=== fir_frame_sequencer_flat ===
**fir_frame_sequencer_flat: routed clock nets over the placement**

The bar under the picture is 20 microns long.
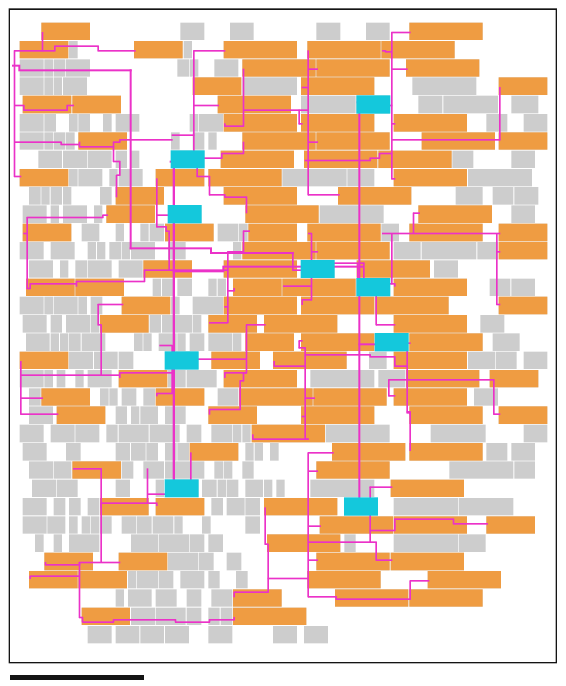

--- src/rtl/fir_frame_sequencer_if.sv ---
// Signal bundle between the frame sequencer, its host stream, the FIR datapath
// and the result consumer. The sequencer uses the slave modport.
interface fir_frame_sequencer_if #(
  parameter int DATA_W     = 8,
  parameter int RES_W      = 16,
  parameter int TAPS       = 16,
  parameter int FIFO_DEPTH = 8
);
  logic [DATA_W-1:0]             s_data;
  logic                          s_valid;
  logic                          s_ready;
  logic [DATA_W-1:0]             smp_out;
  logic                          smp_strobe;
  logic [$clog2(TAPS)-1:0]       tap_idx;
  logic                          acc_clr;
  logic                          acc_en;
  logic [RES_W-1:0]              y_in;
  logic [RES_W-1:0]              m_data;
  logic                          m_valid;
  logic                          m_ready;
  logic [$clog2(FIFO_DEPTH):0]   fifo_level;

  modport master (
    output s_data, s_valid, y_in, m_ready,
    input  s_ready, smp_out, smp_strobe, tap_idx, acc_clr, acc_en,
           m_data, m_valid, fifo_level
  );

  modport slave (
    input  s_data, s_valid, y_in, m_ready,
    output s_ready, smp_out, smp_strobe, tap_idx, acc_clr, acc_en,
           m_data, m_valid, fifo_level
  );
endinterface

--- src/rtl/fir_frame_sequencer.sv ---
// Control end of a serial FIR: buffers host samples, runs one LOAD/MAC/DRAIN
// frame per sample and hands the captured accumulator result to the consumer.
module fir_frame_sequencer #(
  parameter int DATA_W     = 8,
  parameter int RES_W      = 16,
  parameter int TAPS       = 16,
  parameter int FIFO_DEPTH = 8,
  parameter int ACC_LAT    = 2
) (
  input  logic                   clk,
  input  logic                   reset,
  fir_frame_sequencer_if.slave   bus
);
  localparam int TW = $clog2(TAPS);
  localparam int AW = $clog2(FIFO_DEPTH);
  localparam int LW = AW + 1;
  localparam int CW = $clog2(ACC_LAT + 1);

  typedef enum logic [2:0] {IDLE, LOAD, MAC, DRAIN, EMIT} state_t;

  state_t              state_q, state_d;
  logic [DATA_W-1:0]   mem_q [FIFO_DEPTH];
  logic [AW-1:0]       wr_q, rd_q;
  logic [LW-1:0]       lvl_q;
  logic [TW-1:0]       tap_q, tap_d;
  logic [CW-1:0]       lat_q, lat_d;
  logic [DATA_W-1:0]   smp_q, smp_d;
  logic [RES_W-1:0]    mdata_q, mdata_d;
  logic                mvalid_q, mvalid_d;
  logic                s_ready, push, pop;

  assign s_ready = reset && (lvl_q < LW'(FIFO_DEPTH));
  assign push    = bus.s_valid && s_ready;
  // Only LOAD pops, and LOAD is entered only with a non-empty FIFO.
  assign pop     = (state_q == LOAD);

  always_ff @(posedge clk) begin
    if (push) mem_q[wr_q] <= bus.s_data;
  end

  always_ff @(posedge clk) begin
    if (!reset) begin
      wr_q  <= '0;
      rd_q  <= '0;
      lvl_q <= '0;
    end else begin
      if (push) wr_q <= wr_q + 1'b1;
      if (pop)  rd_q <= rd_q + 1'b1;
      case ({push, pop})
        2'b10:   lvl_q <= lvl_q + 1'b1;
        2'b01:   lvl_q <= lvl_q - 1'b1;
        default: lvl_q <= lvl_q;
      endcase
    end
  end

  always_ff @(posedge clk) begin
    if (!reset) begin
      state_q  <= IDLE;
      tap_q    <= '0;
      lat_q    <= '0;
      smp_q    <= '0;
      mdata_q  <= '0;
      mvalid_q <= 1'b0;
    end else begin
      state_q  <= state_d;
      tap_q    <= tap_d;
      lat_q    <= lat_d;
      smp_q    <= smp_d;
      mdata_q  <= mdata_d;
      mvalid_q <= mvalid_d;
    end
  end

  // The head is latched on entry to LOAD so smp_out is already valid while
  // smp_strobe is high; the read pointer itself advances at the end of LOAD.
  always_comb begin
    state_d  = state_q;
    tap_d    = tap_q;
    lat_d    = lat_q;
    smp_d    = smp_q;
    mdata_d  = mdata_q;
    mvalid_d = mvalid_q;
    case (state_q)
      IDLE: begin
        if (lvl_q != '0) begin
          state_d = LOAD;
          smp_d   = mem_q[rd_q];
        end
      end
      LOAD: begin
        state_d = MAC;
        tap_d   = '0;
      end
      MAC: begin
        tap_d = tap_q + 1'b1;
        if (tap_q == TW'(TAPS - 1)) begin
          state_d = DRAIN;
          lat_d   = '0;
        end
      end
      DRAIN: begin
        lat_d = lat_q + 1'b1;
        if (lat_q == CW'(ACC_LAT - 1)) begin
          state_d  = EMIT;
          mdata_d  = bus.y_in;
          mvalid_d = 1'b1;
        end
      end
      EMIT: begin
        if (bus.m_ready) begin
          mvalid_d = 1'b0;
          if (lvl_q != '0) begin
            state_d = LOAD;
            smp_d   = mem_q[rd_q];
          end else begin
            state_d = IDLE;
          end
        end
      end
      default: state_d = IDLE;
    endcase
  end

  assign bus.s_ready    = s_ready;
  assign bus.smp_out    = smp_q;
  assign bus.smp_strobe = (state_q == LOAD);
  assign bus.tap_idx    = tap_q;
  assign bus.acc_clr    = !reset || (state_q == LOAD);
  assign bus.acc_en     = (state_q == MAC);
  assign bus.m_data     = mdata_q;
  assign bus.m_valid    = mvalid_q;
  assign bus.fifo_level = lvl_q;
endmodule

--- src/flat_wrapper.sv ---
// flat-port wrapper written by rule: the top's interface ports become plain ports
module fir_frame_sequencer_flat 
#(
  parameter int DATA_W     = 8,
  parameter int RES_W      = 16,
  parameter int TAPS       = 16,
  parameter int FIFO_DEPTH = 8,
  parameter int ACC_LAT    = 2
)
  (clk, reset, bus_s_data, bus_s_valid, bus_y_in, bus_m_ready, bus_s_ready, bus_smp_out, bus_smp_strobe, bus_tap_idx, bus_acc_clr, bus_acc_en, bus_m_data, bus_m_valid, bus_fifo_level);
  fir_frame_sequencer_if #(.DATA_W(DATA_W), .RES_W(RES_W), .TAPS(TAPS), .FIFO_DEPTH(FIFO_DEPTH)) bus_i ();
  input  logic clk;
  input  logic reset;
  input wire logic [$bits(bus_i.s_data)-1:0] bus_s_data;
  input wire logic [$bits(bus_i.s_valid)-1:0] bus_s_valid;
  input wire logic [$bits(bus_i.y_in)-1:0] bus_y_in;
  input wire logic [$bits(bus_i.m_ready)-1:0] bus_m_ready;
  output wire logic [$bits(bus_i.s_ready)-1:0] bus_s_ready;
  output wire logic [$bits(bus_i.smp_out)-1:0] bus_smp_out;
  output wire logic [$bits(bus_i.smp_strobe)-1:0] bus_smp_strobe;
  output wire logic [$bits(bus_i.tap_idx)-1:0] bus_tap_idx;
  output wire logic [$bits(bus_i.acc_clr)-1:0] bus_acc_clr;
  output wire logic [$bits(bus_i.acc_en)-1:0] bus_acc_en;
  output wire logic [$bits(bus_i.m_data)-1:0] bus_m_data;
  output wire logic [$bits(bus_i.m_valid)-1:0] bus_m_valid;
  output wire logic [$bits(bus_i.fifo_level)-1:0] bus_fifo_level;
  assign bus_i.s_data = bus_s_data;
  assign bus_i.s_valid = bus_s_valid;
  assign bus_i.y_in = bus_y_in;
  assign bus_i.m_ready = bus_m_ready;
  assign bus_s_ready = bus_i.s_ready;
  assign bus_smp_out = bus_i.smp_out;
  assign bus_smp_strobe = bus_i.smp_strobe;
  assign bus_tap_idx = bus_i.tap_idx;
  assign bus_acc_clr = bus_i.acc_clr;
  assign bus_acc_en = bus_i.acc_en;
  assign bus_m_data = bus_i.m_data;
  assign bus_m_valid = bus_i.m_valid;
  assign bus_fifo_level = bus_i.fifo_level;
  fir_frame_sequencer #(.DATA_W(DATA_W), .RES_W(RES_W), .TAPS(TAPS), .FIFO_DEPTH(FIFO_DEPTH), .ACC_LAT(ACC_LAT)) u_core (.clk(clk), .reset(reset), .bus(bus_i));
endmodule
--- config.mk ---
export PLATFORM = sky130hd
export DESIGN_NAME = fir_frame_sequencer_flat
export DESIGN_NICKNAME = d
export VERILOG_FILES = /design/src/rtl/fir_frame_sequencer_if.sv /design/src/rtl/fir_frame_sequencer.sv /design/src/flat_wrapper.sv
export SDC_FILE = /design/constraint.sdc
export NUM_CORES = 1
export LEC_CHECK = 0
export CAP_MARGIN = 20
export CORE_ASPECT_RATIO = 1.2
export CORE_UTILIZATION = 58
export CTS_CLUSTER_DIAMETER = 80
export DETAILED_ROUTE_END_ITERATION = 6
export GPL_ROUTABILITY_DRIVEN = 0
export PLACE_DENSITY = 0.86
export SETUP_SLACK_MARGIN = 0.2
export SKIP_CTS_REPAIR_TIMING = 1
export SLEW_MARGIN = 10
export SYNTH_ARGS = -nofsm -noshare
export SYNTH_HDL_FRONTEND = slang
export SYNTH_SLANG_ARGS = --single-unit
--- constraint.sdc ---
create_clock -name clk -period 4.8 [get_ports clk]
set_input_delay 0.96 -clock clk [delete_from_list [all_inputs] [get_ports clk]]
set_output_delay 0.96 -clock clk [all_outputs]
set_load 0.05 [all_outputs]
=== nyakuo_mem_arbiter_flat ===
===== src/rtl/nyakuo_mem_arbiter_if.sv =====
// Bundle of the fetch, load/store and external memory bus signals around nyakuo_mem_arbiter.
// master: the arbiter itself (it masters the memory bus).
// slave:  the surrounding fetch stage, LSU and memory.
interface nyakuo_mem_arbiter_if #(
    parameter int ADDR_W = 32
);
    logic              if_req;
    logic [ADDR_W-1:0] if_addr;
    logic              if_gnt;
    logic              if_rvalid;
    logic [31:0]       if_rdata;

    logic              ls_req;
    logic              ls_we;
    logic [1:0]        ls_size;
    logic              ls_unsigned;
    logic [ADDR_W-1:0] ls_addr;
    logic [31:0]       ls_wdata;
    logic              ls_gnt;
    logic              ls_rvalid;
    logic [31:0]       ls_rdata;
    logic              ls_misalign;

    logic              mem_req;
    logic              mem_we;
    logic [3:0]        mem_be;
    logic [ADDR_W-1:0] mem_addr;
    logic [31:0]       mem_wdata;
    logic              mem_ack;
    logic [31:0]       mem_rdata;
    logic              err;

    modport master (
        input  if_req, if_addr,
        output if_gnt, if_rvalid, if_rdata,
        input  ls_req, ls_we, ls_size, ls_unsigned, ls_addr, ls_wdata,
        output ls_gnt, ls_rvalid, ls_rdata, ls_misalign,
        output mem_req, mem_we, mem_be, mem_addr, mem_wdata,
        input  mem_ack, mem_rdata,
        output err
    );

    modport slave (
        output if_req, if_addr,
        input  if_gnt, if_rvalid, if_rdata,
        output ls_req, ls_we, ls_size, ls_unsigned, ls_addr, ls_wdata,
        input  ls_gnt, ls_rvalid, ls_rdata, ls_misalign,
        input  mem_req, mem_we, mem_be, mem_addr, mem_wdata,
        output mem_ack, mem_rdata,
        input  err
    );
endinterface


===== src/rtl/nyakuo_mem_arbiter.sv =====
// Shares one memory port between instruction fetch and the load/store unit.
// One transaction at a time, round-robin under contention, byte-lane steering
// for stores and lane extraction / sign extension for loads.
// Optional macro NYAKUO_MEM_TIMEOUT_EN: abort a transaction after TIMEOUT
// ack-less bus cycles and flag it with err.
//
// state | meaning
// IDLE  | no transaction; grants may be given this cycle
// BUSY  | mem_req held, waiting for mem_ack
// DONE  | owner's rvalid pulses; back to IDLE next cycle
module nyakuo_mem_arbiter #(
    parameter int ADDR_W  = 32,
    parameter int TIMEOUT = 15
) (
    input  logic                 clk,
    input  logic                 rst_n,
    nyakuo_mem_arbiter_if.master bus
);
    localparam logic [1:0] S_IDLE = 2'd0;
    localparam logic [1:0] S_BUSY = 2'd1;
    localparam logic [1:0] S_DONE = 2'd2;

    logic [1:0]        state;
    logic              last_ls;
    logic              owner_ls;
    logic [1:0]        size_q;
    logic              uns_q;
    logic [1:0]        off_q;
    logic              req_q, we_q;
    logic [3:0]        be_q;
    logic [ADDR_W-1:0] addr_q;
    logic [31:0]       wdata_q;
    logic              if_rvalid_q, ls_rvalid_q, misalign_q;
    logic [31:0]       if_rdata_q, ls_rdata_q;

    logic              pick_ls, pick_if;
    logic              ls_misaligned;
    logic [3:0]        ls_be;
    logic [31:0]       ls_wd;
    logic [31:0]       load_data;
    logic [7:0]        ld_byte;
    logic [15:0]       ld_half;
    logic              timed_out;

    // Arbitration: LS wins ties unless it won the previous grant.
    always_comb begin
        pick_ls = 1'b0;
        pick_if = 1'b0;
        if (state == S_IDLE) begin
            if (bus.ls_req && (!bus.if_req || !last_ls))
                pick_ls = 1'b1;
            else if (bus.if_req)
                pick_if = 1'b1;
        end
    end

    // Store lane steering and alignment check for the pending LS request.
    always_comb begin
        ls_misaligned = ((bus.ls_size == 2'b01) && bus.ls_addr[0]) ||
                        (bus.ls_size[1] && (bus.ls_addr[1:0] != 2'b00));
        case (bus.ls_size)
            2'b00: begin
                ls_be = 4'b0001 << bus.ls_addr[1:0];
                ls_wd = {4{bus.ls_wdata[7:0]}};
            end
            2'b01: begin
                ls_be = 4'b0011 << {bus.ls_addr[1], 1'b0};
                ls_wd = {2{bus.ls_wdata[15:0]}};
            end
            default: begin
                ls_be = 4'b1111;
                ls_wd = bus.ls_wdata;
            end
        endcase
    end

    // Load lane extraction from the bus word using the latched offset/size.
    always_comb begin
        case (off_q)
            2'd0:    ld_byte = bus.mem_rdata[7:0];
            2'd1:    ld_byte = bus.mem_rdata[15:8];
            2'd2:    ld_byte = bus.mem_rdata[23:16];
            default: ld_byte = bus.mem_rdata[31:24];
        endcase
        ld_half = off_q[1] ? bus.mem_rdata[31:16] : bus.mem_rdata[15:0];
        case (size_q)
            2'b00:   load_data = {{24{ld_byte[7] & ~uns_q}}, ld_byte};
            2'b01:   load_data = {{16{ld_half[15] & ~uns_q}}, ld_half};
            default: load_data = bus.mem_rdata;
        endcase
    end

`ifdef NYAKUO_MEM_TIMEOUT_EN
    localparam int TW = (TIMEOUT > 1) ? $clog2(TIMEOUT) : 1;
    logic [TW-1:0] tmo_cnt;
    logic          err_q;

    // Terminal count reached with no ack in this BUSY cycle: abort.
    assign timed_out = (state == S_BUSY) && !bus.mem_ack && (tmo_cnt == '0);

    // Down-counter of ack-less BUSY cycles, reloaded at every grant.
    always_ff @(posedge clk) begin
        if (!rst_n) begin
            tmo_cnt <= '0;
            err_q   <= 1'b0;
        end else begin
            err_q <= timed_out;
            if (pick_ls || pick_if)
                tmo_cnt <= TW'(TIMEOUT - 1);
            else if ((state == S_BUSY) && !bus.mem_ack && (tmo_cnt != '0))
                tmo_cnt <= tmo_cnt - 1'b1;
        end
    end
    assign bus.err = err_q;
`else
    assign timed_out = 1'b0;
    assign bus.err   = 1'b0;
`endif

    // Transaction sequencer: latch on grant, hold the bus until ack, pulse completion.
    always_ff @(posedge clk) begin
        if (!rst_n) begin
            state       <= S_IDLE;
            last_ls     <= 1'b0;
            owner_ls    <= 1'b0;
            size_q      <= 2'b00;
            uns_q       <= 1'b0;
            off_q       <= 2'b00;
            req_q       <= 1'b0;
            we_q        <= 1'b0;
            be_q        <= 4'b0000;
            addr_q      <= '0;
            wdata_q     <= '0;
            if_rvalid_q <= 1'b0;
            ls_rvalid_q <= 1'b0;
            misalign_q  <= 1'b0;
            if_rdata_q  <= '0;
            ls_rdata_q  <= '0;
        end else begin
            if_rvalid_q <= 1'b0;
            ls_rvalid_q <= 1'b0;
            misalign_q  <= 1'b0;
            case (state)
                S_IDLE: begin
                    if (pick_ls) begin
                        last_ls  <= 1'b1;
                        owner_ls <= 1'b1;
                        size_q   <= bus.ls_size;
                        uns_q    <= bus.ls_unsigned;
                        off_q    <= bus.ls_addr[1:0];
                        if (ls_misaligned) begin
                            // Never reaches the bus; report straight away.
                            state       <= S_DONE;
                            ls_rvalid_q <= 1'b1;
                            misalign_q  <= 1'b1;
                            ls_rdata_q  <= '0;
                        end else begin
                            state   <= S_BUSY;
                            req_q   <= 1'b1;
                            we_q    <= bus.ls_we;
                            be_q    <= ls_be;
                            addr_q  <= bus.ls_addr & ~ADDR_W'(3);
                            wdata_q <= ls_wd;
                        end
                    end else if (pick_if) begin
                        last_ls  <= 1'b0;
                        owner_ls <= 1'b0;
                        state    <= S_BUSY;
                        req_q    <= 1'b1;
                        we_q     <= 1'b0;
                        be_q     <= 4'b1111;
                        addr_q   <= bus.if_addr & ~ADDR_W'(3);
                        wdata_q  <= '0;
                    end
                end
                S_BUSY: begin
                    if (bus.mem_ack || timed_out) begin
                        state <= S_DONE;
                        req_q <= 1'b0;
                        if (owner_ls) begin
                            ls_rvalid_q <= 1'b1;
                            ls_rdata_q  <= (bus.mem_ack && !we_q) ? load_data : '0;
                        end else begin
                            if_rvalid_q <= 1'b1;
                            if_rdata_q  <= bus.mem_ack ? bus.mem_rdata : '0;
                        end
                    end
                end
                S_DONE:  state <= S_IDLE;
                default: state <= S_IDLE;
            endcase
        end
    end

    assign bus.if_gnt      = pick_if;
    assign bus.ls_gnt      = pick_ls;
    assign bus.if_rvalid   = if_rvalid_q;
    assign bus.if_rdata    = if_rdata_q;
    assign bus.ls_rvalid   = ls_rvalid_q;
    assign bus.ls_rdata    = ls_rdata_q;
    assign bus.ls_misalign = misalign_q;
    assign bus.mem_req     = req_q;
    assign bus.mem_we      = we_q;
    assign bus.mem_be      = be_q;
    assign bus.mem_addr    = addr_q;
    assign bus.mem_wdata   = wdata_q;
endmodule

===== src/flat_wrapper.sv =====
// flat-port wrapper written by rule: the top's interface ports become plain ports
module nyakuo_mem_arbiter_flat 
#(
    parameter int ADDR_W  = 32,
    parameter int TIMEOUT = 15
)
  (clk, rst_n, bus_if_req, bus_if_addr, bus_if_gnt, bus_if_rvalid, bus_if_rdata, bus_ls_req, bus_ls_we, bus_ls_size, bus_ls_unsigned, bus_ls_addr, bus_ls_wdata, bus_ls_gnt, bus_ls_rvalid, bus_ls_rdata, bus_ls_misalign, bus_mem_req, bus_mem_we, bus_mem_be, bus_mem_addr, bus_mem_wdata, bus_mem_ack, bus_mem_rdata, bus_err);
  nyakuo_mem_arbiter_if #(.ADDR_W(ADDR_W)) bus_i ();
  input  logic clk;
  input  logic rst_n;
  input wire logic [$bits(bus_i.if_req)-1:0] bus_if_req;
  input wire logic [$bits(bus_i.if_addr)-1:0] bus_if_addr;
  output wire logic [$bits(bus_i.if_gnt)-1:0] bus_if_gnt;
  output wire logic [$bits(bus_i.if_rvalid)-1:0] bus_if_rvalid;
  output wire logic [$bits(bus_i.if_rdata)-1:0] bus_if_rdata;
  input wire logic [$bits(bus_i.ls_req)-1:0] bus_ls_req;
  input wire logic [$bits(bus_i.ls_we)-1:0] bus_ls_we;
  input wire logic [$bits(bus_i.ls_size)-1:0] bus_ls_size;
  input wire logic [$bits(bus_i.ls_unsigned)-1:0] bus_ls_unsigned;
  input wire logic [$bits(bus_i.ls_addr)-1:0] bus_ls_addr;
  input wire logic [$bits(bus_i.ls_wdata)-1:0] bus_ls_wdata;
  output wire logic [$bits(bus_i.ls_gnt)-1:0] bus_ls_gnt;
  output wire logic [$bits(bus_i.ls_rvalid)-1:0] bus_ls_rvalid;
  output wire logic [$bits(bus_i.ls_rdata)-1:0] bus_ls_rdata;
  output wire logic [$bits(bus_i.ls_misalign)-1:0] bus_ls_misalign;
  output wire logic [$bits(bus_i.mem_req)-1:0] bus_mem_req;
  output wire logic [$bits(bus_i.mem_we)-1:0] bus_mem_we;
  output wire logic [$bits(bus_i.mem_be)-1:0] bus_mem_be;
  output wire logic [$bits(bus_i.mem_addr)-1:0] bus_mem_addr;
  output wire logic [$bits(bus_i.mem_wdata)-1:0] bus_mem_wdata;
  input wire logic [$bits(bus_i.mem_ack)-1:0] bus_mem_ack;
  input wire logic [$bits(bus_i.mem_rdata)-1:0] bus_mem_rdata;
  output wire logic [$bits(bus_i.err)-1:0] bus_err;
  assign bus_i.if_req = bus_if_req;
  assign bus_i.if_addr = bus_if_addr;
  assign bus_if_gnt = bus_i.if_gnt;
  assign bus_if_rvalid = bus_i.if_rvalid;
  assign bus_if_rdata = bus_i.if_rdata;
  assign bus_i.ls_req = bus_ls_req;
  assign bus_i.ls_we = bus_ls_we;
  assign bus_i.ls_size = bus_ls_size;
  assign bus_i.ls_unsigned = bus_ls_unsigned;
  assign bus_i.ls_addr = bus_ls_addr;
  assign bus_i.ls_wdata = bus_ls_wdata;
  assign bus_ls_gnt = bus_i.ls_gnt;
  assign bus_ls_rvalid = bus_i.ls_rvalid;
  assign bus_ls_rdata = bus_i.ls_rdata;
  assign bus_ls_misalign = bus_i.ls_misalign;
  assign bus_mem_req = bus_i.mem_req;
  assign bus_mem_we = bus_i.mem_we;
  assign bus_mem_be = bus_i.mem_be;
  assign bus_mem_addr = bus_i.mem_addr;
  assign bus_mem_wdata = bus_i.mem_wdata;
  assign bus_i.mem_ack = bus_mem_ack;
  assign bus_i.mem_rdata = bus_mem_rdata;
  assign bus_err = bus_i.err;
  nyakuo_mem_arbiter #(.ADDR_W(ADDR_W), .TIMEOUT(TIMEOUT)) u_core (.clk(clk), .rst_n(rst_n), .bus(bus_i));
endmodule

===== config.mk =====
export PLATFORM = sky130hd
export DESIGN_NAME = nyakuo_mem_arbiter_flat
export DESIGN_NICKNAME = d
export VERILOG_FILES = /design/src/rtl/nyakuo_mem_arbiter_if.sv /design/src/rtl/nyakuo_mem_arbiter.sv /design/src/flat_wrapper.sv
export SDC_FILE = /design/constraint.sdc
export NUM_CORES = 1
export LEC_CHECK = 0
export CAP_MARGIN = 40
export CORE_MARGIN = 4
export CORE_UTILIZATION = 43
export DETAILED_ROUTE_END_ITERATION = 8
export GPL_TIMING_DRIVEN = 0
export PLACE_DENSITY = 0.81
export SLEW_MARGIN = 15
export SYNTH_ARGS = -nofsm -noshare
export SYNTH_HDL_FRONTEND = slang
export SYNTH_SLANG_ARGS = --single-unit

===== constraint.sdc =====
create_clock -name clk -period 3.1 [get_ports clk]
set_input_delay 0.93 -clock clk [delete_from_list [all_inputs] [get_ports clk]]
set_output_delay 0.93 -clock clk [all_outputs]
set_load 0.01 [all_outputs]

**fir_frame_sequencer_flat: wiring by layer**

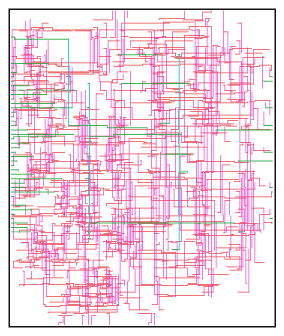
colour	layer	wire length
magenta	metal 2	4010 microns
green	metal 3	424 microns
red	metal 1	3460 microns
cyan	metal 4	134 microns
Vias: 2639
gr usage total: 22.4%

About 'routed clock nets over the placement' of fir_frame_sequencer_flat:
[orange] flip-flops | count: 111
[cyan] clock drivers | count: 9
[magenta] clock wires | length: 1080 microns
flops lie	all over the die

==> ci_impl_report.md, fir_frame_sequencer_flat <==
### Metrics collected by this job

| Metric | Value |
|---|---|
| Register Area | `2860 sq um` |
| Vias in the first global route | `2697` |
| Most frequent logic cells in the routed design | `clkdlybuf4s50_1 (64), edfxtp_1 (64), dfxtp_1 (47)` |
| CP max-delay cell | `clkdlybuf4s50_1` |
| M3 GR Usage | `4.72%` |
| Worst-case clock buffer depth | `2` |
| Cell Count, Final, Fillers Out | `470` |
| Min-delay worst type | `reg2reg` |
| Fin crit share | `74.9%` |
| Comb area share | `26.7%` |
| Fill cells | `458` |
| Reg2reg end | `u_core.bus.fifo_level[3]` |
| Buffers & Inverters on Critical Path | `2` |
| FA/HA/MAJ Cells, Area Fraction | `2.01%` |
| Largest cells by area | `edfxtp_1 (44%), dfxtp_1 (22%), mux4_1 (6.0%)` |
| Critical path depth | `3` |
| Largest register FFs | `64` |
| Remaining global-route overflow | `0` |
| Outcome | `finished clean` |
**nyakuo_mem_arbiter_flat: I/O pins on the die edge**

Pins as bars across the die edge, other pins in grey.
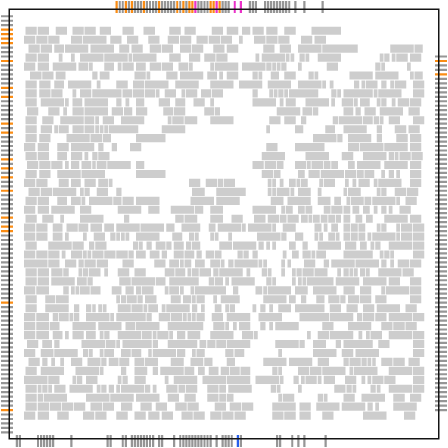
colour	port	pins	direction	edge
magenta	bus_mem_be	4	output	top
blue	bus_ls_unsigned	1	input	bottom
orange	bus_mem_addr	32	output	18 left, 12 top, 2 right
all pins by edge	94 left, 80 right, 55 top, 48 bottom
die height: 130 microns
die width: 130 microns
IO buf count: 270

==> ci_impl_report.md, nyakuo_mem_arbiter_flat <==
### Metrics collected by this job

| Metric | Value |
|---|---|
| Syn Area/Cell | `9.05 sq um` |
| Outcome | `finished clean` |
| H-tree depth | `4` |
| Net Switching | `1.50 mW` |
| Die area | `16900 sq um` |
| Unique cell types | `48` |
| Clk pwr | `2.00 mW` |
| Final nets | `1136` |
| Post-Route WL | `23500 microns` |
| Switching share of power | `28.6%` |
| PD cells | `527 nW/um^2` |
| Post-synth top cells | `dfxtp_1 (143), nand2_1 (123), a21oi_1 (45)` |
| Flops & latches, synth | `143` |
| Worst-case clock buffer depth | `2` |
| Peak supply drop | `411 uV` |
| Fmax | `329 MHz` |
| Fin crit share | `98.1%` |
| Final setup fails | `0` |
| OpenROAD warning count | `28` |
| Beginning of the critical path | `bus_if_req` |
| Largest cell class | `logic gates` |
| PnR worst setup slack | `0.0593 ns` |
| Vias in the first global route | `6592` |
| Seq area share | `28.8%` |
| Largest net degree at the start of global routing | `19` |
| CP top delay family | `simple AND/OR/NAND/NOR gates` |
| Worst path cell trace | `dlygate4sd2_1 > or3b_1 > or2_4 > inv_4 > clkdlybuf4s15_2` |
| Tot Pwr | `5.23 mW` |
| Comb area | `3180 sq um` |
| Post-synth seq share | `44.7%` |
| Clock buffer count | `17` |
| Core area | `14600 sq um` |
| Path type of the worst setup path | `in2out` |
| Cells on Worst Hold Path | `2` |
| First-pass GRT wire length | `35600 microns` |
| Crit path max fanout | `4` |
| Register Area | `2860 sq um` |
| CP Capture Point | `bus_if_gnt` |
| Chip Area, Yosys | `6410 sq um` |

## Gallery

Placed cells, one colour a class.
Fill, decap, tap and diode cells in grey.
Plate I
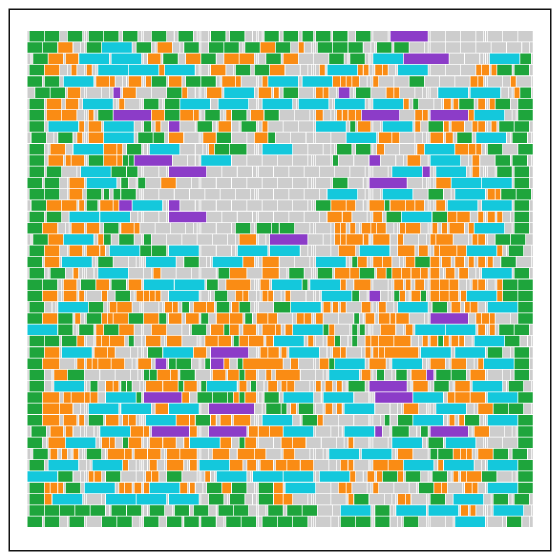
Plate II
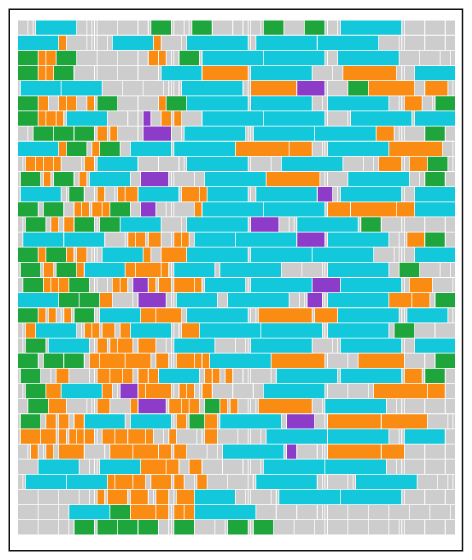
Of these, most sequential cells: Plate I
Of these, most cells: Plate I
Plate I: nyakuo_mem_arbiter_flat
Plate II: fir_frame_sequencer_flat

Key to Plate II:
colour	class	cells	share of their area
cyan	sequential cells	111	56%
purple	clock drivers and dummy loads	16	3.4%
orange	combinational and other logic	186	28%
green	remaining buffers and delay cells	67	13%


=== instr_word_encoder_flat ===
**instr_word_encoder_flat: placement view**

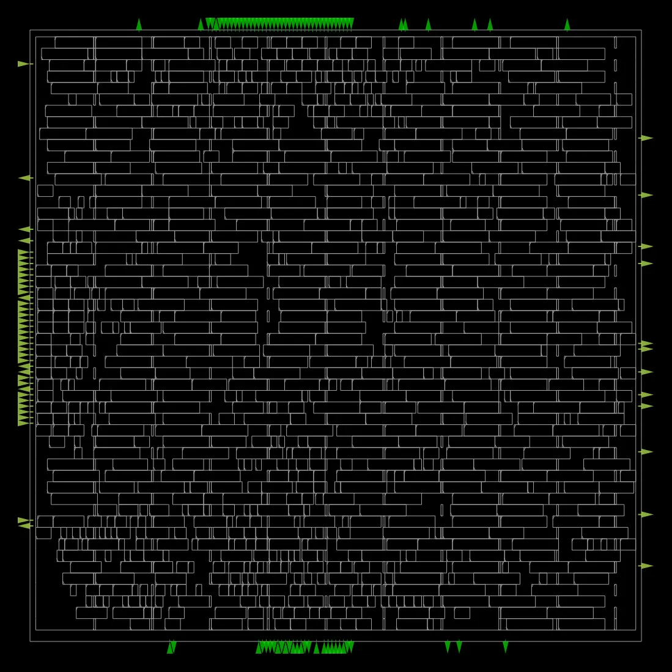

File: config.mk
export PLATFORM = sky130hd
export DESIGN_NAME = instr_word_encoder_flat
export DESIGN_NICKNAME = d
export VERILOG_FILES = /design/src/rtl/instr_enc_pkg.sv /design/src/rtl/instr_word_encoder_if.sv /design/src/rtl/instr_fifo.sv /design/src/rtl/instr_word_encoder.sv /design/src/flat_wrapper.sv
export SDC_FILE = /design/constraint.sdc
export NUM_CORES = 1
export LEC_CHECK = 0
export CAP_MARGIN = 10
export CORE_MARGIN = 1
export CORE_UTILIZATION = 61
export CTS_BUF_LIST = sky130_fd_sc_hd__clkbuf_8 sky130_fd_sc_hd__clkbuf_16
export DETAILED_ROUTE_END_ITERATION = 7
export PLACE_DENSITY_LB_ADDON = 0.05
export SLEW_MARGIN = 40
export SYNTH_ARGS = -nofsm -noshare
export SYNTH_HDL_FRONTEND = slang
export SYNTH_SLANG_ARGS = --single-unit
export TNS_END_PERCENT = 5
File: constraint.sdc
create_clock -name clk -period 9.5 [get_ports clk]
set_input_delay 0.95 -clock clk [delete_from_list [all_inputs] [get_ports clk]]
set_output_delay 0.95 -clock clk [all_outputs]
set_load 0.03 [all_outputs]
File: src/rtl/instr_enc_pkg.sv
// Shared types, constants and the field encoder for instr_word_encoder.
package instr_enc_pkg;

    typedef enum logic [1:0] {
        KIND_R   = 2'b00,
        KIND_I   = 2'b01,
        KIND_J   = 2'b10,
        KIND_RSV = 2'b11
    } kind_e;

    localparam logic [5:0] OP_RTYPE = 6'h00;
    localparam logic [5:0] OP_J     = 6'h02;
    localparam logic [5:0] OP_JAL   = 6'h03;

    // LSB positions of the instruction fields
    localparam int unsigned OP_LSB    = 26;
    localparam int unsigned RS_LSB    = 21;
    localparam int unsigned RT_LSB    = 16;
    localparam int unsigned RD_LSB    = 11;
    localparam int unsigned SHAMT_LSB = 6;
    localparam int unsigned FUNCT_LSB = 0;

    typedef struct packed {
        logic        legal;
        logic [31:0] word;
    } enc_res_t;

    // Build the instruction word and flag whether the command is legal.
    function automatic enc_res_t encode_cmd(
        input kind_e       kind,
        input logic [5:0]  op,
        input logic [4:0]  rs,
        input logic [4:0]  rt,
        input logic [4:0]  rd,
        input logic [4:0]  shamt,
        input logic [5:0]  funct,
        input logic [15:0] imm,
        input logic [25:0] target
    );
        enc_res_t res;
        res.legal = 1'b0;
        res.word  = '0;
        case (kind)
            KIND_R: begin
                res.legal                  = 1'b1;
                res.word[OP_LSB +: 6]      = OP_RTYPE;
                res.word[RS_LSB +: 5]      = rs;
                res.word[RT_LSB +: 5]      = rt;
                res.word[RD_LSB +: 5]      = rd;
                res.word[SHAMT_LSB +: 5]   = shamt;
                res.word[FUNCT_LSB +: 6]   = funct;
            end
            KIND_I: begin
                res.legal             = !(op == OP_RTYPE || op == OP_J || op == OP_JAL);
                res.word[OP_LSB +: 6] = op;
                res.word[RS_LSB +: 5] = rs;
                res.word[RT_LSB +: 5] = rt;
                res.word[15:0]        = imm;
            end
            KIND_J: begin
                res.legal             = (op == OP_J || op == OP_JAL);
                res.word[OP_LSB +: 6] = op;
                res.word[25:0]        = target;
            end
            default: begin
                res.legal = 1'b0;
            end
        endcase
        return res;
    endfunction

endpackage

File: src/rtl/instr_word_encoder_if.sv
// Command and instruction-stream bus of instr_word_encoder.
// slave: the encoder side; master: the command source / word consumer side.
interface instr_word_encoder_if;
    logic        in_valid;
    logic        in_ready;
    logic [1:0]  in_kind;
    logic [5:0]  in_op;
    logic [4:0]  in_rs;
    logic [4:0]  in_rt;
    logic [4:0]  in_rd;
    logic [4:0]  in_shamt;
    logic [5:0]  in_funct;
    logic [15:0] in_imm;
    logic [25:0] in_target;
    logic        out_valid;
    logic        out_ready;
    logic [31:0] out_data;

    modport slave (
        input  in_valid, in_kind, in_op, in_rs, in_rt, in_rd, in_shamt, in_funct, in_imm,
               in_target, out_ready,
        output in_ready, out_valid, out_data
    );

    modport master (
        output in_valid, in_kind, in_op, in_rs, in_rt, in_rd, in_shamt, in_funct, in_imm,
               in_target, out_ready,
        input  in_ready, out_valid, out_data
    );
endinterface

File: src/rtl/instr_fifo.sv
// Circular-buffer FIFO with first-word fall-through head; head reads 0 while empty.
module instr_fifo #(
    parameter int unsigned DEPTH = 8,
    parameter int unsigned WIDTH = 32
) (
    input  logic             clk,
    input  logic             rst,
    input  logic             push,
    input  logic [WIDTH-1:0] push_data,
    input  logic             pop,
    output logic [WIDTH-1:0] head,
    output logic             full,
    output logic             empty
);
    localparam int unsigned PTR_W = $clog2(DEPTH);
    localparam int unsigned CNT_W = $clog2(DEPTH + 1);
    localparam logic [CNT_W-1:0] CNT_MAX = CNT_W'(DEPTH);

    logic [WIDTH-1:0] mem [DEPTH];
    logic [PTR_W-1:0] wr_ptr_q, rd_ptr_q;
    logic [CNT_W-1:0] cnt_q, cnt_d;
    logic             do_push, do_pop;

    assign full    = (cnt_q == CNT_MAX);
    assign empty   = (cnt_q == '0);
    assign do_push = push && !full;
    assign do_pop  = pop && !empty;
    assign head    = empty ? '0 : mem[rd_ptr_q];

    // Occupancy next state; simultaneous push and pop cancel out.
    always_comb begin
        cnt_d = cnt_q;
        unique case ({do_push, do_pop})
            2'b10:   cnt_d = cnt_q + 1'b1;
            2'b01:   cnt_d = cnt_q - 1'b1;
            default: cnt_d = cnt_q;
        endcase
    end

    // Pointers wrap naturally since DEPTH is a power of two.
    always_ff @(posedge clk) begin
        if (rst) begin
            wr_ptr_q <= '0;
            rd_ptr_q <= '0;
            cnt_q    <= '0;
        end else begin
            if (do_push) wr_ptr_q <= wr_ptr_q + 1'b1;
            if (do_pop)  rd_ptr_q <= rd_ptr_q + 1'b1;
            cnt_q <= cnt_d;
        end
    end

    // Storage array, no reset needed since head is masked while empty.
    always_ff @(posedge clk) begin
        if (do_push) mem[wr_ptr_q] <= push_data;
    end
endmodule

File: src/rtl/instr_word_encoder.sv
// MIPS instruction word encoder: registered encode stage feeding an output FIFO.
// Optional per-class emission counters are built when INSTR_ENC_STATS_EN is defined.
module instr_word_encoder
    import instr_enc_pkg::*;
#(
    parameter int unsigned DEPTH = 8,
    parameter int unsigned CNT_W = 8
) (
    input  logic                 clk,
    input  logic                 rst,
    instr_word_encoder_if.slave  bus,
    output logic                 err,
    output logic [CNT_W-1:0]     err_cnt
`ifdef INSTR_ENC_STATS_EN
    ,
    output logic [CNT_W-1:0]     r_cnt,
    output logic [CNT_W-1:0]     i_cnt,
    output logic [CNT_W-1:0]     j_cnt
`endif
);
    localparam int unsigned OCC_W = $clog2(DEPTH + 1);
    localparam logic [OCC_W-1:0] OCC_MAX = OCC_W'(DEPTH);

    enc_res_t         enc;
    logic             accept, push_cmd, bad_cmd, pop;
    logic             enc_valid_q;
    logic [31:0]      enc_word_q;
    logic             err_q;
    logic [CNT_W-1:0] err_cnt_q;
    logic [OCC_W-1:0] occ_q, occ_d;
    logic             fifo_full, fifo_empty;
    logic [31:0]      fifo_head;

    always_comb begin
        enc = encode_cmd(kind_e'(bus.in_kind), bus.in_op, bus.in_rs, bus.in_rt, bus.in_rd,
                         bus.in_shamt, bus.in_funct, bus.in_imm, bus.in_target);
    end

    assign accept   = bus.in_valid && bus.in_ready;
    assign push_cmd = accept && enc.legal;
    assign bad_cmd  = accept && !enc.legal;
    assign pop      = bus.out_valid && bus.out_ready;

    // Occupancy covers the encode stage too, so the FIFO can never overflow.
    assign bus.in_ready  = (occ_q != OCC_MAX) && !fifo_full;
    assign bus.out_valid = !fifo_empty;
    assign bus.out_data  = fifo_head;
    assign err           = err_q;
    assign err_cnt       = err_cnt_q;

    // Encode stage: capture the legal word, bubble otherwise.
    always_ff @(posedge clk) begin
        if (rst) begin
            enc_valid_q <= 1'b0;
            enc_word_q  <= '0;
        end else begin
            enc_valid_q <= push_cmd;
            if (push_cmd) enc_word_q <= enc.word;
        end
    end

    // Error pulse and saturating error count.
    always_ff @(posedge clk) begin
        if (rst) begin
            err_q     <= 1'b0;
            err_cnt_q <= '0;
        end else begin
            err_q <= bad_cmd;
            if (bad_cmd && err_cnt_q != {CNT_W{1'b1}}) err_cnt_q <= err_cnt_q + 1'b1;
        end
    end

    // Total occupancy next state: encode stage plus FIFO contents.
    always_comb begin
        occ_d = occ_q;
        unique case ({push_cmd, pop})
            2'b10:   occ_d = occ_q + 1'b1;
            2'b01:   occ_d = occ_q - 1'b1;
            default: occ_d = occ_q;
        endcase
    end

    // Occupancy register.
    always_ff @(posedge clk) begin
        if (rst) occ_q <= '0;
        else     occ_q <= occ_d;
    end

    instr_fifo #(
        .DEPTH (DEPTH),
        .WIDTH (32)
    ) u_fifo (
        .clk       (clk),
        .rst       (rst),
        .push      (enc_valid_q),
        .push_data (enc_word_q),
        .pop       (pop),
        .head      (fifo_head),
        .full      (fifo_full),
        .empty     (fifo_empty)
    );

`ifdef INSTR_ENC_STATS_EN
    logic [5:0] out_op;
    assign out_op = bus.out_data[OP_LSB +: 6];

    // Per-class emitted word counters, wrapping.
    always_ff @(posedge clk) begin
        if (rst) begin
            r_cnt <= '0;
            i_cnt <= '0;
            j_cnt <= '0;
        end else if (pop) begin
            if (out_op == OP_RTYPE)                    r_cnt <= r_cnt + 1'b1;
            else if (out_op == OP_J || out_op == OP_JAL) j_cnt <= j_cnt + 1'b1;
            else                                       i_cnt <= i_cnt + 1'b1;
        end
    end
`endif
endmodule

File: src/flat_wrapper.sv
// flat-port wrapper written by rule: the top's interface ports become plain ports
module instr_word_encoder_flat import instr_enc_pkg::*;
#(
    parameter int unsigned DEPTH = 8,
    parameter int unsigned CNT_W = 8
)
  (clk, rst, err, err_cnt, bus_in_valid, bus_in_kind, bus_in_op, bus_in_rs, bus_in_rt, bus_in_rd, bus_in_shamt, bus_in_funct, bus_in_imm, bus_in_target, bus_out_ready, bus_in_ready, bus_out_valid, bus_out_data);
  instr_word_encoder_if bus_i ();
  input  logic clk;
  input  logic rst;
  output logic err;
  output logic [CNT_W-1:0] err_cnt;
  input wire logic [$bits(bus_i.in_valid)-1:0] bus_in_valid;
  input wire logic [$bits(bus_i.in_kind)-1:0] bus_in_kind;
  input wire logic [$bits(bus_i.in_op)-1:0] bus_in_op;
  input wire logic [$bits(bus_i.in_rs)-1:0] bus_in_rs;
  input wire logic [$bits(bus_i.in_rt)-1:0] bus_in_rt;
  input wire logic [$bits(bus_i.in_rd)-1:0] bus_in_rd;
  input wire logic [$bits(bus_i.in_shamt)-1:0] bus_in_shamt;
  input wire logic [$bits(bus_i.in_funct)-1:0] bus_in_funct;
  input wire logic [$bits(bus_i.in_imm)-1:0] bus_in_imm;
  input wire logic [$bits(bus_i.in_target)-1:0] bus_in_target;
  input wire logic [$bits(bus_i.out_ready)-1:0] bus_out_ready;
  output wire logic [$bits(bus_i.in_ready)-1:0] bus_in_ready;
  output wire logic [$bits(bus_i.out_valid)-1:0] bus_out_valid;
  output wire logic [$bits(bus_i.out_data)-1:0] bus_out_data;
  assign bus_i.in_valid = bus_in_valid;
  assign bus_i.in_kind = bus_in_kind;
  assign bus_i.in_op = bus_in_op;
  assign bus_i.in_rs = bus_in_rs;
  assign bus_i.in_rt = bus_in_rt;
  assign bus_i.in_rd = bus_in_rd;
  assign bus_i.in_shamt = bus_in_shamt;
  assign bus_i.in_funct = bus_in_funct;
  assign bus_i.in_imm = bus_in_imm;
  assign bus_i.in_target = bus_in_target;
  assign bus_i.out_ready = bus_out_ready;
  assign bus_in_ready = bus_i.in_ready;
  assign bus_out_valid = bus_i.out_valid;
  assign bus_out_data = bus_i.out_data;
  instr_word_encoder #(.DEPTH(DEPTH), .CNT_W(CNT_W)) u_core (.clk(clk), .rst(rst), .bus(bus_i), .err(err), .err_cnt(err_cnt));
endmodule
=== scan_sequencer_138 ===
**src/rtl/scan_sequencer_138.sv**
```systemverilog
// -----------------------------------------------------------------------------
// scan_sequencer_138
//
// Drives a downstream 3-to-8 decoder through a masked channel scan. Each
// enabled channel is held for (dwell + 1) cycles. Every pointer position is
// preceded by a one-cycle blanking slot (SEEK), so two channels are never
// enabled back to back.
//
// Ports
//   clk        : single clock; all state changes on its rising edge
//   rst        : asynchronous active-high reset
//   start      : scan request, accepted only when idle and not busy
//   stop       : abort request; forces idle on the next edge (no done pulse)
//   continuous : 1 = wrap from channel 7 to 0 indefinitely (captured at start)
//   dwell      : active cycles per channel minus 1 (captured at start)
//   mask       : bit n enables channel n (captured at start)
//   I          : decoder enable code, 3'b100 = enabled, 3'b000 = disabled
//   S          : decoder channel select
//   busy       : high while a scan is in progress, including the done cycle
//   ch_valid   : high exactly when I == 3'b100
//   done       : one-cycle pulse on normal scan completion
//
// All outputs are registered. The state register (_p0) runs one cycle ahead
// of the output register: the outputs show, one edge later, what the state
// was doing. Abort and reset bypass that lag and clear the outputs directly.
// -----------------------------------------------------------------------------
module scan_sequencer_138 #(
    parameter int DWELL_W = 8
) (
    input  logic               clk,
    input  logic               rst,
    input  logic               start,
    input  logic               stop,
    input  logic               continuous,
    input  logic [DWELL_W-1:0] dwell,
    input  logic [7:0]         mask,
    output logic [2:0]         I,
    output logic [2:0]         S,
    output logic               busy,
    output logic               ch_valid,
    output logic               done
);

    typedef enum logic [1:0] {
        IDLE  = 2'd0,
        SEEK  = 2'd1,
        DWELL = 2'd2,
        DONE  = 2'd3
    } state_t;

    state_t             state_p0;
    logic [2:0]         ptr_p0;
    logic [DWELL_W-1:0] cnt_p0;
    logic [7:0]         mask_r;
    logic [DWELL_W-1:0] dwell_r;
    logic               cont_r;

    always_ff @(posedge clk or posedge rst) begin
        if (rst) begin
            state_p0 <= IDLE;
            ptr_p0   <= 3'd0;
            cnt_p0   <= '0;
            mask_r   <= 8'd0;
            dwell_r  <= '0;
            cont_r   <= 1'b0;
            I        <= 3'b000;
            S        <= 3'b000;
            busy     <= 1'b0;
            ch_valid <= 1'b0;
            done     <= 1'b0;
        end else if (state_p0 == IDLE) begin
            I        <= 3'b000;
            S        <= 3'b000;
            ch_valid <= 1'b0;
            done     <= 1'b0;
            // busy is still high during the done cycle, which keeps a start
            // held across the end of a scan from being taken on that edge.
            if (start && !stop && !busy) begin
                mask_r  <= mask;
                dwell_r <= dwell;
                cont_r  <= continuous;
                ptr_p0  <= 3'd0;
                busy    <= 1'b1;
                // An empty mask goes straight to DONE and never enables a channel.
                state_p0 <= (mask != 8'd0) ? SEEK : DONE;
            end else begin
                busy <= 1'b0;
            end
        end else if (stop) begin
            // Abort: outputs clear on this edge, so no done pulse and no
            // trailing enable.
            state_p0 <= IDLE;
            ptr_p0   <= 3'd0;
            cnt_p0   <= '0;
            I        <= 3'b000;
            S        <= 3'b000;
            busy     <= 1'b0;
            ch_valid <= 1'b0;
            done     <= 1'b0;
        end else begin
            // Output stage: present the phase the state register is in now.
            I        <= (state_p0 == DWELL) ? 3'b100 : 3'b000;
            S        <= (state_p0 == DONE) ? 3'b000 : ptr_p0;
            ch_valid <= (state_p0 == DWELL);
            done     <= (state_p0 == DONE);
            busy     <= 1'b1;

            case (state_p0)
                SEEK: begin
                    if (mask_r[ptr_p0]) begin
                        cnt_p0   <= dwell_r;
                        state_p0 <= DWELL;
                    end else if (ptr_p0 != 3'd7) begin
                        ptr_p0 <= ptr_p0 + 3'd1;
                    end else if (cont_r) begin
                        ptr_p0 <= 3'd0;
                    end else begin
                        state_p0 <= DONE;
                    end
                end
                DWELL: begin
                    if (cnt_p0 != '0) begin
                        cnt_p0 <= cnt_p0 - 1'b1;
                    end else if (ptr_p0 != 3'd7) begin
                        ptr_p0   <= ptr_p0 + 3'd1;
                        state_p0 <= SEEK;
                    end else if (cont_r) begin
                        ptr_p0   <= 3'd0;
                        state_p0 <= SEEK;
                    end else begin
                        state_p0 <= DONE;
                    end
                end
                DONE: begin
                    ptr_p0   <= 3'd0;
                    state_p0 <= IDLE;
                end
                default: state_p0 <= IDLE;
            endcase
        end
    end

endmodule

```
**config.mk**
```make
export PLATFORM = sky130hd
export DESIGN_NAME = scan_sequencer_138
export DESIGN_NICKNAME = d
export VERILOG_FILES = /design/src/rtl/scan_sequencer_138.sv
export SDC_FILE = /design/constraint.sdc
export NUM_CORES = 1
export LEC_CHECK = 0
export CAP_MARGIN = 5
export CORE_ASPECT_RATIO = 0.7
export CORE_MARGIN = 4
export CORE_UTILIZATION = 55
export CTS_BUF_LIST = sky130_fd_sc_hd__clkbuf_4 sky130_fd_sc_hd__clkbuf_8 sky130_fd_sc_hd__clkbuf_16
export DETAILED_ROUTE_END_ITERATION = 7
export GPL_TIMING_DRIVEN = 0
export PLACE_DENSITY = 0.78
export REMOVE_ABC_BUFFERS = 1
export SYNTH_ARGS = -nofsm -noshare
export SYNTH_HDL_FRONTEND = slang
export SYNTH_SLANG_ARGS = --single-unit
```
**constraint.sdc**
```tcl
create_clock -name clk -period 5.2 [get_ports clk]
set_input_delay 1.04 -clock clk [delete_from_list [all_inputs] [get_ports clk]]
set_output_delay 1.04 -clock clk [all_outputs]
set_load 0.02 [all_outputs]
```
=== counter_display_driver ===
==> src/rtl/counter_display_driver_pkg.sv <==
// Shared definitions for the counter display driver: converter FSM states
// and the active-low seven-segment patterns.
package counter_display_driver_pkg;

  typedef enum logic [1:0] {
    IDLE  = 2'd0,
    SHIFT = 2'd1,
    LOAD  = 2'd2
  } conv_state_t;

  localparam logic [6:0] SEG_BLANK = 7'h7F;

  // {g,f,e,d,c,b,a}, a zero lights the segment
  localparam logic [6:0] SEG_TABLE [0:9] = '{
    7'b1000000, 7'b1111001, 7'b0100100, 7'b0110000, 7'b0011001,
    7'b0010010, 7'b0000010, 7'b1111000, 7'b0000000, 7'b0010000
  };

  function automatic logic [6:0] seg_decode(input logic [3:0] digit);
    return (digit <= 4'd9) ? SEG_TABLE[digit] : SEG_BLANK;
  endfunction

endpackage

==> src/rtl/bin2bcd_seq.sv <==
// Sequential double-dabble converter: one capture cycle, eight shift cycles
// and one load cycle in which done flags a complete BCD result.
module bin2bcd_seq
  import counter_display_driver_pkg::*;
(
  input  logic        clk,
  input  logic        reset,
  input  logic        start,
  input  logic [7:0]  bin,
  output logic        busy,
  output logic        done,
  output logic [11:0] bcd
);

  conv_state_t state, state_next;
  logic [7:0]  shreg;
  logic [11:0] acc;
  logic [11:0] acc_adj;
  logic [2:0]  cnt;

  always_ff @(posedge clk or posedge reset) begin
    if (reset) state <= IDLE;
    else       state <= state_next;
  end

  always_comb begin
    state_next = state;
    busy       = 1'b0;
    done       = 1'b0;
    case (state)
      IDLE:  if (start) state_next = SHIFT;
      SHIFT: begin
        busy = 1'b1;
        if (cnt == 3'd7) state_next = LOAD;
      end
      LOAD: begin
        busy       = 1'b1;
        done       = 1'b1;
        state_next = IDLE;
      end
      default: state_next = IDLE;
    endcase
  end

  // Every nibble of 5 or more gets +3 before the shift so it carries correctly
  always_comb begin
    acc_adj = acc;
    for (int i = 0; i < 3; i++) begin
      if (acc[4*i +: 4] >= 4'd5) acc_adj[4*i +: 4] = acc[4*i +: 4] + 4'd3;
    end
  end

  always_ff @(posedge clk or posedge reset) begin
    if (reset) begin
      shreg <= '0;
      acc   <= '0;
      cnt   <= '0;
    end else begin
      case (state)
        IDLE: if (start) begin
          shreg <= bin;
          acc   <= '0;
          cnt   <= '0;
        end
        SHIFT: begin
          {acc, shreg} <= {acc_adj, shreg} << 1;
          cnt          <= cnt + 3'd1;
        end
        default: ;
      endcase
    end
  end

  assign bcd = acc;

endmodule

==> src/rtl/counter_display_driver.sv <==
// Three-digit multiplexed seven-segment driver for an 8-bit count, with
// change-triggered BCD conversion and optional leading-zero blanking.
module counter_display_driver
  import counter_display_driver_pkg::*;
#(
  parameter int SCAN_DIV = 1000,
  parameter bit BLANK_LZ = 1'b1
) (
  input  logic       clk,
  input  logic       reset,
  input  logic [7:0] q_in,
  output logic [6:0] seg,
  output logic [2:0] an,
  output logic       busy
);

  logic [7:0]  sample;
  logic        first_pending;
  logic        start;
  logic        done;
  logic [11:0] bcd;
  logic [3:0]  dig_h, dig_t, dig_u;
  logic [15:0] scan_cnt;
  logic [1:0]  dig_idx;
  logic        disp_en;
  logic [3:0]  sel_digit;
  logic        blank;
  logic [2:0]  an_sel;

  assign start = !busy && (first_pending || (q_in != sample));

  bin2bcd_seq u_conv (
    .clk   (clk),
    .reset (reset),
    .start (start),
    .bin   (q_in),
    .busy  (busy),
    .done  (done),
    .bcd   (bcd)
  );

  // first_pending forces one conversion right after reset even if q_in is 0
  always_ff @(posedge clk or posedge reset) begin
    if (reset) begin
      sample        <= '0;
      first_pending <= 1'b1;
    end else if (start) begin
      sample        <= q_in;
      first_pending <= 1'b0;
    end
  end

  always_ff @(posedge clk or posedge reset) begin
    if (reset) begin
      dig_h <= '0;
      dig_t <= '0;
      dig_u <= '0;
    end else if (done) begin
      dig_h <= bcd[11:8];
      dig_t <= bcd[7:4];
      dig_u <= bcd[3:0];
    end
  end

  always_ff @(posedge clk or posedge reset) begin
    if (reset) begin
      scan_cnt <= '0;
      dig_idx  <= '0;
      disp_en  <= 1'b0;
    end else begin
      disp_en <= 1'b1;
      if (scan_cnt == 16'(SCAN_DIV - 1)) begin
        scan_cnt <= '0;
        dig_idx  <= (dig_idx == 2'd2) ? 2'd0 : dig_idx + 2'd1;
      end else begin
        scan_cnt <= scan_cnt + 16'd1;
      end
    end
  end

  // Outputs depend only on registers, so q_in never reaches seg/an directly
  always_comb begin
    an_sel    = 3'b110;
    sel_digit = dig_u;
    blank     = 1'b0;
    case (dig_idx)
      2'd1: begin
        an_sel    = 3'b101;
        sel_digit = dig_t;
        blank     = BLANK_LZ && (dig_h == 4'd0) && (dig_t == 4'd0);
      end
      2'd2: begin
        an_sel    = 3'b011;
        sel_digit = dig_h;
        blank     = BLANK_LZ && (dig_h == 4'd0);
      end
      default: ;
    endcase
  end

  assign an  = disp_en ? an_sel : 3'b111;
  assign seg = (!disp_en || blank) ? SEG_BLANK : seg_decode(sel_digit);

endmodule

==> config.mk <==
export PLATFORM = sky130hd
export DESIGN_NAME = counter_display_driver
export DESIGN_NICKNAME = d
export VERILOG_FILES = /design/src/rtl/counter_display_driver_pkg.sv /design/src/rtl/bin2bcd_seq.sv /design/src/rtl/counter_display_driver.sv
export SDC_FILE = /design/constraint.sdc
export NUM_CORES = 1
export LEC_CHECK = 0
export CAP_MARGIN = 20
export CORE_MARGIN = 1
export CORE_UTILIZATION = 45
export CTS_CLUSTER_SIZE = 10
export DETAILED_ROUTE_END_ITERATION = 8
export MAX_ROUTING_LAYER = met4
export PLACE_DENSITY = 0.63
export SKIP_CTS_REPAIR_TIMING = 1
export SLEW_MARGIN = 40
export SYNTH_ARGS = -nofsm -noshare
export SYNTH_HDL_FRONTEND = slang
export SYNTH_SLANG_ARGS = --single-unit
==> constraint.sdc <==
create_clock -name clk -period 2.2 [get_ports clk]
set_input_delay 0.22 -clock clk [delete_from_list [all_inputs] [get_ports clk]]
set_output_delay 0.22 -clock clk [all_outputs]
set_load 0.1 [all_outputs]
=== gnss_sample_packer_flat ===
**config.mk**
```make
export PLATFORM = sky130hd
export DESIGN_NAME = gnss_sample_packer_flat
export DESIGN_NICKNAME = d
export VERILOG_FILES = /design/src/rtl/gnss_pkg.sv /design/src/rtl/gnss_sample_packer_if.sv /design/src/rtl/gnss_word_fifo.sv /design/src/rtl/gnss_sample_packer.sv /design/src/flat_wrapper.sv
export SDC_FILE = /design/constraint.sdc
export NUM_CORES = 1
export LEC_CHECK = 0
export ABC_AREA = 1
export CORE_MARGIN = 10
export CORE_UTILIZATION = 59
export CTS_BUF_LIST = sky130_fd_sc_hd__clkbuf_16
export CTS_CLUSTER_SIZE = 20
export DETAILED_ROUTE_END_ITERATION = 10
export PLACE_DENSITY_LB_ADDON = 0.08
export RECOVER_POWER = 100
export SYNTH_ARGS = -nofsm -noshare
export SYNTH_HDL_FRONTEND = slang
export SYNTH_SLANG_ARGS = --single-unit
export TNS_END_PERCENT = 30
```
**constraint.sdc**
```tcl
create_clock -name sys_clk -period 2.95 [get_ports sys_clk]
set_input_delay 0.4425 -clock sys_clk [delete_from_list [all_inputs] [get_ports sys_clk]]
set_output_delay 0.4425 -clock sys_clk [all_outputs]
set_load 0.05 [all_outputs]
```
**src/rtl/gnss_pkg.sv**
```systemverilog
// Shared types and defaults for the GNSS front-end sample packer.
// Sample code is {sign, mag}, as delivered by the RF front end.
package gnss_pkg;

  localparam int SAMPLES_PER_WORD_DEF = 16;
  localparam int FIFO_DEPTH_DEF       = 4;

  typedef struct packed {
    logic sign;
    logic mag;
  } sample_t;

  function automatic int cnt_w(input int n);
    return (n > 1) ? $clog2(n) : 1;
  endfunction

endpackage

```
**src/rtl/gnss_sample_packer_if.sv**
```systemverilog
// Packed-word output stream: valid/ready handshake toward the correlator.
// Master drives data/valid, slave drives ready.
interface gnss_sample_packer_if
  import gnss_pkg::*;
#(
  parameter int W = 2 * SAMPLES_PER_WORD_DEF
) ();

  logic [W-1:0] m_data;
  logic         m_valid;
  logic         m_ready;

  modport master (
    output m_data,
    output m_valid,
    input  m_ready
  );

  modport slave (
    input  m_data,
    input  m_valid,
    output m_ready
  );

endinterface

```
**src/rtl/gnss_word_fifo.sv**
```systemverilog
// Registered word FIFO with valid/ready on both sides.
// Read data is forced to zero while empty so reset yields a clean bus.
module gnss_word_fifo #(
  parameter int WIDTH = 32,
  parameter int DEPTH = 4
) (
  input  logic             clk,
  input  logic             rst,
  input  logic             i_in_valid,
  output logic             o_in_ready,
  input  logic [WIDTH-1:0] i_in_data,
  output logic             o_out_valid,
  input  logic             i_out_ready,
  output logic [WIDTH-1:0] o_out_data,
  output logic             o_full,
  output logic             o_empty
);

  localparam int AW = (DEPTH > 1) ? $clog2(DEPTH) : 1;

  logic [WIDTH-1:0] r_mem [DEPTH];
  logic [AW-1:0]    r_wptr;
  logic [AW-1:0]    r_rptr;
  logic [AW:0]      r_count;

  logic w_push;
  logic w_pop;

  assign o_full      = (r_count == (AW+1)'(DEPTH));
  assign o_empty     = (r_count == '0);
  assign o_out_valid = ~o_empty;
  assign w_pop       = o_out_valid & i_out_ready;
  // A pop in the same cycle frees the slot a full push needs
  assign o_in_ready  = ~o_full | w_pop;
  assign w_push      = i_in_valid & o_in_ready;
  assign o_out_data  = o_empty ? '0 : r_mem[r_rptr];

  always_ff @(posedge clk) begin
    if (w_push) begin
      r_mem[r_wptr] <= i_in_data;
    end
  end

  always_ff @(posedge clk) begin
    if (rst) begin
      r_wptr  <= '0;
      r_rptr  <= '0;
      r_count <= '0;
    end else begin
      if (w_push) begin
        r_wptr <= r_wptr + 1'b1;
      end
      if (w_pop) begin
        r_rptr <= r_rptr + 1'b1;
      end
      unique case ({w_push, w_pop})
        2'b10:   r_count <= r_count + 1'b1;
        2'b01:   r_count <= r_count - 1'b1;
        default: r_count <= r_count;
      endcase
    end
  end

endmodule

```
**src/rtl/gnss_sample_packer.sv**
```systemverilog
// Synchronizes 2-bit GNSS front-end samples into sys_clk and packs
// them LSB-first into words buffered by a small FIFO.
module gnss_sample_packer
  import gnss_pkg::*;
#(
  parameter int SAMPLES_PER_WORD = SAMPLES_PER_WORD_DEF,
  parameter int FIFO_DEPTH       = FIFO_DEPTH_DEF
) (
  input  logic                  sys_clk,
  input  logic                  rst,
  input  logic                  enable,
  input  logic                  fe_clk,
  input  logic                  fe_sign,
  input  logic                  fe_mag,
  gnss_sample_packer_if.master  m,
  output logic                  overflow,
  input  logic                  clear_ovf,
  output logic [15:0]           drop_cnt
);

  localparam int W  = 2 * SAMPLES_PER_WORD;
  localparam int CW = cnt_w(SAMPLES_PER_WORD);

  typedef enum logic [1:0] {
    IDLE,
    ALIGN,
    RUN
  } state_t;

  state_t r_state;
  state_t w_next;

  logic [2:0]    r_fc;
  logic [1:0]    r_fs;
  logic [1:0]    r_fm;
  logic [CW-1:0] r_cnt;
  logic [W-1:0]  r_word;
  logic          r_push;
  logic          r_ovf;
  logic [15:0]   r_drop;

  logic          w_edge;
  logic          w_cap;
  logic          w_last;
  sample_t       w_code;
  logic [W-1:0]  w_word;
  logic          w_in_ready;
  logic          w_out_valid;
  logic [W-1:0]  w_out_data;
  logic          w_full;
  logic          w_empty;
  logic          w_drop;

  assign w_edge = r_fc[1] & ~r_fc[2];
  assign w_code = '{sign: r_fs[1], mag: r_fm[1]};
  assign w_last = (r_cnt == CW'(SAMPLES_PER_WORD - 1));

  always_ff @(posedge sys_clk) begin
    if (rst) begin
      r_fc <= '0;
      r_fs <= '0;
      r_fm <= '0;
    end else begin
      r_fc <= {r_fc[1:0], fe_clk};
      r_fs <= {r_fs[0], fe_sign};
      r_fm <= {r_fm[0], fe_mag};
    end
  end

  always_comb begin
    w_next = r_state;
    w_cap  = 1'b0;
    unique case (r_state)
      IDLE: begin
        if (enable) w_next = ALIGN;
      end
      ALIGN: begin
        if (!enable) begin
          w_next = IDLE;
        end else if (w_edge) begin
          w_cap  = 1'b1;
          w_next = RUN;
        end
      end
      RUN: begin
        if (!enable) w_next = IDLE;
        else         w_cap  = w_edge;
      end
      default: w_next = IDLE;
    endcase
  end

  always_comb begin
    w_word = r_word;
    w_word[2*int'(r_cnt) +: 2] = w_code;
  end

  // A partial word is abandoned by rewinding the counter on exit
  always_ff @(posedge sys_clk) begin
    if (rst) begin
      r_state <= IDLE;
      r_cnt   <= '0;
      r_word  <= '0;
      r_push  <= 1'b0;
    end else begin
      r_state <= w_next;
      r_push  <= w_cap & w_last;
      if (w_cap) begin
        r_word <= w_word;
        r_cnt  <= w_last ? '0 : r_cnt + 1'b1;
      end else if (w_next == IDLE) begin
        r_cnt  <= '0;
      end
    end
  end

  gnss_word_fifo #(
    .WIDTH (W),
    .DEPTH (FIFO_DEPTH)
  ) u_fifo (
    .clk         (sys_clk),
    .rst         (rst),
    .i_in_valid  (r_push),
    .o_in_ready  (w_in_ready),
    .i_in_data   (r_word),
    .o_out_valid (w_out_valid),
    .i_out_ready (m.m_ready),
    .o_out_data  (w_out_data),
    .o_full      (w_full),
    .o_empty     (w_empty)
  );

  assign m.m_valid = w_out_valid;
  assign m.m_data  = w_out_data;

  assign w_drop = r_push & ~w_in_ready;

  // A drop in the same cycle as clear_ovf wins
  always_ff @(posedge sys_clk) begin
    if (rst) begin
      r_ovf  <= 1'b0;
      r_drop <= '0;
    end else begin
      if (w_drop)         r_ovf <= 1'b1;
      else if (clear_ovf) r_ovf <= 1'b0;
      if (w_drop && (r_drop != 16'hFFFF)) begin
        r_drop <= r_drop + 16'd1;
      end
    end
  end

  assign overflow = r_ovf;
  assign drop_cnt = r_drop;

  a_fifo_flags : assert property (
    @(posedge sys_clk) disable iff (rst)
    !(w_full && w_empty) && (w_empty == !w_out_valid)
  );

endmodule

```
**src/flat_wrapper.sv**
```systemverilog
// flat-port wrapper written by rule: the top's interface ports become plain ports
module gnss_sample_packer_flat import gnss_pkg::*;
#(
  parameter int SAMPLES_PER_WORD = SAMPLES_PER_WORD_DEF,
  parameter int FIFO_DEPTH       = FIFO_DEPTH_DEF
)
  (sys_clk, rst, enable, fe_clk, fe_sign, fe_mag, overflow, clear_ovf, drop_cnt, m_m_data, m_m_valid, m_m_ready);
  gnss_sample_packer_if #(.W(32)) m_i ();
  input  logic sys_clk;
  input  logic rst;
  input  logic enable;
  input  logic fe_clk;
  input  logic fe_sign;
  input  logic fe_mag;
  output logic overflow;
  input  logic clear_ovf;
  output logic [15:0] drop_cnt;
  output wire logic [$bits(m_i.m_data)-1:0] m_m_data;
  output wire logic [$bits(m_i.m_valid)-1:0] m_m_valid;
  input wire logic [$bits(m_i.m_ready)-1:0] m_m_ready;
  assign m_m_data = m_i.m_data;
  assign m_m_valid = m_i.m_valid;
  assign m_i.m_ready = m_m_ready;
  gnss_sample_packer #(.SAMPLES_PER_WORD(SAMPLES_PER_WORD), .FIFO_DEPTH(FIFO_DEPTH)) u_core (.sys_clk(sys_clk), .rst(rst), .enable(enable), .fe_clk(fe_clk), .fe_sign(fe_sign), .fe_mag(fe_mag), .m(m_i), .overflow(overflow), .clear_ovf(clear_ovf), .drop_cnt(drop_cnt));
endmodule
```
**instr_word_encoder_flat: wiring by layer**

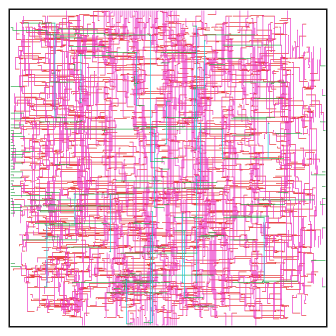
colour	layer	wire length
cyan	metal 4	685 microns
red	metal 1	10600 microns
green	metal 3	1440 microns
magenta	metal 2	13400 microns

**instr_word_encoder_flat: routed clock nets over the placement**

The bar under the picture is 50 microns long.
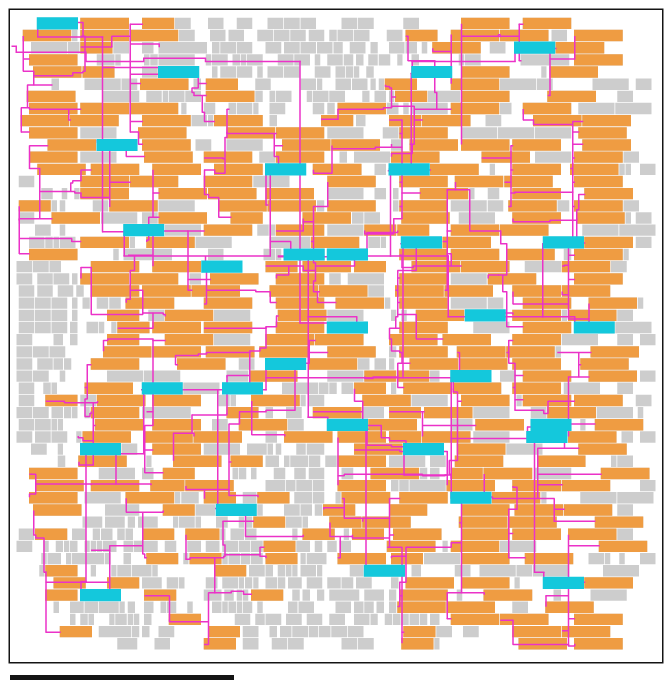
[orange] flip-flops | count: 315
[magenta] clock wires | length: 3170 microns
[cyan] clock drivers | count: 30
flops lie	all over the die
routed clock nets	31
clock share of power: 32.0%
clock skew after layout: 0.0194 ns
clock latency on the worst-skew pair: 0.55 ns
clk pwr: 1.20 mW

## Picture notes: 'placement view' of instr_word_encoder_flat
Fill cells: 1201
core area: 20200 sq um

==> ci_impl_report.md, instr_word_encoder_flat <==
### Metrics collected by this job

| Metric | Value |
|---|---|
| Most instantiated logic cell after routing | `edfxtp_1` |
| Hold Violations, Final | `0` |
| Worst rel slew slack | `50.8%` |
| CTS tree | `yes` |
| Aoi share | `4.23%` |
| Buffers & Inverters on Critical Path | `3` |
| Worst path cell trace | `buf_4 > buf_12 > mux4_2 > mux2i_1 > nor2_1 > clkdlybuf4s50_1` |
| Worst Hold Path EP | `u_core.err_cnt[6]` |
| Layout cells sized above 1 | `16.9%` |
| Die height | `146 microns` |
| Vias in the first global route | `7271` |
| FA/HA/MAJ Cells, Area Fraction | `1.21%` |
| Ys cells | `759` |
| Die width | `146 microns` |
| Final setup fails | `0` |
| PnR worst setup slack | `5.16 ns` |
| Remaining DRCs | `0` |
| CP Capture Point | `bus_out_data[4]` |
| Synth warnings | `0` |
| Non-clk buf share | `9.21%` |
| Post-CTS Resized | `0` |
| Worst Reg-to-Reg Cells | `10` |
| Post-route cell area | `15300 sq um` |
| Outcome | `finished clean` |
| Cell taking the most area after synthesis | `edfxtp_1` |
| Post-synth seq share | `70.3%` |
| Leak | `4.97 nW` |
| Worst-Margin Slew | `0.732 ns` |
| Main logic family | `multiplexers` |
| Gr usage total | `25.2%` |
| Post-Route WL | `26100 microns` |
**counter_display_driver: placement view**

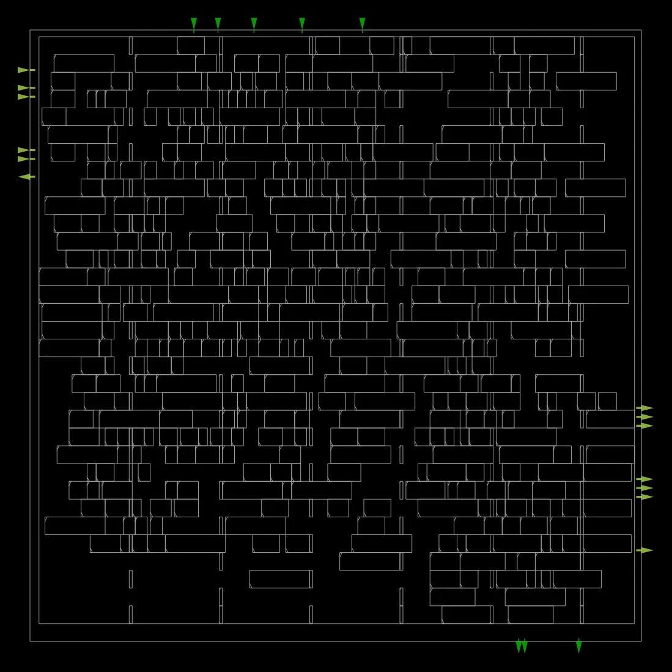
Well-Tap Cells: 105
Fill cells: 717
num rows: 33

**counter_display_driver: placed cells, one colour a class**

Fill, decap, tap and diode cells in grey.
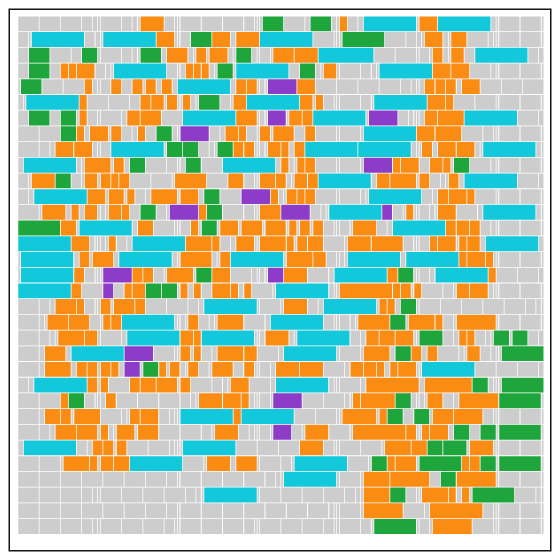
colour	class	cells	share of their area
orange	combinational and other logic	299	48%
cyan	sequential cells	65	35%
purple	clock drivers and dummy loads	16	3.9%
green	remaining buffers and delay cells	61	13%

==> ci_impl_report.md, counter_display_driver <==
### Metrics collected by this job

| Metric | Value |
|---|---|
| M3 GR Usage | `3.41%` |
| Outcome | `finished, violations left` |
| Most Used Layer, Global Route | `met2` |
| First-pass GRT wire length | `13300 microns` |
| Cell Count, Final, Fillers Out | `546` |
| Area grow syn2layout | `27.3%` |
| FP Util | `46.1%` |
| Antenna violations before repair | `0` |
| Flops & latches, synth | `65` |
| RSZ-0062 raised after global routing | `yes` |
| Seq pwr | `1.99 mW` |
| Comb area share | `45.4%` |
| Worst r2r src | `u_conv.state[1]` |
| Post-layout util | `58.7%` |
| Main logic family | `simple AND/OR/NAND/NOR gates` |
| Fin crit share | `115%` |
| Die area | `8750 sq um` |
| Post-synth top cells | `dfrtp_1 (64), nand3_1 (41), nand2_1 (29)` |
| PnR worst setup slack | `-0.333 ns` |
| Clock share of power | `13.1%` |
| Clock root buffer | `clkbuf_8` |
| Worst-case clock buffer depth | `2` |
| Clock skew after layout | `0.0109 ns` |
| Final setup fails | `7` |
| Highest metal used | `met4` |
| Worst-Margin Slew | `0.717 ns` |
| Die height | `93.5 microns` |
| CP top delay family | `AND-OR/OR-AND gates` |
| Multi-In Gates | `281` |
| Max incr delay on CP | `0.39 ns` |
| H-tree depth | `3` |
| Avg WL per Cell | `14.4 microns` |
| PD cells | `1470 nW/um^2` |
| Worst Reg-to-Reg Cells | `7` |
| XOR-XNOR Cells, Area Fraction | `5.81%` |
| WL met2 | `3830 microns` |
| Largest cell class | `logic gates` |
| DP Area | `4560 sq um` |
| Router iterations before antenna repair | `4` |
| Initial drt markers | `148` |
| Most frequent logic cells in the routed design | `dfrtp_1 (64), nand3_1 (41), buf_4 (40)` |
| DRT met1 WL | `3650 microns` |
| Reg clk slew, reported paths | `0.08 ns` |
| Syn Area/Cell | `9.92 sq um` |
| Critical path depth | `9` |
| Setup_tns | `-2.17 ns` |
| Int Power | `3.86 mW` |
| Net Switching | `3.21 mW` |
| M2 GR Usage | `32.7%` |
| Final min period | `2.53 ns` |
| Gr usage total | `20.0%` |
| Worst path cell trace | `inv_2 > ha_2 > buf_4 > a22o_1 > mux2i_4 > o21ai_2 > a21o_1 > or3_4 > buf_12` |
| Leak | `2.07 nW` |
| Post-Route WL | `7840 microns` |
| Biggest register | `scan_cnt` |
| Vias in the first global route | `2873` |
| Unique cell types | `51` |
| Share of power burned in registers | `28.1%` |
| Startpoint types | `flop` |
| Chip Area, Yosys | `3770 sq um` |
| Switching share of power | `45.5%` |
| Clock latency on the worst-skew pair | `0.34 ns` |
| Critical path arrival | `2.31 ns` |
| Failing checks | `setup timing` |
| Count of library flops with an enable pin | `0` |
| Synth warnings | `0` |
| Combinational power share | `58.8%` |
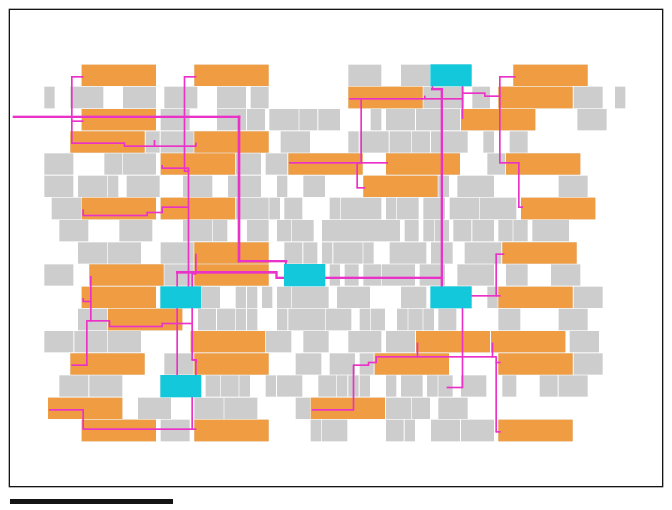
**Above:** scan_sequencer_138 (routed clock nets over the placement).
The bar under the picture is 20 microns long.
[orange] flip-flops | count: 36
[magenta] clock wires | length: 415 microns
[cyan] clock drivers | count: 5
flops lie	all over the die
clock share of power: 15.5%
clock latency on the worst-skew pair: 0.28 ns
clock skew after layout: 0.00194 ns

==> ci_impl_report.md, scan_sequencer_138 <==
### Metrics collected by this job

| Metric | Value |
|---|---|
| Diode count | `0` |
| Worst rel slew slack | `45.5%` |
| First-pass GRT wire length | `6970 microns` |
| Worst path cell trace | `clkdlybuf4s50_1 > or2_2 > nor2_1 > buf_4 > mux2_2` |
| Cells on Worst Hold Path | `1` |
| Vias | `1454` |
| Post-synth seq share | `45.3%` |
| XOR-XNOR Cells, Area Fraction | `2.64%` |
| Tot Pwr | `1.29 mW` |
| Fmax | `327 MHz` |
| Post-CTS setup buffers | `0` |
| M2 GR Usage | `31.1%` |
| Met1 Use GR | `26.2%` |
| Post-route cell area | `2370 sq um` |
| Highest metal used | `met4` |
| Main logic family | `multiplexers` |
| Area grow syn2layout | `19.3%` |
| Min-delay worst type | `reg2reg` |
| CTS tree | `yes` |
| Syn Area/Cell | `10.9 sq um` |
| Max-slew violation count | `0` |
| Largest cells by area | `dfrtp_1 (45%), mux2_2 (10%), ha_1 (5.7%)` |
| Multi-In Gates | `130` |
| Outcome | `finished clean` |
| Vias in the first global route | `1482` |
| Final setup fails | `0` |
**gnss_sample_packer_flat: wiring by layer**

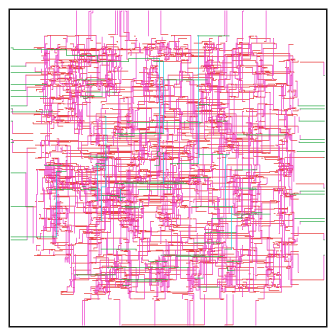
colour	layer	wire length
cyan	metal 4	283 microns
red	metal 1	8330 microns
magenta	metal 2	8780 microns
green	metal 3	988 microns

==> ci_impl_report.md, gnss_sample_packer_flat <==
### Metrics collected by this job

| Metric | Value |
|---|---|
| Worst rel slew slack | `1.52%` |
| Inverters | `78` |
| Cell Count, Final, Fillers Out | `1145` |
| Outcome | `finished clean` |
| RSZ-0062 raised after global routing | `no` |
| Worst Reg-to-Reg Cells | `7` |
| Post-Syn Area | `8640 sq um` |
| Multi-In Gates | `580` |
| Remaining global-route overflow | `0` |
| Ys cells | `895` |
| Post-CTS Resized | `0` |
| Chip Area, Yosys | `8640 sq um` |
| Via-per-instance ratio | `5.42` |
| Tot Pwr | `7.73 mW` |
| Critical path depth | `5` |
| Fin Hold WS | `0.400 ns` |
| Clock share of power | `29.6%` |
| PD cells | `799 nW/um^2` |
| Register Area | `5290 sq um` |
| Count of library flops with an enable pin | `128` |
| Hold_sp | `u_core.r_fc[0]` |
| Seq area share | `54.6%` |
| CP Data Required Time | `2.51 ns` |
| Reg clk slew, reported paths | `0.07 ns` |
| Final HPWL DP | `12200 microns` |
| DP Worst Slack | `0.606 ns` |
| Largest register FFs | `128` |
| Clk pwr | `2.29 mW` |
| Final GP Congestion | `0.948` |
| Net Switching | `2.97 mW` |
| Met3 wire len | `988 microns` |
| Final nets | `971` |
| Main logic family | `simple AND/OR/NAND/NOR gates` |
| DP Area | `9320 sq um` |
| Router iterations before antenna repair | `5` |
| Vias in the first global route | `5963` |
| Post-CTS setup buffers | `0` |
| Worst path cell trace | `inv_1 > nor2_1 > o21ai_0 > a21oi_1 > clkbuf_2` |
| Leak | `3.59 nW` |
| Fmax | `375 MHz` |
| Total CTS buffers | `17` |
| CTS tree | `yes` |
| Largest cell class | `flip-flops and latches` |
| CP max-delay cell | `inv_1` |
| XOR-XNOR Cells, Area Fraction | `1.40%` |
| Post-route cell area | `9680 sq um` |
| Clock network share of area | `6.02%` |
| Met1 Use GR | `24.0%` |
| Fin crit share | `90.3%` |
| Gr usage total | `18.7%` |
| Setup_tns | `0 ns` |
| Post-layout util | `67.1%` |
| CP Capture Point | `m_m_data[14]` |
| Fill cells | `1146` |
| Clock latency on the worst-skew pair | `0.43 ns` |
| Max incr delay on CP | `0.82 ns` |
| Worst Hold Path EP | `u_core.r_fc[1]` |
| H-tree depth | `4` |
| Ports | `58` |
| Reg2reg end | `u_core.r_word[4]` |
| Share of power burned in registers | `39.0%` |
| M3 GR Usage | `4.13%` |
| Post-synth seq share | `61.1%` |
| Seq pwr | `3.01 mW` |
| Bufs w/o clock | `71` |

=== alu_sequencer ===
**alu_sequencer: placement view**

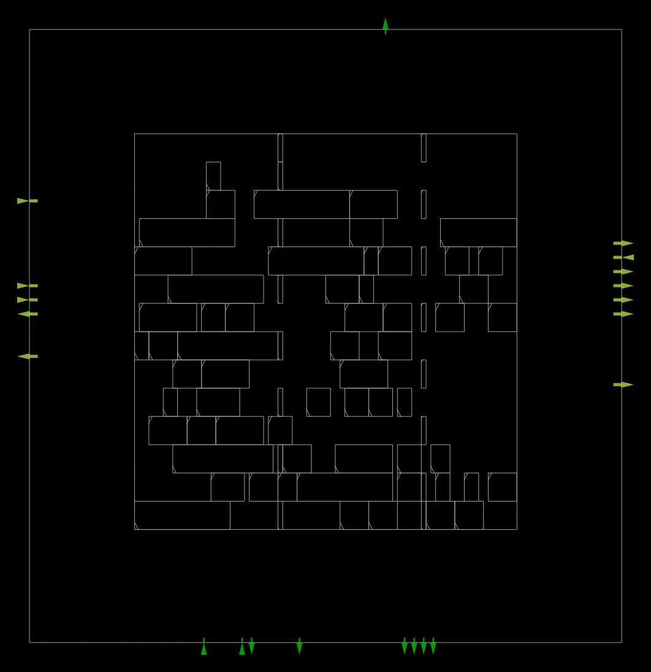

==> config.mk <==
export PLATFORM = sky130hd
export DESIGN_NAME = alu_sequencer
export DESIGN_NICKNAME = d
export VERILOG_FILES = /design/src/rtl/alu_sequencer.sv
export SDC_FILE = /design/constraint.sdc
export NUM_CORES = 1
export LEC_CHECK = 0
export CAP_MARGIN = 40
export CORE_AREA = 10 10 47 49
export CTS_CLUSTER_SIZE = 25
export DETAILED_ROUTE_END_ITERATION = 10
export DIE_AREA = 0 0 57 59
export DONT_BUFFER_PORTS = 1
export PLACE_DENSITY = 0.6
export SLEW_MARGIN = 30
export SYNTH_ARGS = -nofsm -noshare
export SYNTH_HDL_FRONTEND = slang
export SYNTH_SLANG_ARGS = --single-unit
==> constraint.sdc <==
create_clock -name clk -period 2.32 [get_ports clk]
set_clock_uncertainty 0.1 [all_clocks]
set_input_delay 0.696 -clock clk [delete_from_list [all_inputs] [get_ports clk]]
set_output_delay 0.696 -clock clk [all_outputs]
set_load 0.02 [all_outputs]
==> src/rtl/alu_sequencer.sv <==
// Control sequencer for a shift-add ALU datapath: collects opcode and two
// operands via ENTER presses, runs add/sub/pass in one cycle or multiply in WIDTH steps.
module alu_sequencer #(
  parameter int WIDTH = 4
) (
  input  logic       clk,
  input  logic       CLR,
  input  logic       ENTER,
  input  logic [1:0] OPCODE,
  input  logic       B_LSB,
  output logic       RESET,
  output logic       LoadOU,
  output logic       LoadA,
  output logic       LoadB,
  output logic       LoadR,
  output logic       IUAU,
  output logic       ClrR,
  output logic       AddEn,
  output logic       ShiftA,
  output logic       ShiftB,
  output logic       BUSY,
  output logic       DONE,
  output logic [2:0] STATE
);

  localparam int CW = $clog2(WIDTH);
  localparam logic [1:0] OP_MUL = 2'b10;

  typedef enum logic [2:0] {
    IDLE     = 3'b000,
    GET_OP   = 3'b001,
    GET_A    = 3'b010,
    GET_B    = 3'b011,
    EXEC     = 3'b100,
    MUL_STEP = 3'b101,
    SHOW     = 3'b110
  } state_t;

  state_t          state_q, state_d;
  logic            enter_q, enter_d;
  logic [1:0]      op_q, op_d;
  logic [CW-1:0]   cnt_q, cnt_d;
  logic            enter_pulse;

  assign enter_pulse = ENTER & ~enter_q;

  // enter_q resets high so a button held through reset is not seen as a press
  always_ff @(posedge clk or negedge CLR) begin
    if (!CLR) begin
      state_q <= IDLE;
      enter_q <= 1'b1;
      op_q    <= 2'b00;
      cnt_q   <= '0;
    end else begin
      state_q <= state_d;
      enter_q <= enter_d;
      op_q    <= op_d;
      cnt_q   <= cnt_d;
    end
  end

  always_comb begin
    state_d = state_q;
    enter_d = ENTER;
    op_d    = op_q;
    cnt_d   = cnt_q;
    case (state_q)
      IDLE:   state_d = GET_OP;
      GET_OP: if (enter_pulse) begin
        op_d    = OPCODE;
        state_d = GET_A;
      end
      GET_A:  if (enter_pulse) state_d = GET_B;
      GET_B:  if (enter_pulse) state_d = EXEC;
      EXEC: begin
        if (op_q == OP_MUL) begin
          cnt_d   = CW'(WIDTH - 1);
          state_d = MUL_STEP;
        end else begin
          state_d = SHOW;
        end
      end
      // Exit on the cycle the counter reads zero, so it never wraps
      MUL_STEP: begin
        if (cnt_q == '0) state_d = SHOW;
        else             cnt_d   = cnt_q - 1'b1;
      end
      SHOW:   if (enter_pulse) state_d = IDLE;
      default: state_d = IDLE;
    endcase
  end

  always_comb begin
    RESET  = 1'b0;
    LoadOU = 1'b0;
    LoadA  = 1'b0;
    LoadB  = 1'b0;
    LoadR  = 1'b0;
    IUAU   = 1'b0;
    ClrR   = 1'b0;
    AddEn  = 1'b0;
    ShiftA = 1'b0;
    ShiftB = 1'b0;
    BUSY   = 1'b0;
    DONE   = 1'b0;
    STATE  = state_q;
    case (state_q)
      IDLE:   RESET  = 1'b1;
      GET_OP: LoadOU = enter_pulse;
      GET_A:  LoadA  = enter_pulse;
      GET_B:  LoadB  = enter_pulse;
      EXEC: begin
        BUSY = 1'b1;
        if (op_q == OP_MUL) begin
          ClrR = 1'b1;
        end else begin
          LoadR = 1'b1;
          IUAU  = 1'b1;
        end
      end
      MUL_STEP: begin
        BUSY   = 1'b1;
        AddEn  = B_LSB;
        ShiftA = 1'b1;
        ShiftB = 1'b1;
      end
      SHOW: begin
        DONE = 1'b1;
        IUAU = 1'b1;
      end
      default: ;
    endcase
  end

endmodule

=== axis_sa_arbiter ===
<file path="src/rtl/axis_sa_arbiter.sv">
// Tag FIFO: requester IDs of packets issued to the array, oldest at rd_dat.
// Latency: a pushed entry reaches rd_dat on the cycle after the push.
// Backpressure: none internally; the caller must not push when full or pop when empty.
module axis_sa_tag_fifo #(
    parameter int W = 1,
    parameter int D = 4
) (
    input  logic                 clk,
    input  logic                 rst,
    input  logic                 push,
    input  logic [W-1:0]         wr_dat,
    input  logic                 pop,
    output logic [W-1:0]         rd_dat,
    output logic [$clog2(D):0]   count
);
    localparam int AW = $clog2(D);

    logic [W-1:0]  mem [D];
    logic [AW-1:0] wr_ptr;
    logic [AW-1:0] rd_ptr;

    // Pointers wrap naturally because D is a power of two; simultaneous push/pop keeps count.
    always_ff @(posedge clk or posedge rst) begin
        if (rst) begin
            wr_ptr <= '0;
            rd_ptr <= '0;
            count  <= '0;
        end else begin
            if (push) wr_ptr <= wr_ptr + 1'b1;
            if (pop)  rd_ptr <= rd_ptr + 1'b1;
            if (push && !pop)      count <= count + 1'b1;
            else if (!push && pop) count <= count - 1'b1;
        end
    end

    // Storage needs no reset: entries are only read once count says they are valid.
    always_ff @(posedge clk) begin
        if (push) mem[wr_ptr] <= wr_dat;
    end

    assign rd_dat = mem[rd_ptr];
endmodule

// Shares one axis_sa array among N stream requesters with packet round-robin and in-order result return.
// Latency: 0 cycles per beat on both paths, plus a 1-cycle arbitration bubble per input packet.
// Backpressure: sa_s_ready passes to the granted requester only; m_ready of the FIFO-head requester drives sa_m_ready.
module axis_sa_arbiter #(
    parameter int N   = 2,
    parameter int WXK = 24,
    parameter int WYB = 22,
    parameter int D   = 4
) (
    input  logic             clk,
    input  logic             rst,
    input  logic [N-1:0]     s_valid,
    output logic [N-1:0]     s_ready,
    input  logic [N-1:0]     s_last,
    input  logic [N*WXK-1:0] s_data,
    output logic             sa_s_valid,
    input  logic             sa_s_ready,
    output logic             sa_s_last,
    output logic [WXK-1:0]   sa_s_data,
    input  logic             sa_m_valid,
    output logic             sa_m_ready,
    input  logic             sa_m_last,
    input  logic [WYB-1:0]   sa_m_data,
    output logic [N-1:0]     m_valid,
    input  logic [N-1:0]     m_ready,
    output logic             m_last,
    output logic [WYB-1:0]   m_data,
    output logic             err
);
    localparam int WT = $clog2(N);
    localparam int WC = $clog2(D) + 1;

    localparam logic [0:0] IDLE = 1'b0;
    localparam logic [0:0] BUSY = 1'b1;

    logic [0:0]    state;
    logic [WT-1:0] grant;
    logic [WT-1:0] last_grant;
    logic [WT-1:0] next_id;
    logic          req_found;
    logic [WT-1:0] head;
    logic [WC-1:0] count;
    logic          fifo_full;
    logic          push;
    logic          pop;
    logic          busy_last;

    // Round-robin pick: first requester with s_valid strictly after last_grant, wrapping.
    always_comb begin
        next_id   = last_grant;
        req_found = 1'b0;
        for (int i = 1; i <= N; i++) begin
            if (!req_found && s_valid[(int'(last_grant) + i) % N]) begin
                req_found = 1'b1;
                next_id   = WT'((int'(last_grant) + i) % N);
            end
        end
    end

    // Full uses the registered count, so a same-cycle result pop cannot open a slot.
    assign fifo_full = (count == WC'(D));
    assign push      = (state == IDLE) && req_found && !fifo_full;
    assign busy_last = (state == BUSY) && s_valid[grant] && sa_s_ready && s_last[grant];
    assign pop       = sa_m_valid && sa_m_ready && sa_m_last;

    // Grant is latched in IDLE and held until the granted packet's last beat is accepted.
    always_ff @(posedge clk or posedge rst) begin
        if (rst) begin
            state      <= IDLE;
            grant      <= '0;
            last_grant <= WT'(N - 1);
        end else if (state == IDLE) begin
            if (push) begin
                state      <= BUSY;
                grant      <= next_id;
                last_grant <= next_id;
            end
        end else if (busy_last) begin
            state <= IDLE;
        end
    end

    axis_sa_tag_fifo #(
        .W (WT),
        .D (D)
    ) u_tag_fifo (
        .clk    (clk),
        .rst    (rst),
        .push   (push),
        .wr_dat (next_id),
        .pop    (pop),
        .rd_dat (head),
        .count  (count)
    );

    // Forward path: only the granted requester is connected, and only while BUSY.
    always_comb begin
        s_ready    = '0;
        sa_s_valid = 1'b0;
        sa_s_last  = 1'b0;
        sa_s_data  = '0;
        if (state == BUSY) begin
            sa_s_valid     = s_valid[grant];
            sa_s_last      = s_last[grant];
            sa_s_data      = s_data[int'(grant)*WXK +: WXK];
            s_ready[grant] = sa_s_ready;
        end
    end

    // Return path: results belong to the oldest outstanding tag; nothing is accepted with no tag.
    always_comb begin
        m_valid    = '0;
        sa_m_ready = 1'b0;
        if (count != '0) begin
            m_valid[head] = sa_m_valid;
            sa_m_ready    = m_ready[head];
        end
    end

    assign m_data = sa_m_data;
    assign m_last = sa_m_last;

    // Sticky error: the array produced a beat no request is waiting for.
    always_ff @(posedge clk or posedge rst) begin
        if (rst)                            err <= 1'b0;
        else if (sa_m_valid && count == '0) err <= 1'b1;
    end
endmodule

</file>
<file path="config.mk">
export PLATFORM = sky130hd
export DESIGN_NAME = axis_sa_arbiter
export DESIGN_NICKNAME = d
export VERILOG_FILES = /design/src/rtl/axis_sa_arbiter.sv
export SDC_FILE = /design/constraint.sdc
export NUM_CORES = 1
export LEC_CHECK = 0
export ABC_AREA = 0
export CORE_UTILIZATION = 33
export CTS_BUF_LIST = sky130_fd_sc_hd__clkbuf_4
export DETAILED_ROUTE_END_ITERATION = 8
export GPL_TIMING_DRIVEN = 1
export PLACE_DENSITY_LB_ADDON = 0.2
export SLEW_MARGIN = 20
export SYNTH_ARGS = -nofsm -noshare
export SYNTH_HDL_FRONTEND = slang
export SYNTH_SLANG_ARGS = --single-unit
</file>
<file path="constraint.sdc">
create_clock -name clk -period 3.5 [get_ports clk]
set_input_delay 0.35 -clock clk [delete_from_list [all_inputs] [get_ports clk]]
set_output_delay 0.35 -clock clk [all_outputs]
set_load 0.02 [all_outputs]
</file>
=== serial_add2_ctrl ===
[config.mk]
export PLATFORM = sky130hd
export DESIGN_NAME = serial_add2_ctrl
export DESIGN_NICKNAME = d
export VERILOG_FILES = /design/src/rtl/serial_add2_pkg.sv /design/src/rtl/serial_add2_ctrl_settle_timer.sv /design/src/rtl/serial_add2_ctrl.sv
export SDC_FILE = /design/constraint.sdc
export NUM_CORES = 1
export LEC_CHECK = 0
export ABC_AREA = 1
export CAP_MARGIN = 15
export CORE_MARGIN = 4
export CORE_UTILIZATION = 45
export CTS_BUF_LIST = sky130_fd_sc_hd__clkbuf_4 sky130_fd_sc_hd__clkbuf_8
export CTS_CLUSTER_SIZE = 14
export DETAILED_ROUTE_END_ITERATION = 7
export DONT_BUFFER_PORTS = 1
export SLEW_MARGIN = 20
export SYNTH_ARGS = -nofsm -noshare
export SYNTH_HDL_FRONTEND = slang
export SYNTH_SLANG_ARGS = --single-unit
export TNS_END_PERCENT = 30
[constraint.sdc]
create_clock -name clk -period 2.5 [get_ports clk]
set_clock_uncertainty 0.05 [all_clocks]
set_input_delay 0.625 -clock clk [delete_from_list [all_inputs] [get_ports clk]]
set_output_delay 0.625 -clock clk [all_outputs]
set_load 0.1 [all_outputs]
[src/rtl/serial_add2_pkg.sv]
// Shared definitions for the serial two-bit-per-digit adder sequencer.
// Holds the controller state encoding used by the top level.
package serial_add2_pkg;

    // Controller states; encodings are fixed so that debug probes read stable values.
    typedef enum logic [1:0] {
        ST_IDLE    = 2'd0,
        ST_SETTLE  = 2'd1,
        ST_CAPTURE = 2'd2,
        ST_DONE    = 2'd3
    } state_t;

    // Bits consumed from each operand per digit.
    localparam int DIGIT_BITS = 2;

endpackage

[src/rtl/serial_add2_ctrl_settle_timer.sv]
// settle_timer: loadable down-counter with a registered zero flag.
// Ports:
//   clk      rising-edge clock
//   rst      asynchronous, active-high reset (count cleared, zero=1)
//   load     load load_val (has priority over dec)
//   load_val value loaded on load
//   dec      decrement by one; saturates at zero
//   zero     high while the registered count is zero
module settle_timer
    import serial_add2_pkg::*;
#(
    parameter int CW = 2
) (
    input  logic          clk,
    input  logic          rst,
    input  logic          load,
    input  logic [CW-1:0] load_val,
    input  logic          dec,
    output logic          zero
);

    logic [CW-1:0] count_r;
    logic [CW-1:0] count_next_s;
    logic          zero_r;

    // Next count: load wins over decrement, decrement never wraps below zero.
    always_comb begin
        count_next_s = count_r;
        if (load) begin
            count_next_s = load_val;
        end else if (dec && (count_r != {CW{1'b0}})) begin
            count_next_s = count_r - {{(CW-1){1'b0}}, 1'b1};
        end else begin
            count_next_s = count_r;
        end
    end

    // Count register; the zero flag is registered from the next count so it tracks count_r exactly.
    always_ff @(posedge clk or posedge rst) begin
        if (rst) begin
            count_r <= {CW{1'b0}};
            zero_r  <= 1'b1;
        end else begin
            count_r <= count_next_s;
            zero_r  <= (count_next_s == {CW{1'b0}});
        end
    end

    assign zero = zero_r;

endmodule

[src/rtl/serial_add2_ctrl.sv]
// serial_add2_ctrl: performs a WIDTH-bit add by reusing one external 2-bit
// ripple slice, LSB digit first, with SETTLE_CYC clocks of settling per digit.
// Ports:
//   clk, rst                         clock and async active-high reset
//   start, a_in, b_in, cin           request and operands (latched in IDLE)
//   add_a1..add_c0                   drives to the external slice
//   add_c1, add_s1, add_s0           slice carry/sum returned
//   sum, cout                        result, held until the next accepted start
//   busy                             high while digits are being processed
//   done                             one-cycle completion pulse
module serial_add2_ctrl
    import serial_add2_pkg::*;
#(
    parameter int WIDTH      = 8,
    parameter int SETTLE_CYC = 2
) (
    input  logic             clk,
    input  logic             rst,
    input  logic             start,
    input  logic [WIDTH-1:0] a_in,
    input  logic [WIDTH-1:0] b_in,
    input  logic             cin,
    output logic             add_a1,
    output logic             add_a0,
    output logic             add_b1,
    output logic             add_b0,
    output logic             add_c0,
    input  logic             add_c1,
    input  logic             add_s1,
    input  logic             add_s0,
    output logic [WIDTH-1:0] sum,
    output logic             cout,
    output logic             busy,
    output logic             done
);

    localparam int DIGITS = WIDTH / DIGIT_BITS;
    localparam int DW     = (DIGITS > 1) ? $clog2(DIGITS) : 1;
    localparam int CW     = (SETTLE_CYC > 1) ? $clog2(SETTLE_CYC + 1) : 1;
    localparam logic [DW-1:0] LAST_DIGIT = DW'(DIGITS - 1);
    localparam logic [CW-1:0] WAIT_LOAD  = CW'(SETTLE_CYC - 1);

    state_t           state_r;
    state_t           next_state_s;
    logic [WIDTH-1:0] a_r;
    logic [WIDTH-1:0] b_r;
    logic             carry_r;
    logic [WIDTH-1:0] sum_r;
    logic             cout_r;
    logic [DW-1:0]    digit_r;
    logic             busy_r;
    logic             done_r;
    logic             timer_load_s;
    logic             timer_dec_s;
    logic             timer_zero_s;
    logic             last_digit_s;
    logic             drive_en_s;
    logic [WIDTH+1:0] sum_cat_s;

    settle_timer #(
        .CW (CW)
    ) u_timer (
        .clk      (clk),
        .rst      (rst),
        .load     (timer_load_s),
        .load_val (WAIT_LOAD),
        .dec      (timer_dec_s),
        .zero     (timer_zero_s)
    );

    assign last_digit_s = (digit_r == LAST_DIGIT);
    // New digit enters at the top; shifting the concatenation keeps this valid for WIDTH=2.
    assign sum_cat_s    = {add_s1, add_s0, sum_r} >> 2'd2;

    // Next-state and timer control.
    always_comb begin
        next_state_s = state_r;
        timer_load_s = 1'b0;
        timer_dec_s  = 1'b0;
        case (state_r)
            ST_IDLE: begin
                if (start) begin
                    next_state_s = ST_SETTLE;
                    timer_load_s = 1'b1;
                end else begin
                    next_state_s = ST_IDLE;
                end
            end
            ST_SETTLE: begin
                if (timer_zero_s) begin
                    next_state_s = ST_CAPTURE;
                end else begin
                    timer_dec_s  = 1'b1;
                end
            end
            ST_CAPTURE: begin
                if (last_digit_s) begin
                    next_state_s = ST_DONE;
                end else begin
                    next_state_s = ST_SETTLE;
                    timer_load_s = 1'b1;
                end
            end
            ST_DONE: begin
                next_state_s = ST_IDLE;
            end
            default: begin
                next_state_s = ST_IDLE;
            end
        endcase
    end

    // State register plus busy/done, registered from the next state so they line up with it.
    always_ff @(posedge clk or posedge rst) begin
        if (rst) begin
            state_r <= ST_IDLE;
            busy_r  <= 1'b0;
            done_r  <= 1'b0;
        end else begin
            state_r <= next_state_s;
            busy_r  <= (next_state_s == ST_SETTLE) || (next_state_s == ST_CAPTURE);
            done_r  <= (next_state_s == ST_DONE);
        end
    end

    // Operand shift registers, carry, digit counter and result accumulation.
    always_ff @(posedge clk or posedge rst) begin
        if (rst) begin
            a_r     <= {WIDTH{1'b0}};
            b_r     <= {WIDTH{1'b0}};
            carry_r <= 1'b0;
            sum_r   <= {WIDTH{1'b0}};
            cout_r  <= 1'b0;
            digit_r <= {DW{1'b0}};
        end else begin
            case (state_r)
                ST_IDLE: begin
                    if (start) begin
                        a_r     <= a_in;
                        b_r     <= b_in;
                        carry_r <= cin;
                        sum_r   <= {WIDTH{1'b0}};
                        cout_r  <= 1'b0;
                        digit_r <= {DW{1'b0}};
                    end
                end
                ST_CAPTURE: begin
                    sum_r   <= sum_cat_s[WIDTH-1:0];
                    carry_r <= add_c1;
                    a_r     <= a_r >> 2'd2;
                    b_r     <= b_r >> 2'd2;
                    if (last_digit_s) begin
                        cout_r  <= add_c1;
                    end else begin
                        digit_r <= digit_r + 1'b1;
                    end
                end
                default: begin
                end
            endcase
        end
    end

    // Slice drives come straight from registers and are forced low outside SETTLE/CAPTURE.
    always_comb begin
        drive_en_s = (state_r == ST_SETTLE) || (state_r == ST_CAPTURE);
        add_a1 = 1'b0;
        add_a0 = 1'b0;
        add_b1 = 1'b0;
        add_b0 = 1'b0;
        add_c0 = 1'b0;
        if (drive_en_s) begin
            add_a1 = a_r[1];
            add_a0 = a_r[0];
            add_b1 = b_r[1];
            add_b0 = b_r[0];
            add_c0 = carry_r;
        end else begin
            add_a1 = 1'b0;
            add_a0 = 1'b0;
            add_b1 = 1'b0;
            add_b0 = 1'b0;
            add_c0 = 1'b0;
        end
    end

    assign sum  = sum_r;
    assign cout = cout_r;
    assign busy = busy_r;
    assign done = done_r;

endmodule

**axis_sa_arbiter: wiring by layer**

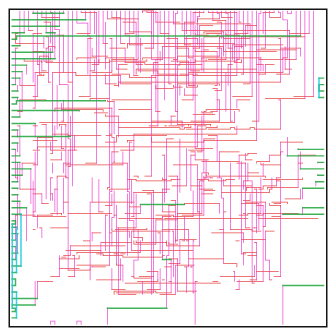
colour	layer	wire length
red	metal 1	1670 microns
green	metal 3	304 microns
cyan	metal 4	47.6 microns
magenta	metal 2	2150 microns
Vias: 1251
Avg WL per Cell: 15.5 microns
Post-Route WL: 4160 microns
gr usage total: 19.1%

==> ci_impl_report.md, axis_sa_arbiter <==
### Metrics collected by this job

| Metric | Value |
|---|---|
| Outcome | `finished clean` |
| DRT met1 WL | `1670 microns` |
| WL met2 | `2150 microns` |
| Final HPWL DP | `3470 microns` |
| Final GP Congestion | `0.733` |
| Reg2reg end | `u_tag_fifo.count[2]` |
| Post-CTS setup buffers | `0` |
| Most frequent cell after synthesis | `nor2_1` |
| Worst-case clock buffer depth | `2` |
| Combinational power share | `72.6%` |
| Clock root buffer | `clkbuf_4` |
| Fin crit share | `68.5%` |
| Worst r2r src | `u_tag_fifo.rd_ptr[1]` |
| Largest net degree at the start of global routing | `30` |
| RSZ-0062 raised after global routing | `no` |
| Final nets | `307` |
| Tot Pwr | `1.56 mW` |
| Post-layout util | `54.9%` |
| Path type of the worst setup path | `reg2out` |
| Post-CTS Resized | `0` |
| CP top delay family | `multiplexers` |
| Die height | `66.3 microns` |
| Synth async-reset ratio | `73.3%` |
| Fill cells | `366` |
| Total CTS buffers | `3` |
| CTS tree | `yes` |
| Ports | `136` |
| Leak | `0.939 nW` |
| Cell Count, Final, Fillers Out | `269` |
| Largest registers | `u_tag_fifo.mem (4), u_tag_fifo.count (3)` |
| Net Switching | `0.701 mW` |
| Aoi share | `4.31%` |
| Synth warnings | `0` |
| Num rows | `23` |
| Area grow syn2layout | `59.6%` |
| Main synth FF type | `dfrtp_1` |
| Most frequent logic cells in the routed design | `clkdlybuf4s50_1 (91), nor2_1 (33), mux2i_1 (31)` |
| Largest cells by area | `mux2i_1 (23%), dfrtp_1 (18%), buf_4 (13%)` |
| FA/HA/MAJ Cells, Area Fraction | `6.05%` |
| Post-synth seq share | `29.1%` |
| Post-route cell area | `2180 sq um` |
| Diode count | `0` |
| Worst rel slew slack | `70.1%` |
| Ys cells | `151` |
| PnR worst setup slack | `1.10 ns` |
| Setup_tns | `0 ns` |
| H-tree depth | `1` |
| Die area | `4400 sq um` |
| Crit path max fanout | `3` |
| First-pass GRT wire length | `6220 microns` |
| Reg2Reg Setup Slack | `1.11 ns` |
| Layout cells sized above 1 | `5.48%` |
| CP Data Required Time | `3.15 ns` |
| Reg clk slew, reported paths | `0.08 ns` |
| Clock share of power | `6.5%` |
| Met1 Use GR | `23.0%` |
| Comb area share | `34.3%` |
| M2 GR Usage | `32.1%` |
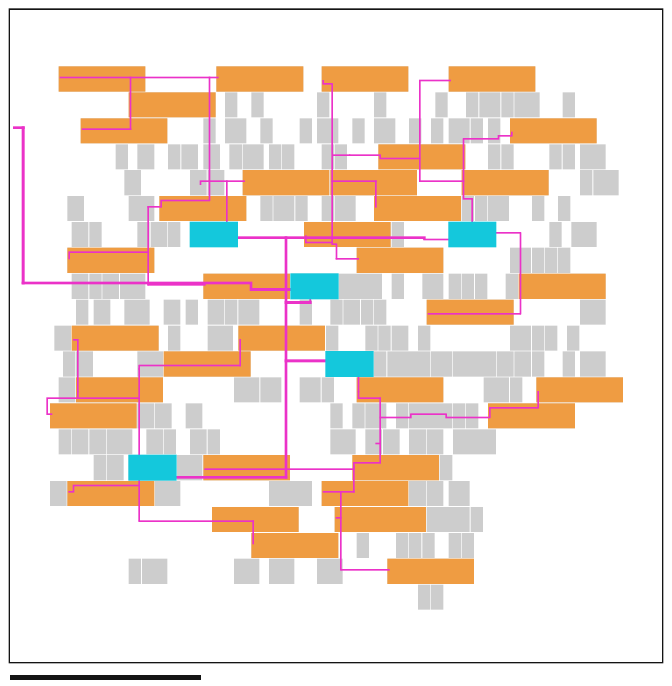
**Above:** serial_add2_ctrl (routed clock nets over the placement).
The bar under the picture is 20 microns long.
[cyan] clock drivers | count: 5
[orange] flip-flops | count: 35
[magenta] clock wires | length: 454 microns
routed clock nets	6

==> ci_impl_report.md, serial_add2_ctrl <==
### Metrics collected by this job

| Metric | Value |
|---|---|
| Outcome | `finished clean` |
| CP Data Required Time | `1.82 ns` |
| Placed insts | `250` |
| Reg clk slew, reported paths | `0.07 ns` |
| Setup_tns | `0 ns` |
| Post-synth top cells | `nand2_1 (54), dfrtp_1 (34), nand3_1 (29)` |
| Post-route cell area | `1880 sq um` |
| Share of power burned in registers | `32.9%` |
| Inverters | `18` |
| RSZ-0062 raised after global routing | `no` |
| Worst path cell trace | `inv_1 > ha_1 > nand2_1 > inv_1 > buf_4` |
| Worst-case clock buffer depth | `2` |
| FF+latch count | `35` |
| Max-area cell share | `51.8%` |
| Worst-Margin Slew | `0.509 ns` |
| Total CTS buffers | `5` |
**alu_sequencer: I/O pins on the die edge**

Pins as bars across the die edge, other pins in grey.
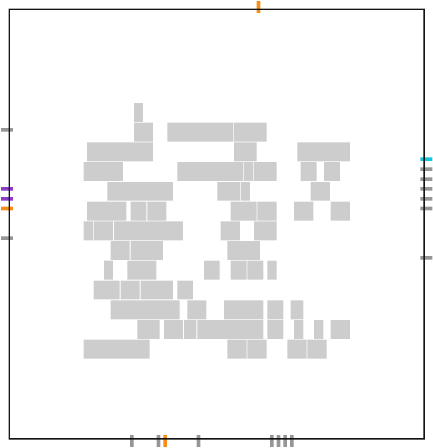
colour	port	pins	direction	edge
cyan	AddEn	1	output	right
orange	STATE	3	output	1 bottom, 1 left, 1 top
purple	OPCODE	2	input	left
die height: 59 microns
die width: 57 microns
IO buf count: 0

About 'placement view' of alu_sequencer:
num rows: 14
FF+latch count: 8
post-layout util: 45.4%
Fill cells: 145

==> ci_impl_report.md, alu_sequencer <==
### Metrics collected by this job

| Metric | Value |
|---|---|
| Outcome | `finished clean` |
| Fin Hold WS | `0.0303 ns` |
| Unique cell types | `33` |
| Fin crit share | `93.0%` |
| Inverters | `4` |
| Most frequent cell after synthesis | `dfrtp_1` |
| Aoi share | `19.0%` |
| Comb area | `300 sq um` |
| Cells after Synth | `52` |
| Reg2Reg Setup Slack | `0.88 ns` |
| Worst Reg-to-Reg Cells | `4` |
| Clock buffer count | `4` |
| DP Worst Slack | `0.234 ns` |
| Combinational power share | `55.9%` |
| CP Capture Point | `LoadB` |
| Seq pwr | `0.283 mW` |
| Vias in the first global route | `415` |
| Gr usage total | `7.65%` |
| Comb power | `0.508 mW` |
| Switching share of power | `45.1%` |
| CP Data Required Time | `1.52 ns` |
| Setup_tns | `0 ns` |
| Clk pwr | `0.117 mW` |
| Critical path arrival | `1.36 ns` |
| Final setup fails | `0` |
| Remaining DRCs | `0` |
| Area grow syn2layout | `16.7%` |
| DP Area | `609 sq um` |
| M2 GR Usage | `11.8%` |
| Ports | `21` |
| Post-CTS Resized | `0` |
| Syn nets | `59` |
| Bufs w/o clock | `8` |
| DRT met1 WL | `536 microns` |
| Reg2reg end | `op_q[1]` |
| Register Area | `203 sq um` |
| Final HPWL DP | `1020 microns` |
| Cell taking the most area after synthesis | `dfrtp_1` |
| Share of power burned in registers | `31.2%` |
| Fmax | `463 MHz` |
| Diode count | `0` |
| Ys cells | `52` |
| CP endpoint kind | `primary output` |
| Well-Tap Cells | `16` |
| Post-CTS setup buffers | `0` |
| Most frequent logic cells in the routed design | `buf_4 (7), dfrtp_1 (6), inv_1 (4)` |
| Min-delay worst type | `in2async` |
| Worst-Margin Slew | `0.326 ns` |
| Clock network share of area | `4.13%` |
| Avg WL per Cell | `16.3 microns` |
| Max incr delay on CP | `0.45 ns` |
| Max-area cell share | `32.1%` |
| Remaining global-route overflow | `0` |
| Max-slew violation count | `0` |
| First-pass GRT wire length | `2020 microns` |
| FA/HA/MAJ Cells, Area Fraction | `4.36%` |
| Final nets | `68` |
| CP max-delay cell | `dfrtp_1` |
| Largest cell class | `logic gates` |
| WL met2 | `573 microns` |
| Layout cells sized above 1 | `38.3%` |
| Hold_buf cts | `0` |
| Antenna violations before repair | `0` |
| Max cap viols | `0` |
| Multi-In Gates | `36` |

=== cs_sched ===
**cs_sched: routed clock nets over the placement**

The bar under the picture is 20 microns long.
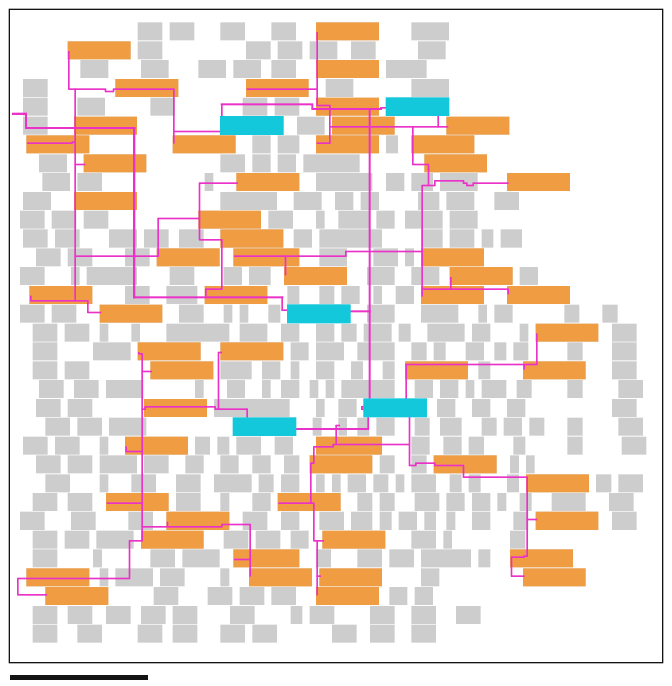
**cs_sched: wiring by layer**

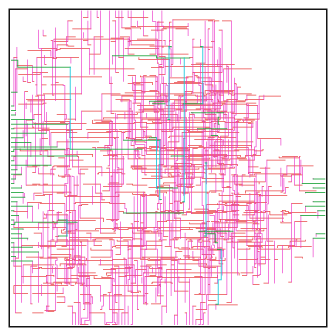
**cs_sched: placed cells, one colour a class**

Fill, decap, tap and diode cells in grey.
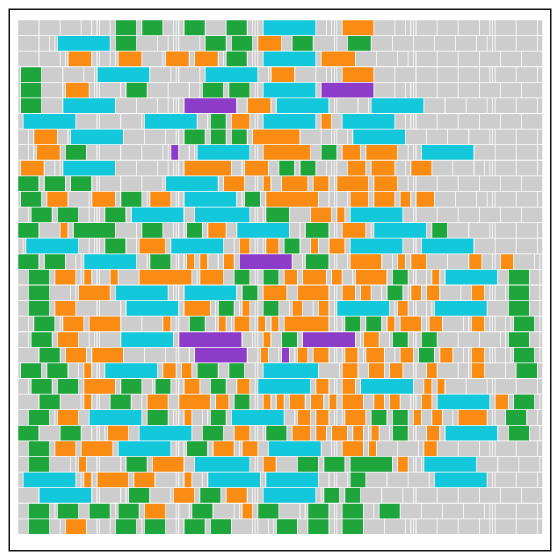
==> config.mk <==
export PLATFORM = sky130hd
export DESIGN_NAME = cs_sched
export DESIGN_NICKNAME = d
export VERILOG_FILES = /design/src/rtl/cs_sched.sv
export SDC_FILE = /design/constraint.sdc
export NUM_CORES = 1
export LEC_CHECK = 0
export CELL_PAD_IN_SITES_DETAIL_PLACEMENT = 1
export CELL_PAD_IN_SITES_GLOBAL_PLACEMENT = 1
export CORE_UTILIZATION = 33
export CTS_BUF_LIST = sky130_fd_sc_hd__clkbuf_16
export DETAILED_ROUTE_END_ITERATION = 7
export GPL_ROUTABILITY_DRIVEN = 0
export PLACE_DENSITY = 0.84
export SETUP_SLACK_MARGIN = 0.2
export SLEW_MARGIN = 15
export SYNTH_ARGS = -nofsm -noshare
export SYNTH_HDL_FRONTEND = slang
export SYNTH_SLANG_ARGS = --single-unit
==> constraint.sdc <==
create_clock -name clk -period 2.2 [get_ports clk]
set_clock_uncertainty 0.05 [all_clocks]
set_input_delay 0.22 -clock clk [delete_from_list [all_inputs] [get_ports clk]]
set_output_delay 0.22 -clock clk [all_outputs]
set_load 0.01 [all_outputs]
==> src/rtl/cs_sched.sv <==
// cs_sched: four-channel scheduler in front of a shared windowed-average engine.
// Arbitrates sample requests, services window flushes, tracks per-channel
// warm-up and forwards engine results once a channel's window is full.
// Build option: define CS_SCHED_PRIO_EN to give channel 0 fixed priority,
// with channels 1-3 round-robin among themselves.
module cs_sched (
  input  logic        clk,
  input  logic        reset,
  input  logic [3:0]  req,
  input  logic [31:0] x_bus,
  input  logic [3:0]  flush,
  output logic [3:0]  gnt,
  output logic [3:0]  flush_ack,
  output logic [7:0]  eng_x,
  output logic [1:0]  eng_ch,
  output logic        eng_load,
  output logic        eng_clr,
  input  logic [9:0]  eng_y,
  input  logic        eng_done,
  output logic [9:0]  y_out,
  output logic [1:0]  y_ch,
  output logic        y_valid,
  output logic        busy
);

  localparam logic [1:0] IDLE  = 2'd0;
  localparam logic [1:0] ISSUE = 2'd1;
  localparam logic [1:0] WAIT  = 2'd2;
  localparam logic [1:0] DONE  = 2'd3;

  localparam logic [3:0] CNT_SAT = 4'd9;

  logic [1:0] state_q, state_d;
  logic [1:0] last_q, last_d;
  logic [1:0] win_q, win_d;
  logic [3:0] cnt_q [4];
  logic [3:0] cnt_d [4];

  logic [3:0] gnt_q, gnt_d;
  logic [3:0] flush_ack_q, flush_ack_d;
  logic [7:0] eng_x_q, eng_x_d;
  logic [1:0] eng_ch_q, eng_ch_d;
  logic       eng_load_q, eng_load_d;
  logic       eng_clr_q, eng_clr_d;
  logic [9:0] y_out_q, y_out_d;
  logic [1:0] y_ch_q, y_ch_d;
  logic       y_valid_q, y_valid_d;
  logic       busy_q, busy_d;

  logic [3:0] fl_pend;
  logic       fl_hit;
  logic [1:0] fl_pick;
  logic       arb_hit;
  logic [1:0] arb_pick;

  // Lowest-indexed pending flush. The channel being acked this cycle still
  // holds its flush level, so it is masked to avoid servicing it twice.
  always_comb begin
    fl_pend = flush & ~flush_ack_q;
    fl_hit  = 1'b0;
    fl_pick = '0;
    for (int unsigned k = 0; k < 4; k++) begin
      if (fl_pend[k] && !fl_hit) begin
        fl_hit  = 1'b1;
        fl_pick = 2'(k);
      end
    end
  end

  // Request arbitration: round-robin starting after the last granted channel.
  always_comb begin
    arb_hit  = 1'b0;
    arb_pick = '0;
`ifdef CS_SCHED_PRIO_EN
    begin
      logic [2:0] c;
      c = '0;
      if (req[0]) begin
        arb_hit = 1'b1;
      end else begin
        for (int unsigned k = 1; k <= 3; k++) begin
          c = {1'b0, last_q} + 3'(k);
          if (c > 3'd3) c = c - 3'd3;
          if (!arb_hit && req[c[1:0]]) begin
            arb_hit  = 1'b1;
            arb_pick = c[1:0];
          end
        end
      end
    end
`else
    begin
      logic [1:0] c;
      c = '0;
      for (int unsigned k = 1; k <= 4; k++) begin
        c = last_q + 2'(k);
        if (!arb_hit && req[c]) begin
          arb_hit  = 1'b1;
          arb_pick = c;
        end
      end
    end
`endif
  end

  // Next-state and registered-output logic.
  always_comb begin
    state_d     = state_q;
    last_d      = last_q;
    win_d       = win_q;
    cnt_d       = cnt_q;
    gnt_d       = '0;
    flush_ack_d = '0;
    eng_load_d  = 1'b0;
    eng_clr_d   = 1'b0;
    y_valid_d   = 1'b0;
    eng_x_d     = eng_x_q;
    eng_ch_d    = eng_ch_q;
    y_out_d     = y_out_q;
    y_ch_d      = y_ch_q;
    case (state_q)
      IDLE: begin
        if (fl_hit) begin
          flush_ack_d[fl_pick] = 1'b1;
          eng_clr_d            = 1'b1;
          eng_ch_d             = fl_pick;
          cnt_d[fl_pick]       = '0;
        end else if (arb_hit) begin
          win_d           = arb_pick;
          gnt_d[arb_pick] = 1'b1;
          eng_load_d      = 1'b1;
          eng_ch_d        = arb_pick;
          eng_x_d         = x_bus[{arb_pick, 3'b000} +: 8];
          state_d         = ISSUE;
`ifdef CS_SCHED_PRIO_EN
          if (arb_pick != 2'd0) last_d = arb_pick;
`else
          last_d = arb_pick;
`endif
        end
      end
      ISSUE: begin
        if (cnt_q[win_q] != CNT_SAT) cnt_d[win_q] = cnt_q[win_q] + 4'd1;
        state_d = WAIT;
      end
      WAIT: begin
        if (eng_done) begin
          y_out_d   = eng_y;
          y_ch_d    = win_q;
          y_valid_d = (cnt_q[win_q] == CNT_SAT);
          state_d   = DONE;
        end
      end
      DONE: begin
        state_d = IDLE;
      end
      default: begin
        state_d = IDLE;
      end
    endcase
    busy_d = (state_d != IDLE);
  end

  // State, counters and output registers.
  always_ff @(posedge clk or posedge reset) begin
    if (reset) begin
      state_q     <= IDLE;
      last_q      <= 2'd3;
      win_q       <= '0;
      for (int unsigned i = 0; i < 4; i++) cnt_q[i] <= '0;
      gnt_q       <= '0;
      flush_ack_q <= '0;
      eng_x_q     <= '0;
      eng_ch_q    <= '0;
      eng_load_q  <= 1'b0;
      eng_clr_q   <= 1'b0;
      y_out_q     <= '0;
      y_ch_q      <= '0;
      y_valid_q   <= 1'b0;
      busy_q      <= 1'b0;
    end else begin
      state_q     <= state_d;
      last_q      <= last_d;
      win_q       <= win_d;
      for (int unsigned i = 0; i < 4; i++) cnt_q[i] <= cnt_d[i];
      gnt_q       <= gnt_d;
      flush_ack_q <= flush_ack_d;
      eng_x_q     <= eng_x_d;
      eng_ch_q    <= eng_ch_d;
      eng_load_q  <= eng_load_d;
      eng_clr_q   <= eng_clr_d;
      y_out_q     <= y_out_d;
      y_ch_q      <= y_ch_d;
      y_valid_q   <= y_valid_d;
      busy_q      <= busy_d;
    end
  end

  assign gnt       = gnt_q;
  assign flush_ack = flush_ack_q;
  assign eng_x     = eng_x_q;
  assign eng_ch    = eng_ch_q;
  assign eng_load  = eng_load_q;
  assign eng_clr   = eng_clr_q;
  assign y_out     = y_out_q;
  assign y_ch      = y_ch_q;
  assign y_valid   = y_valid_q;
  assign busy      = busy_q;

endmodule

==> ci_impl_report.md <==
### Metrics collected by this job

| Metric | Value |
|---|---|
| Final nets | `419` |
| PnR worst setup slack | `-0.0514 ns` |
| OpenROAD warning count | `32` |
| Main logic family | `multiplexers` |
| H-tree depth | `2` |
| Final setup fails | `9` |
| Initial drt markers | `107` |
| Setup_tns | `-0.230 ns` |
| Outcome | `finished, violations left` |
| Worst Reg-to-Reg Cells | `8` |
| Post-synth seq share | `50.0%` |
| Seq pwr | `1.64 mW` |
| FF+latch count | `56` |
| Failing checks | `setup timing` |
| Cells after Synth | `237` |
| Via-per-instance ratio | `5.20` |
| Tot Pwr | `5.00 mW` |
| Bufs w/o clock | `127` |
| Register Area | `1410 sq um` |
| Met1 Use GR | `22.8%` |
| Chip Area, Yosys | `2810 sq um` |
| First-pass GRT wire length | `13400 microns` |
| Max incr delay on CP | `0.50 ns` |
About 'routed clock nets over the placement' of cs_sched:
[orange] flip-flops | count: 56
[cyan] clock drivers | count: 5
[magenta] clock wires | length: 697 microns
flops lie	all over the die
clock latency on the worst-skew pair: 0.29 ns
clock share of power: 17.7%
clk pwr: 0.887 mW

About 'wiring by layer' of cs_sched:
colour	layer	wire length
magenta	metal 2	4470 microns
red	metal 1	3480 microns
cyan	metal 4	183 microns
green	metal 3	404 microns
Post-Route WL: 8530 microns
Avg WL per Cell: 18.3 microns
gr usage total: 19.9%
Vias: 2428

About 'placed cells, one colour a class' of cs_sched:
colour	class	cells	share of their area
orange	combinational and other logic	171	34%
purple	clock drivers and dummy loads	8	3.8%
green	remaining buffers and delay cells	127	29%
cyan	sequential cells	56	33%
post-route cell area: 4370 sq um
core area: 8220 sq um
post-layout util: 53.1%
Seq area share: 32.2%
num rows: 33



## Gallery

Routed clock nets over the placement.
panel A
The bar under the picture is 50 microns long.
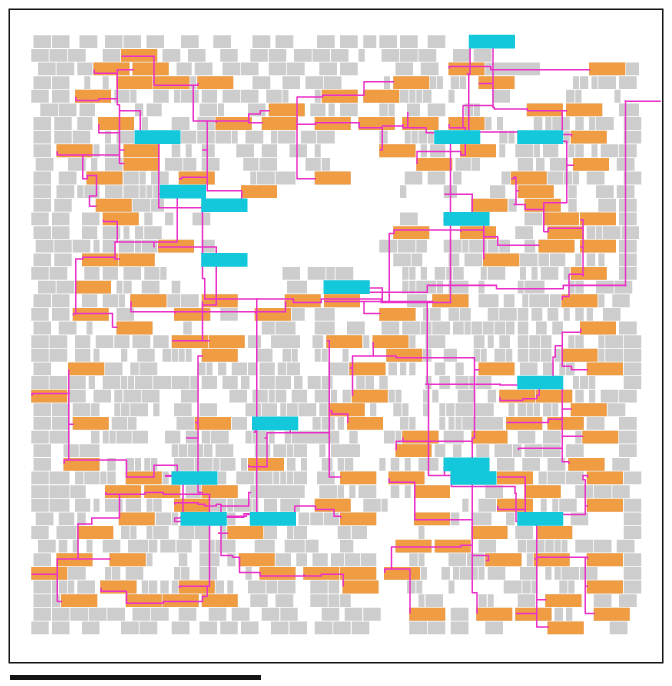
panel B
The bar under the picture is 50 microns long.
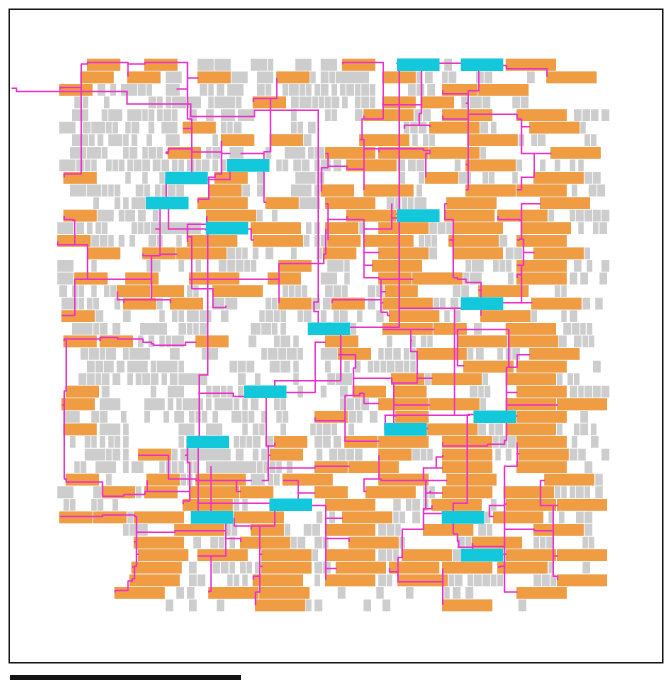
panel C
The bar under the picture is 20 microns long.
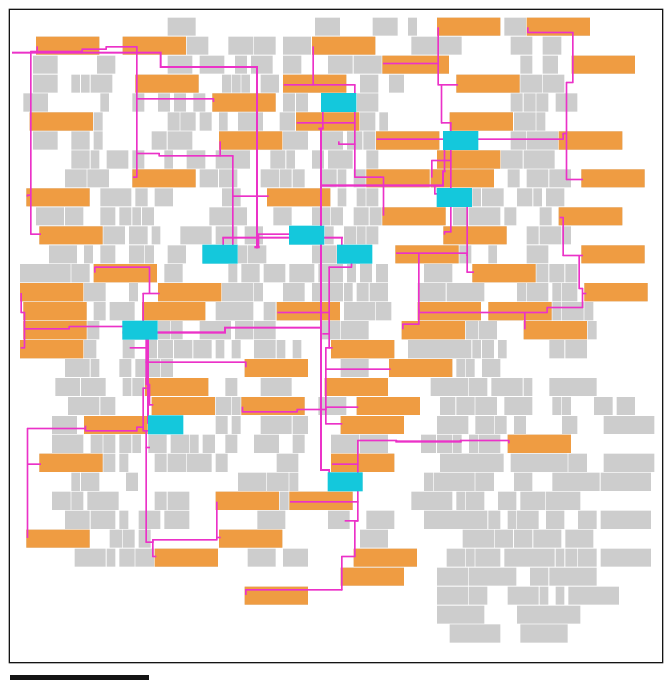
panel D
The bar under the picture is 20 microns long.
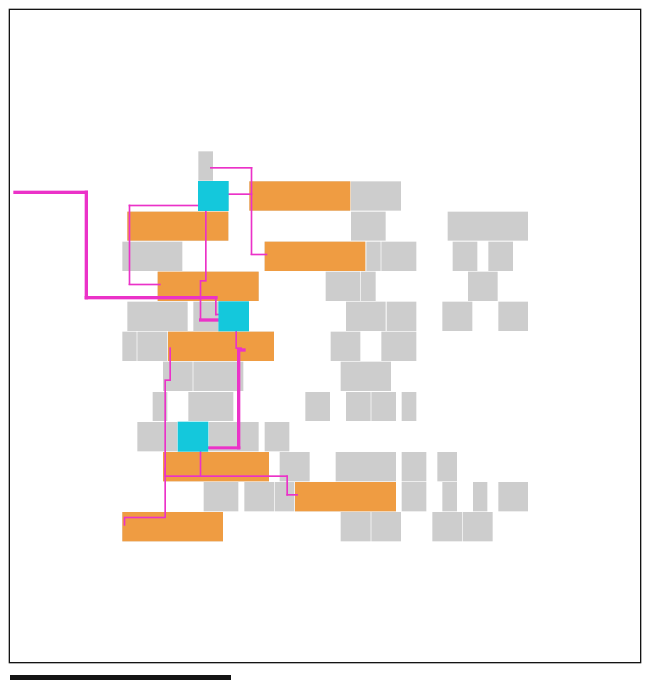
panel E
The bar under the picture is 20 microns long.
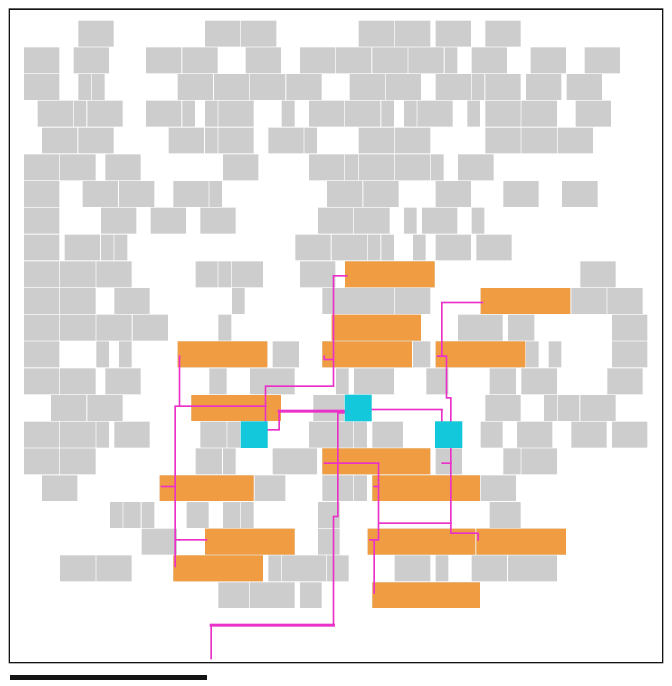
panel A -> nyakuo_mem_arbiter_flat
panel C -> counter_display_driver
panel D -> alu_sequencer
panel B -> gnss_sample_packer_flat
panel E -> axis_sa_arbiter
- fewest sequential cells: panel D
- smallest die: panel D


## Gallery

Wiring by layer.
picture 1
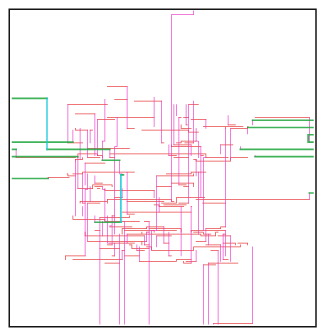
picture 2
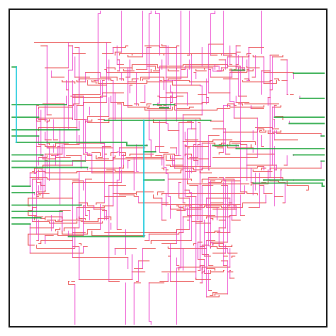
picture 3
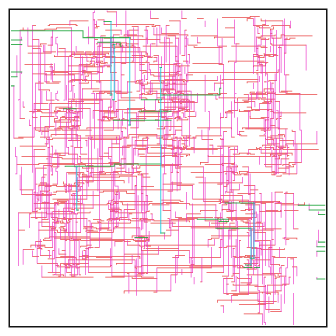
picture 4
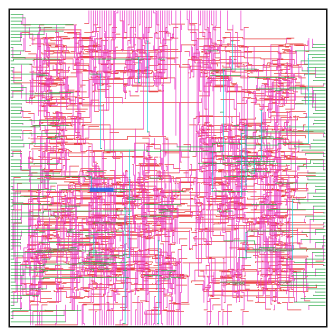
picture 5
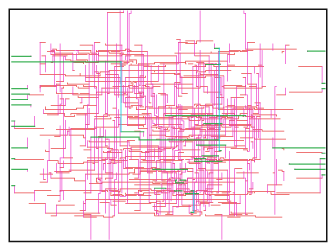
Picture 5 comes from scan_sequencer_138.
Picture 2 comes from serial_add2_ctrl.
Picture 3 comes from counter_display_driver.
Picture 1 comes from alu_sequencer.
Picture 4 comes from nyakuo_mem_arbiter_flat.
- least wire: picture 1
- most wire: picture 4

Key to picture 3:
colour	layer	wire length
green	metal 3	209 microns
magenta	metal 2	3830 microns
red	metal 1	3650 microns
cyan	metal 4	153 microns

Power figures rest on the tool's default switching activity, not on a simulated workload.
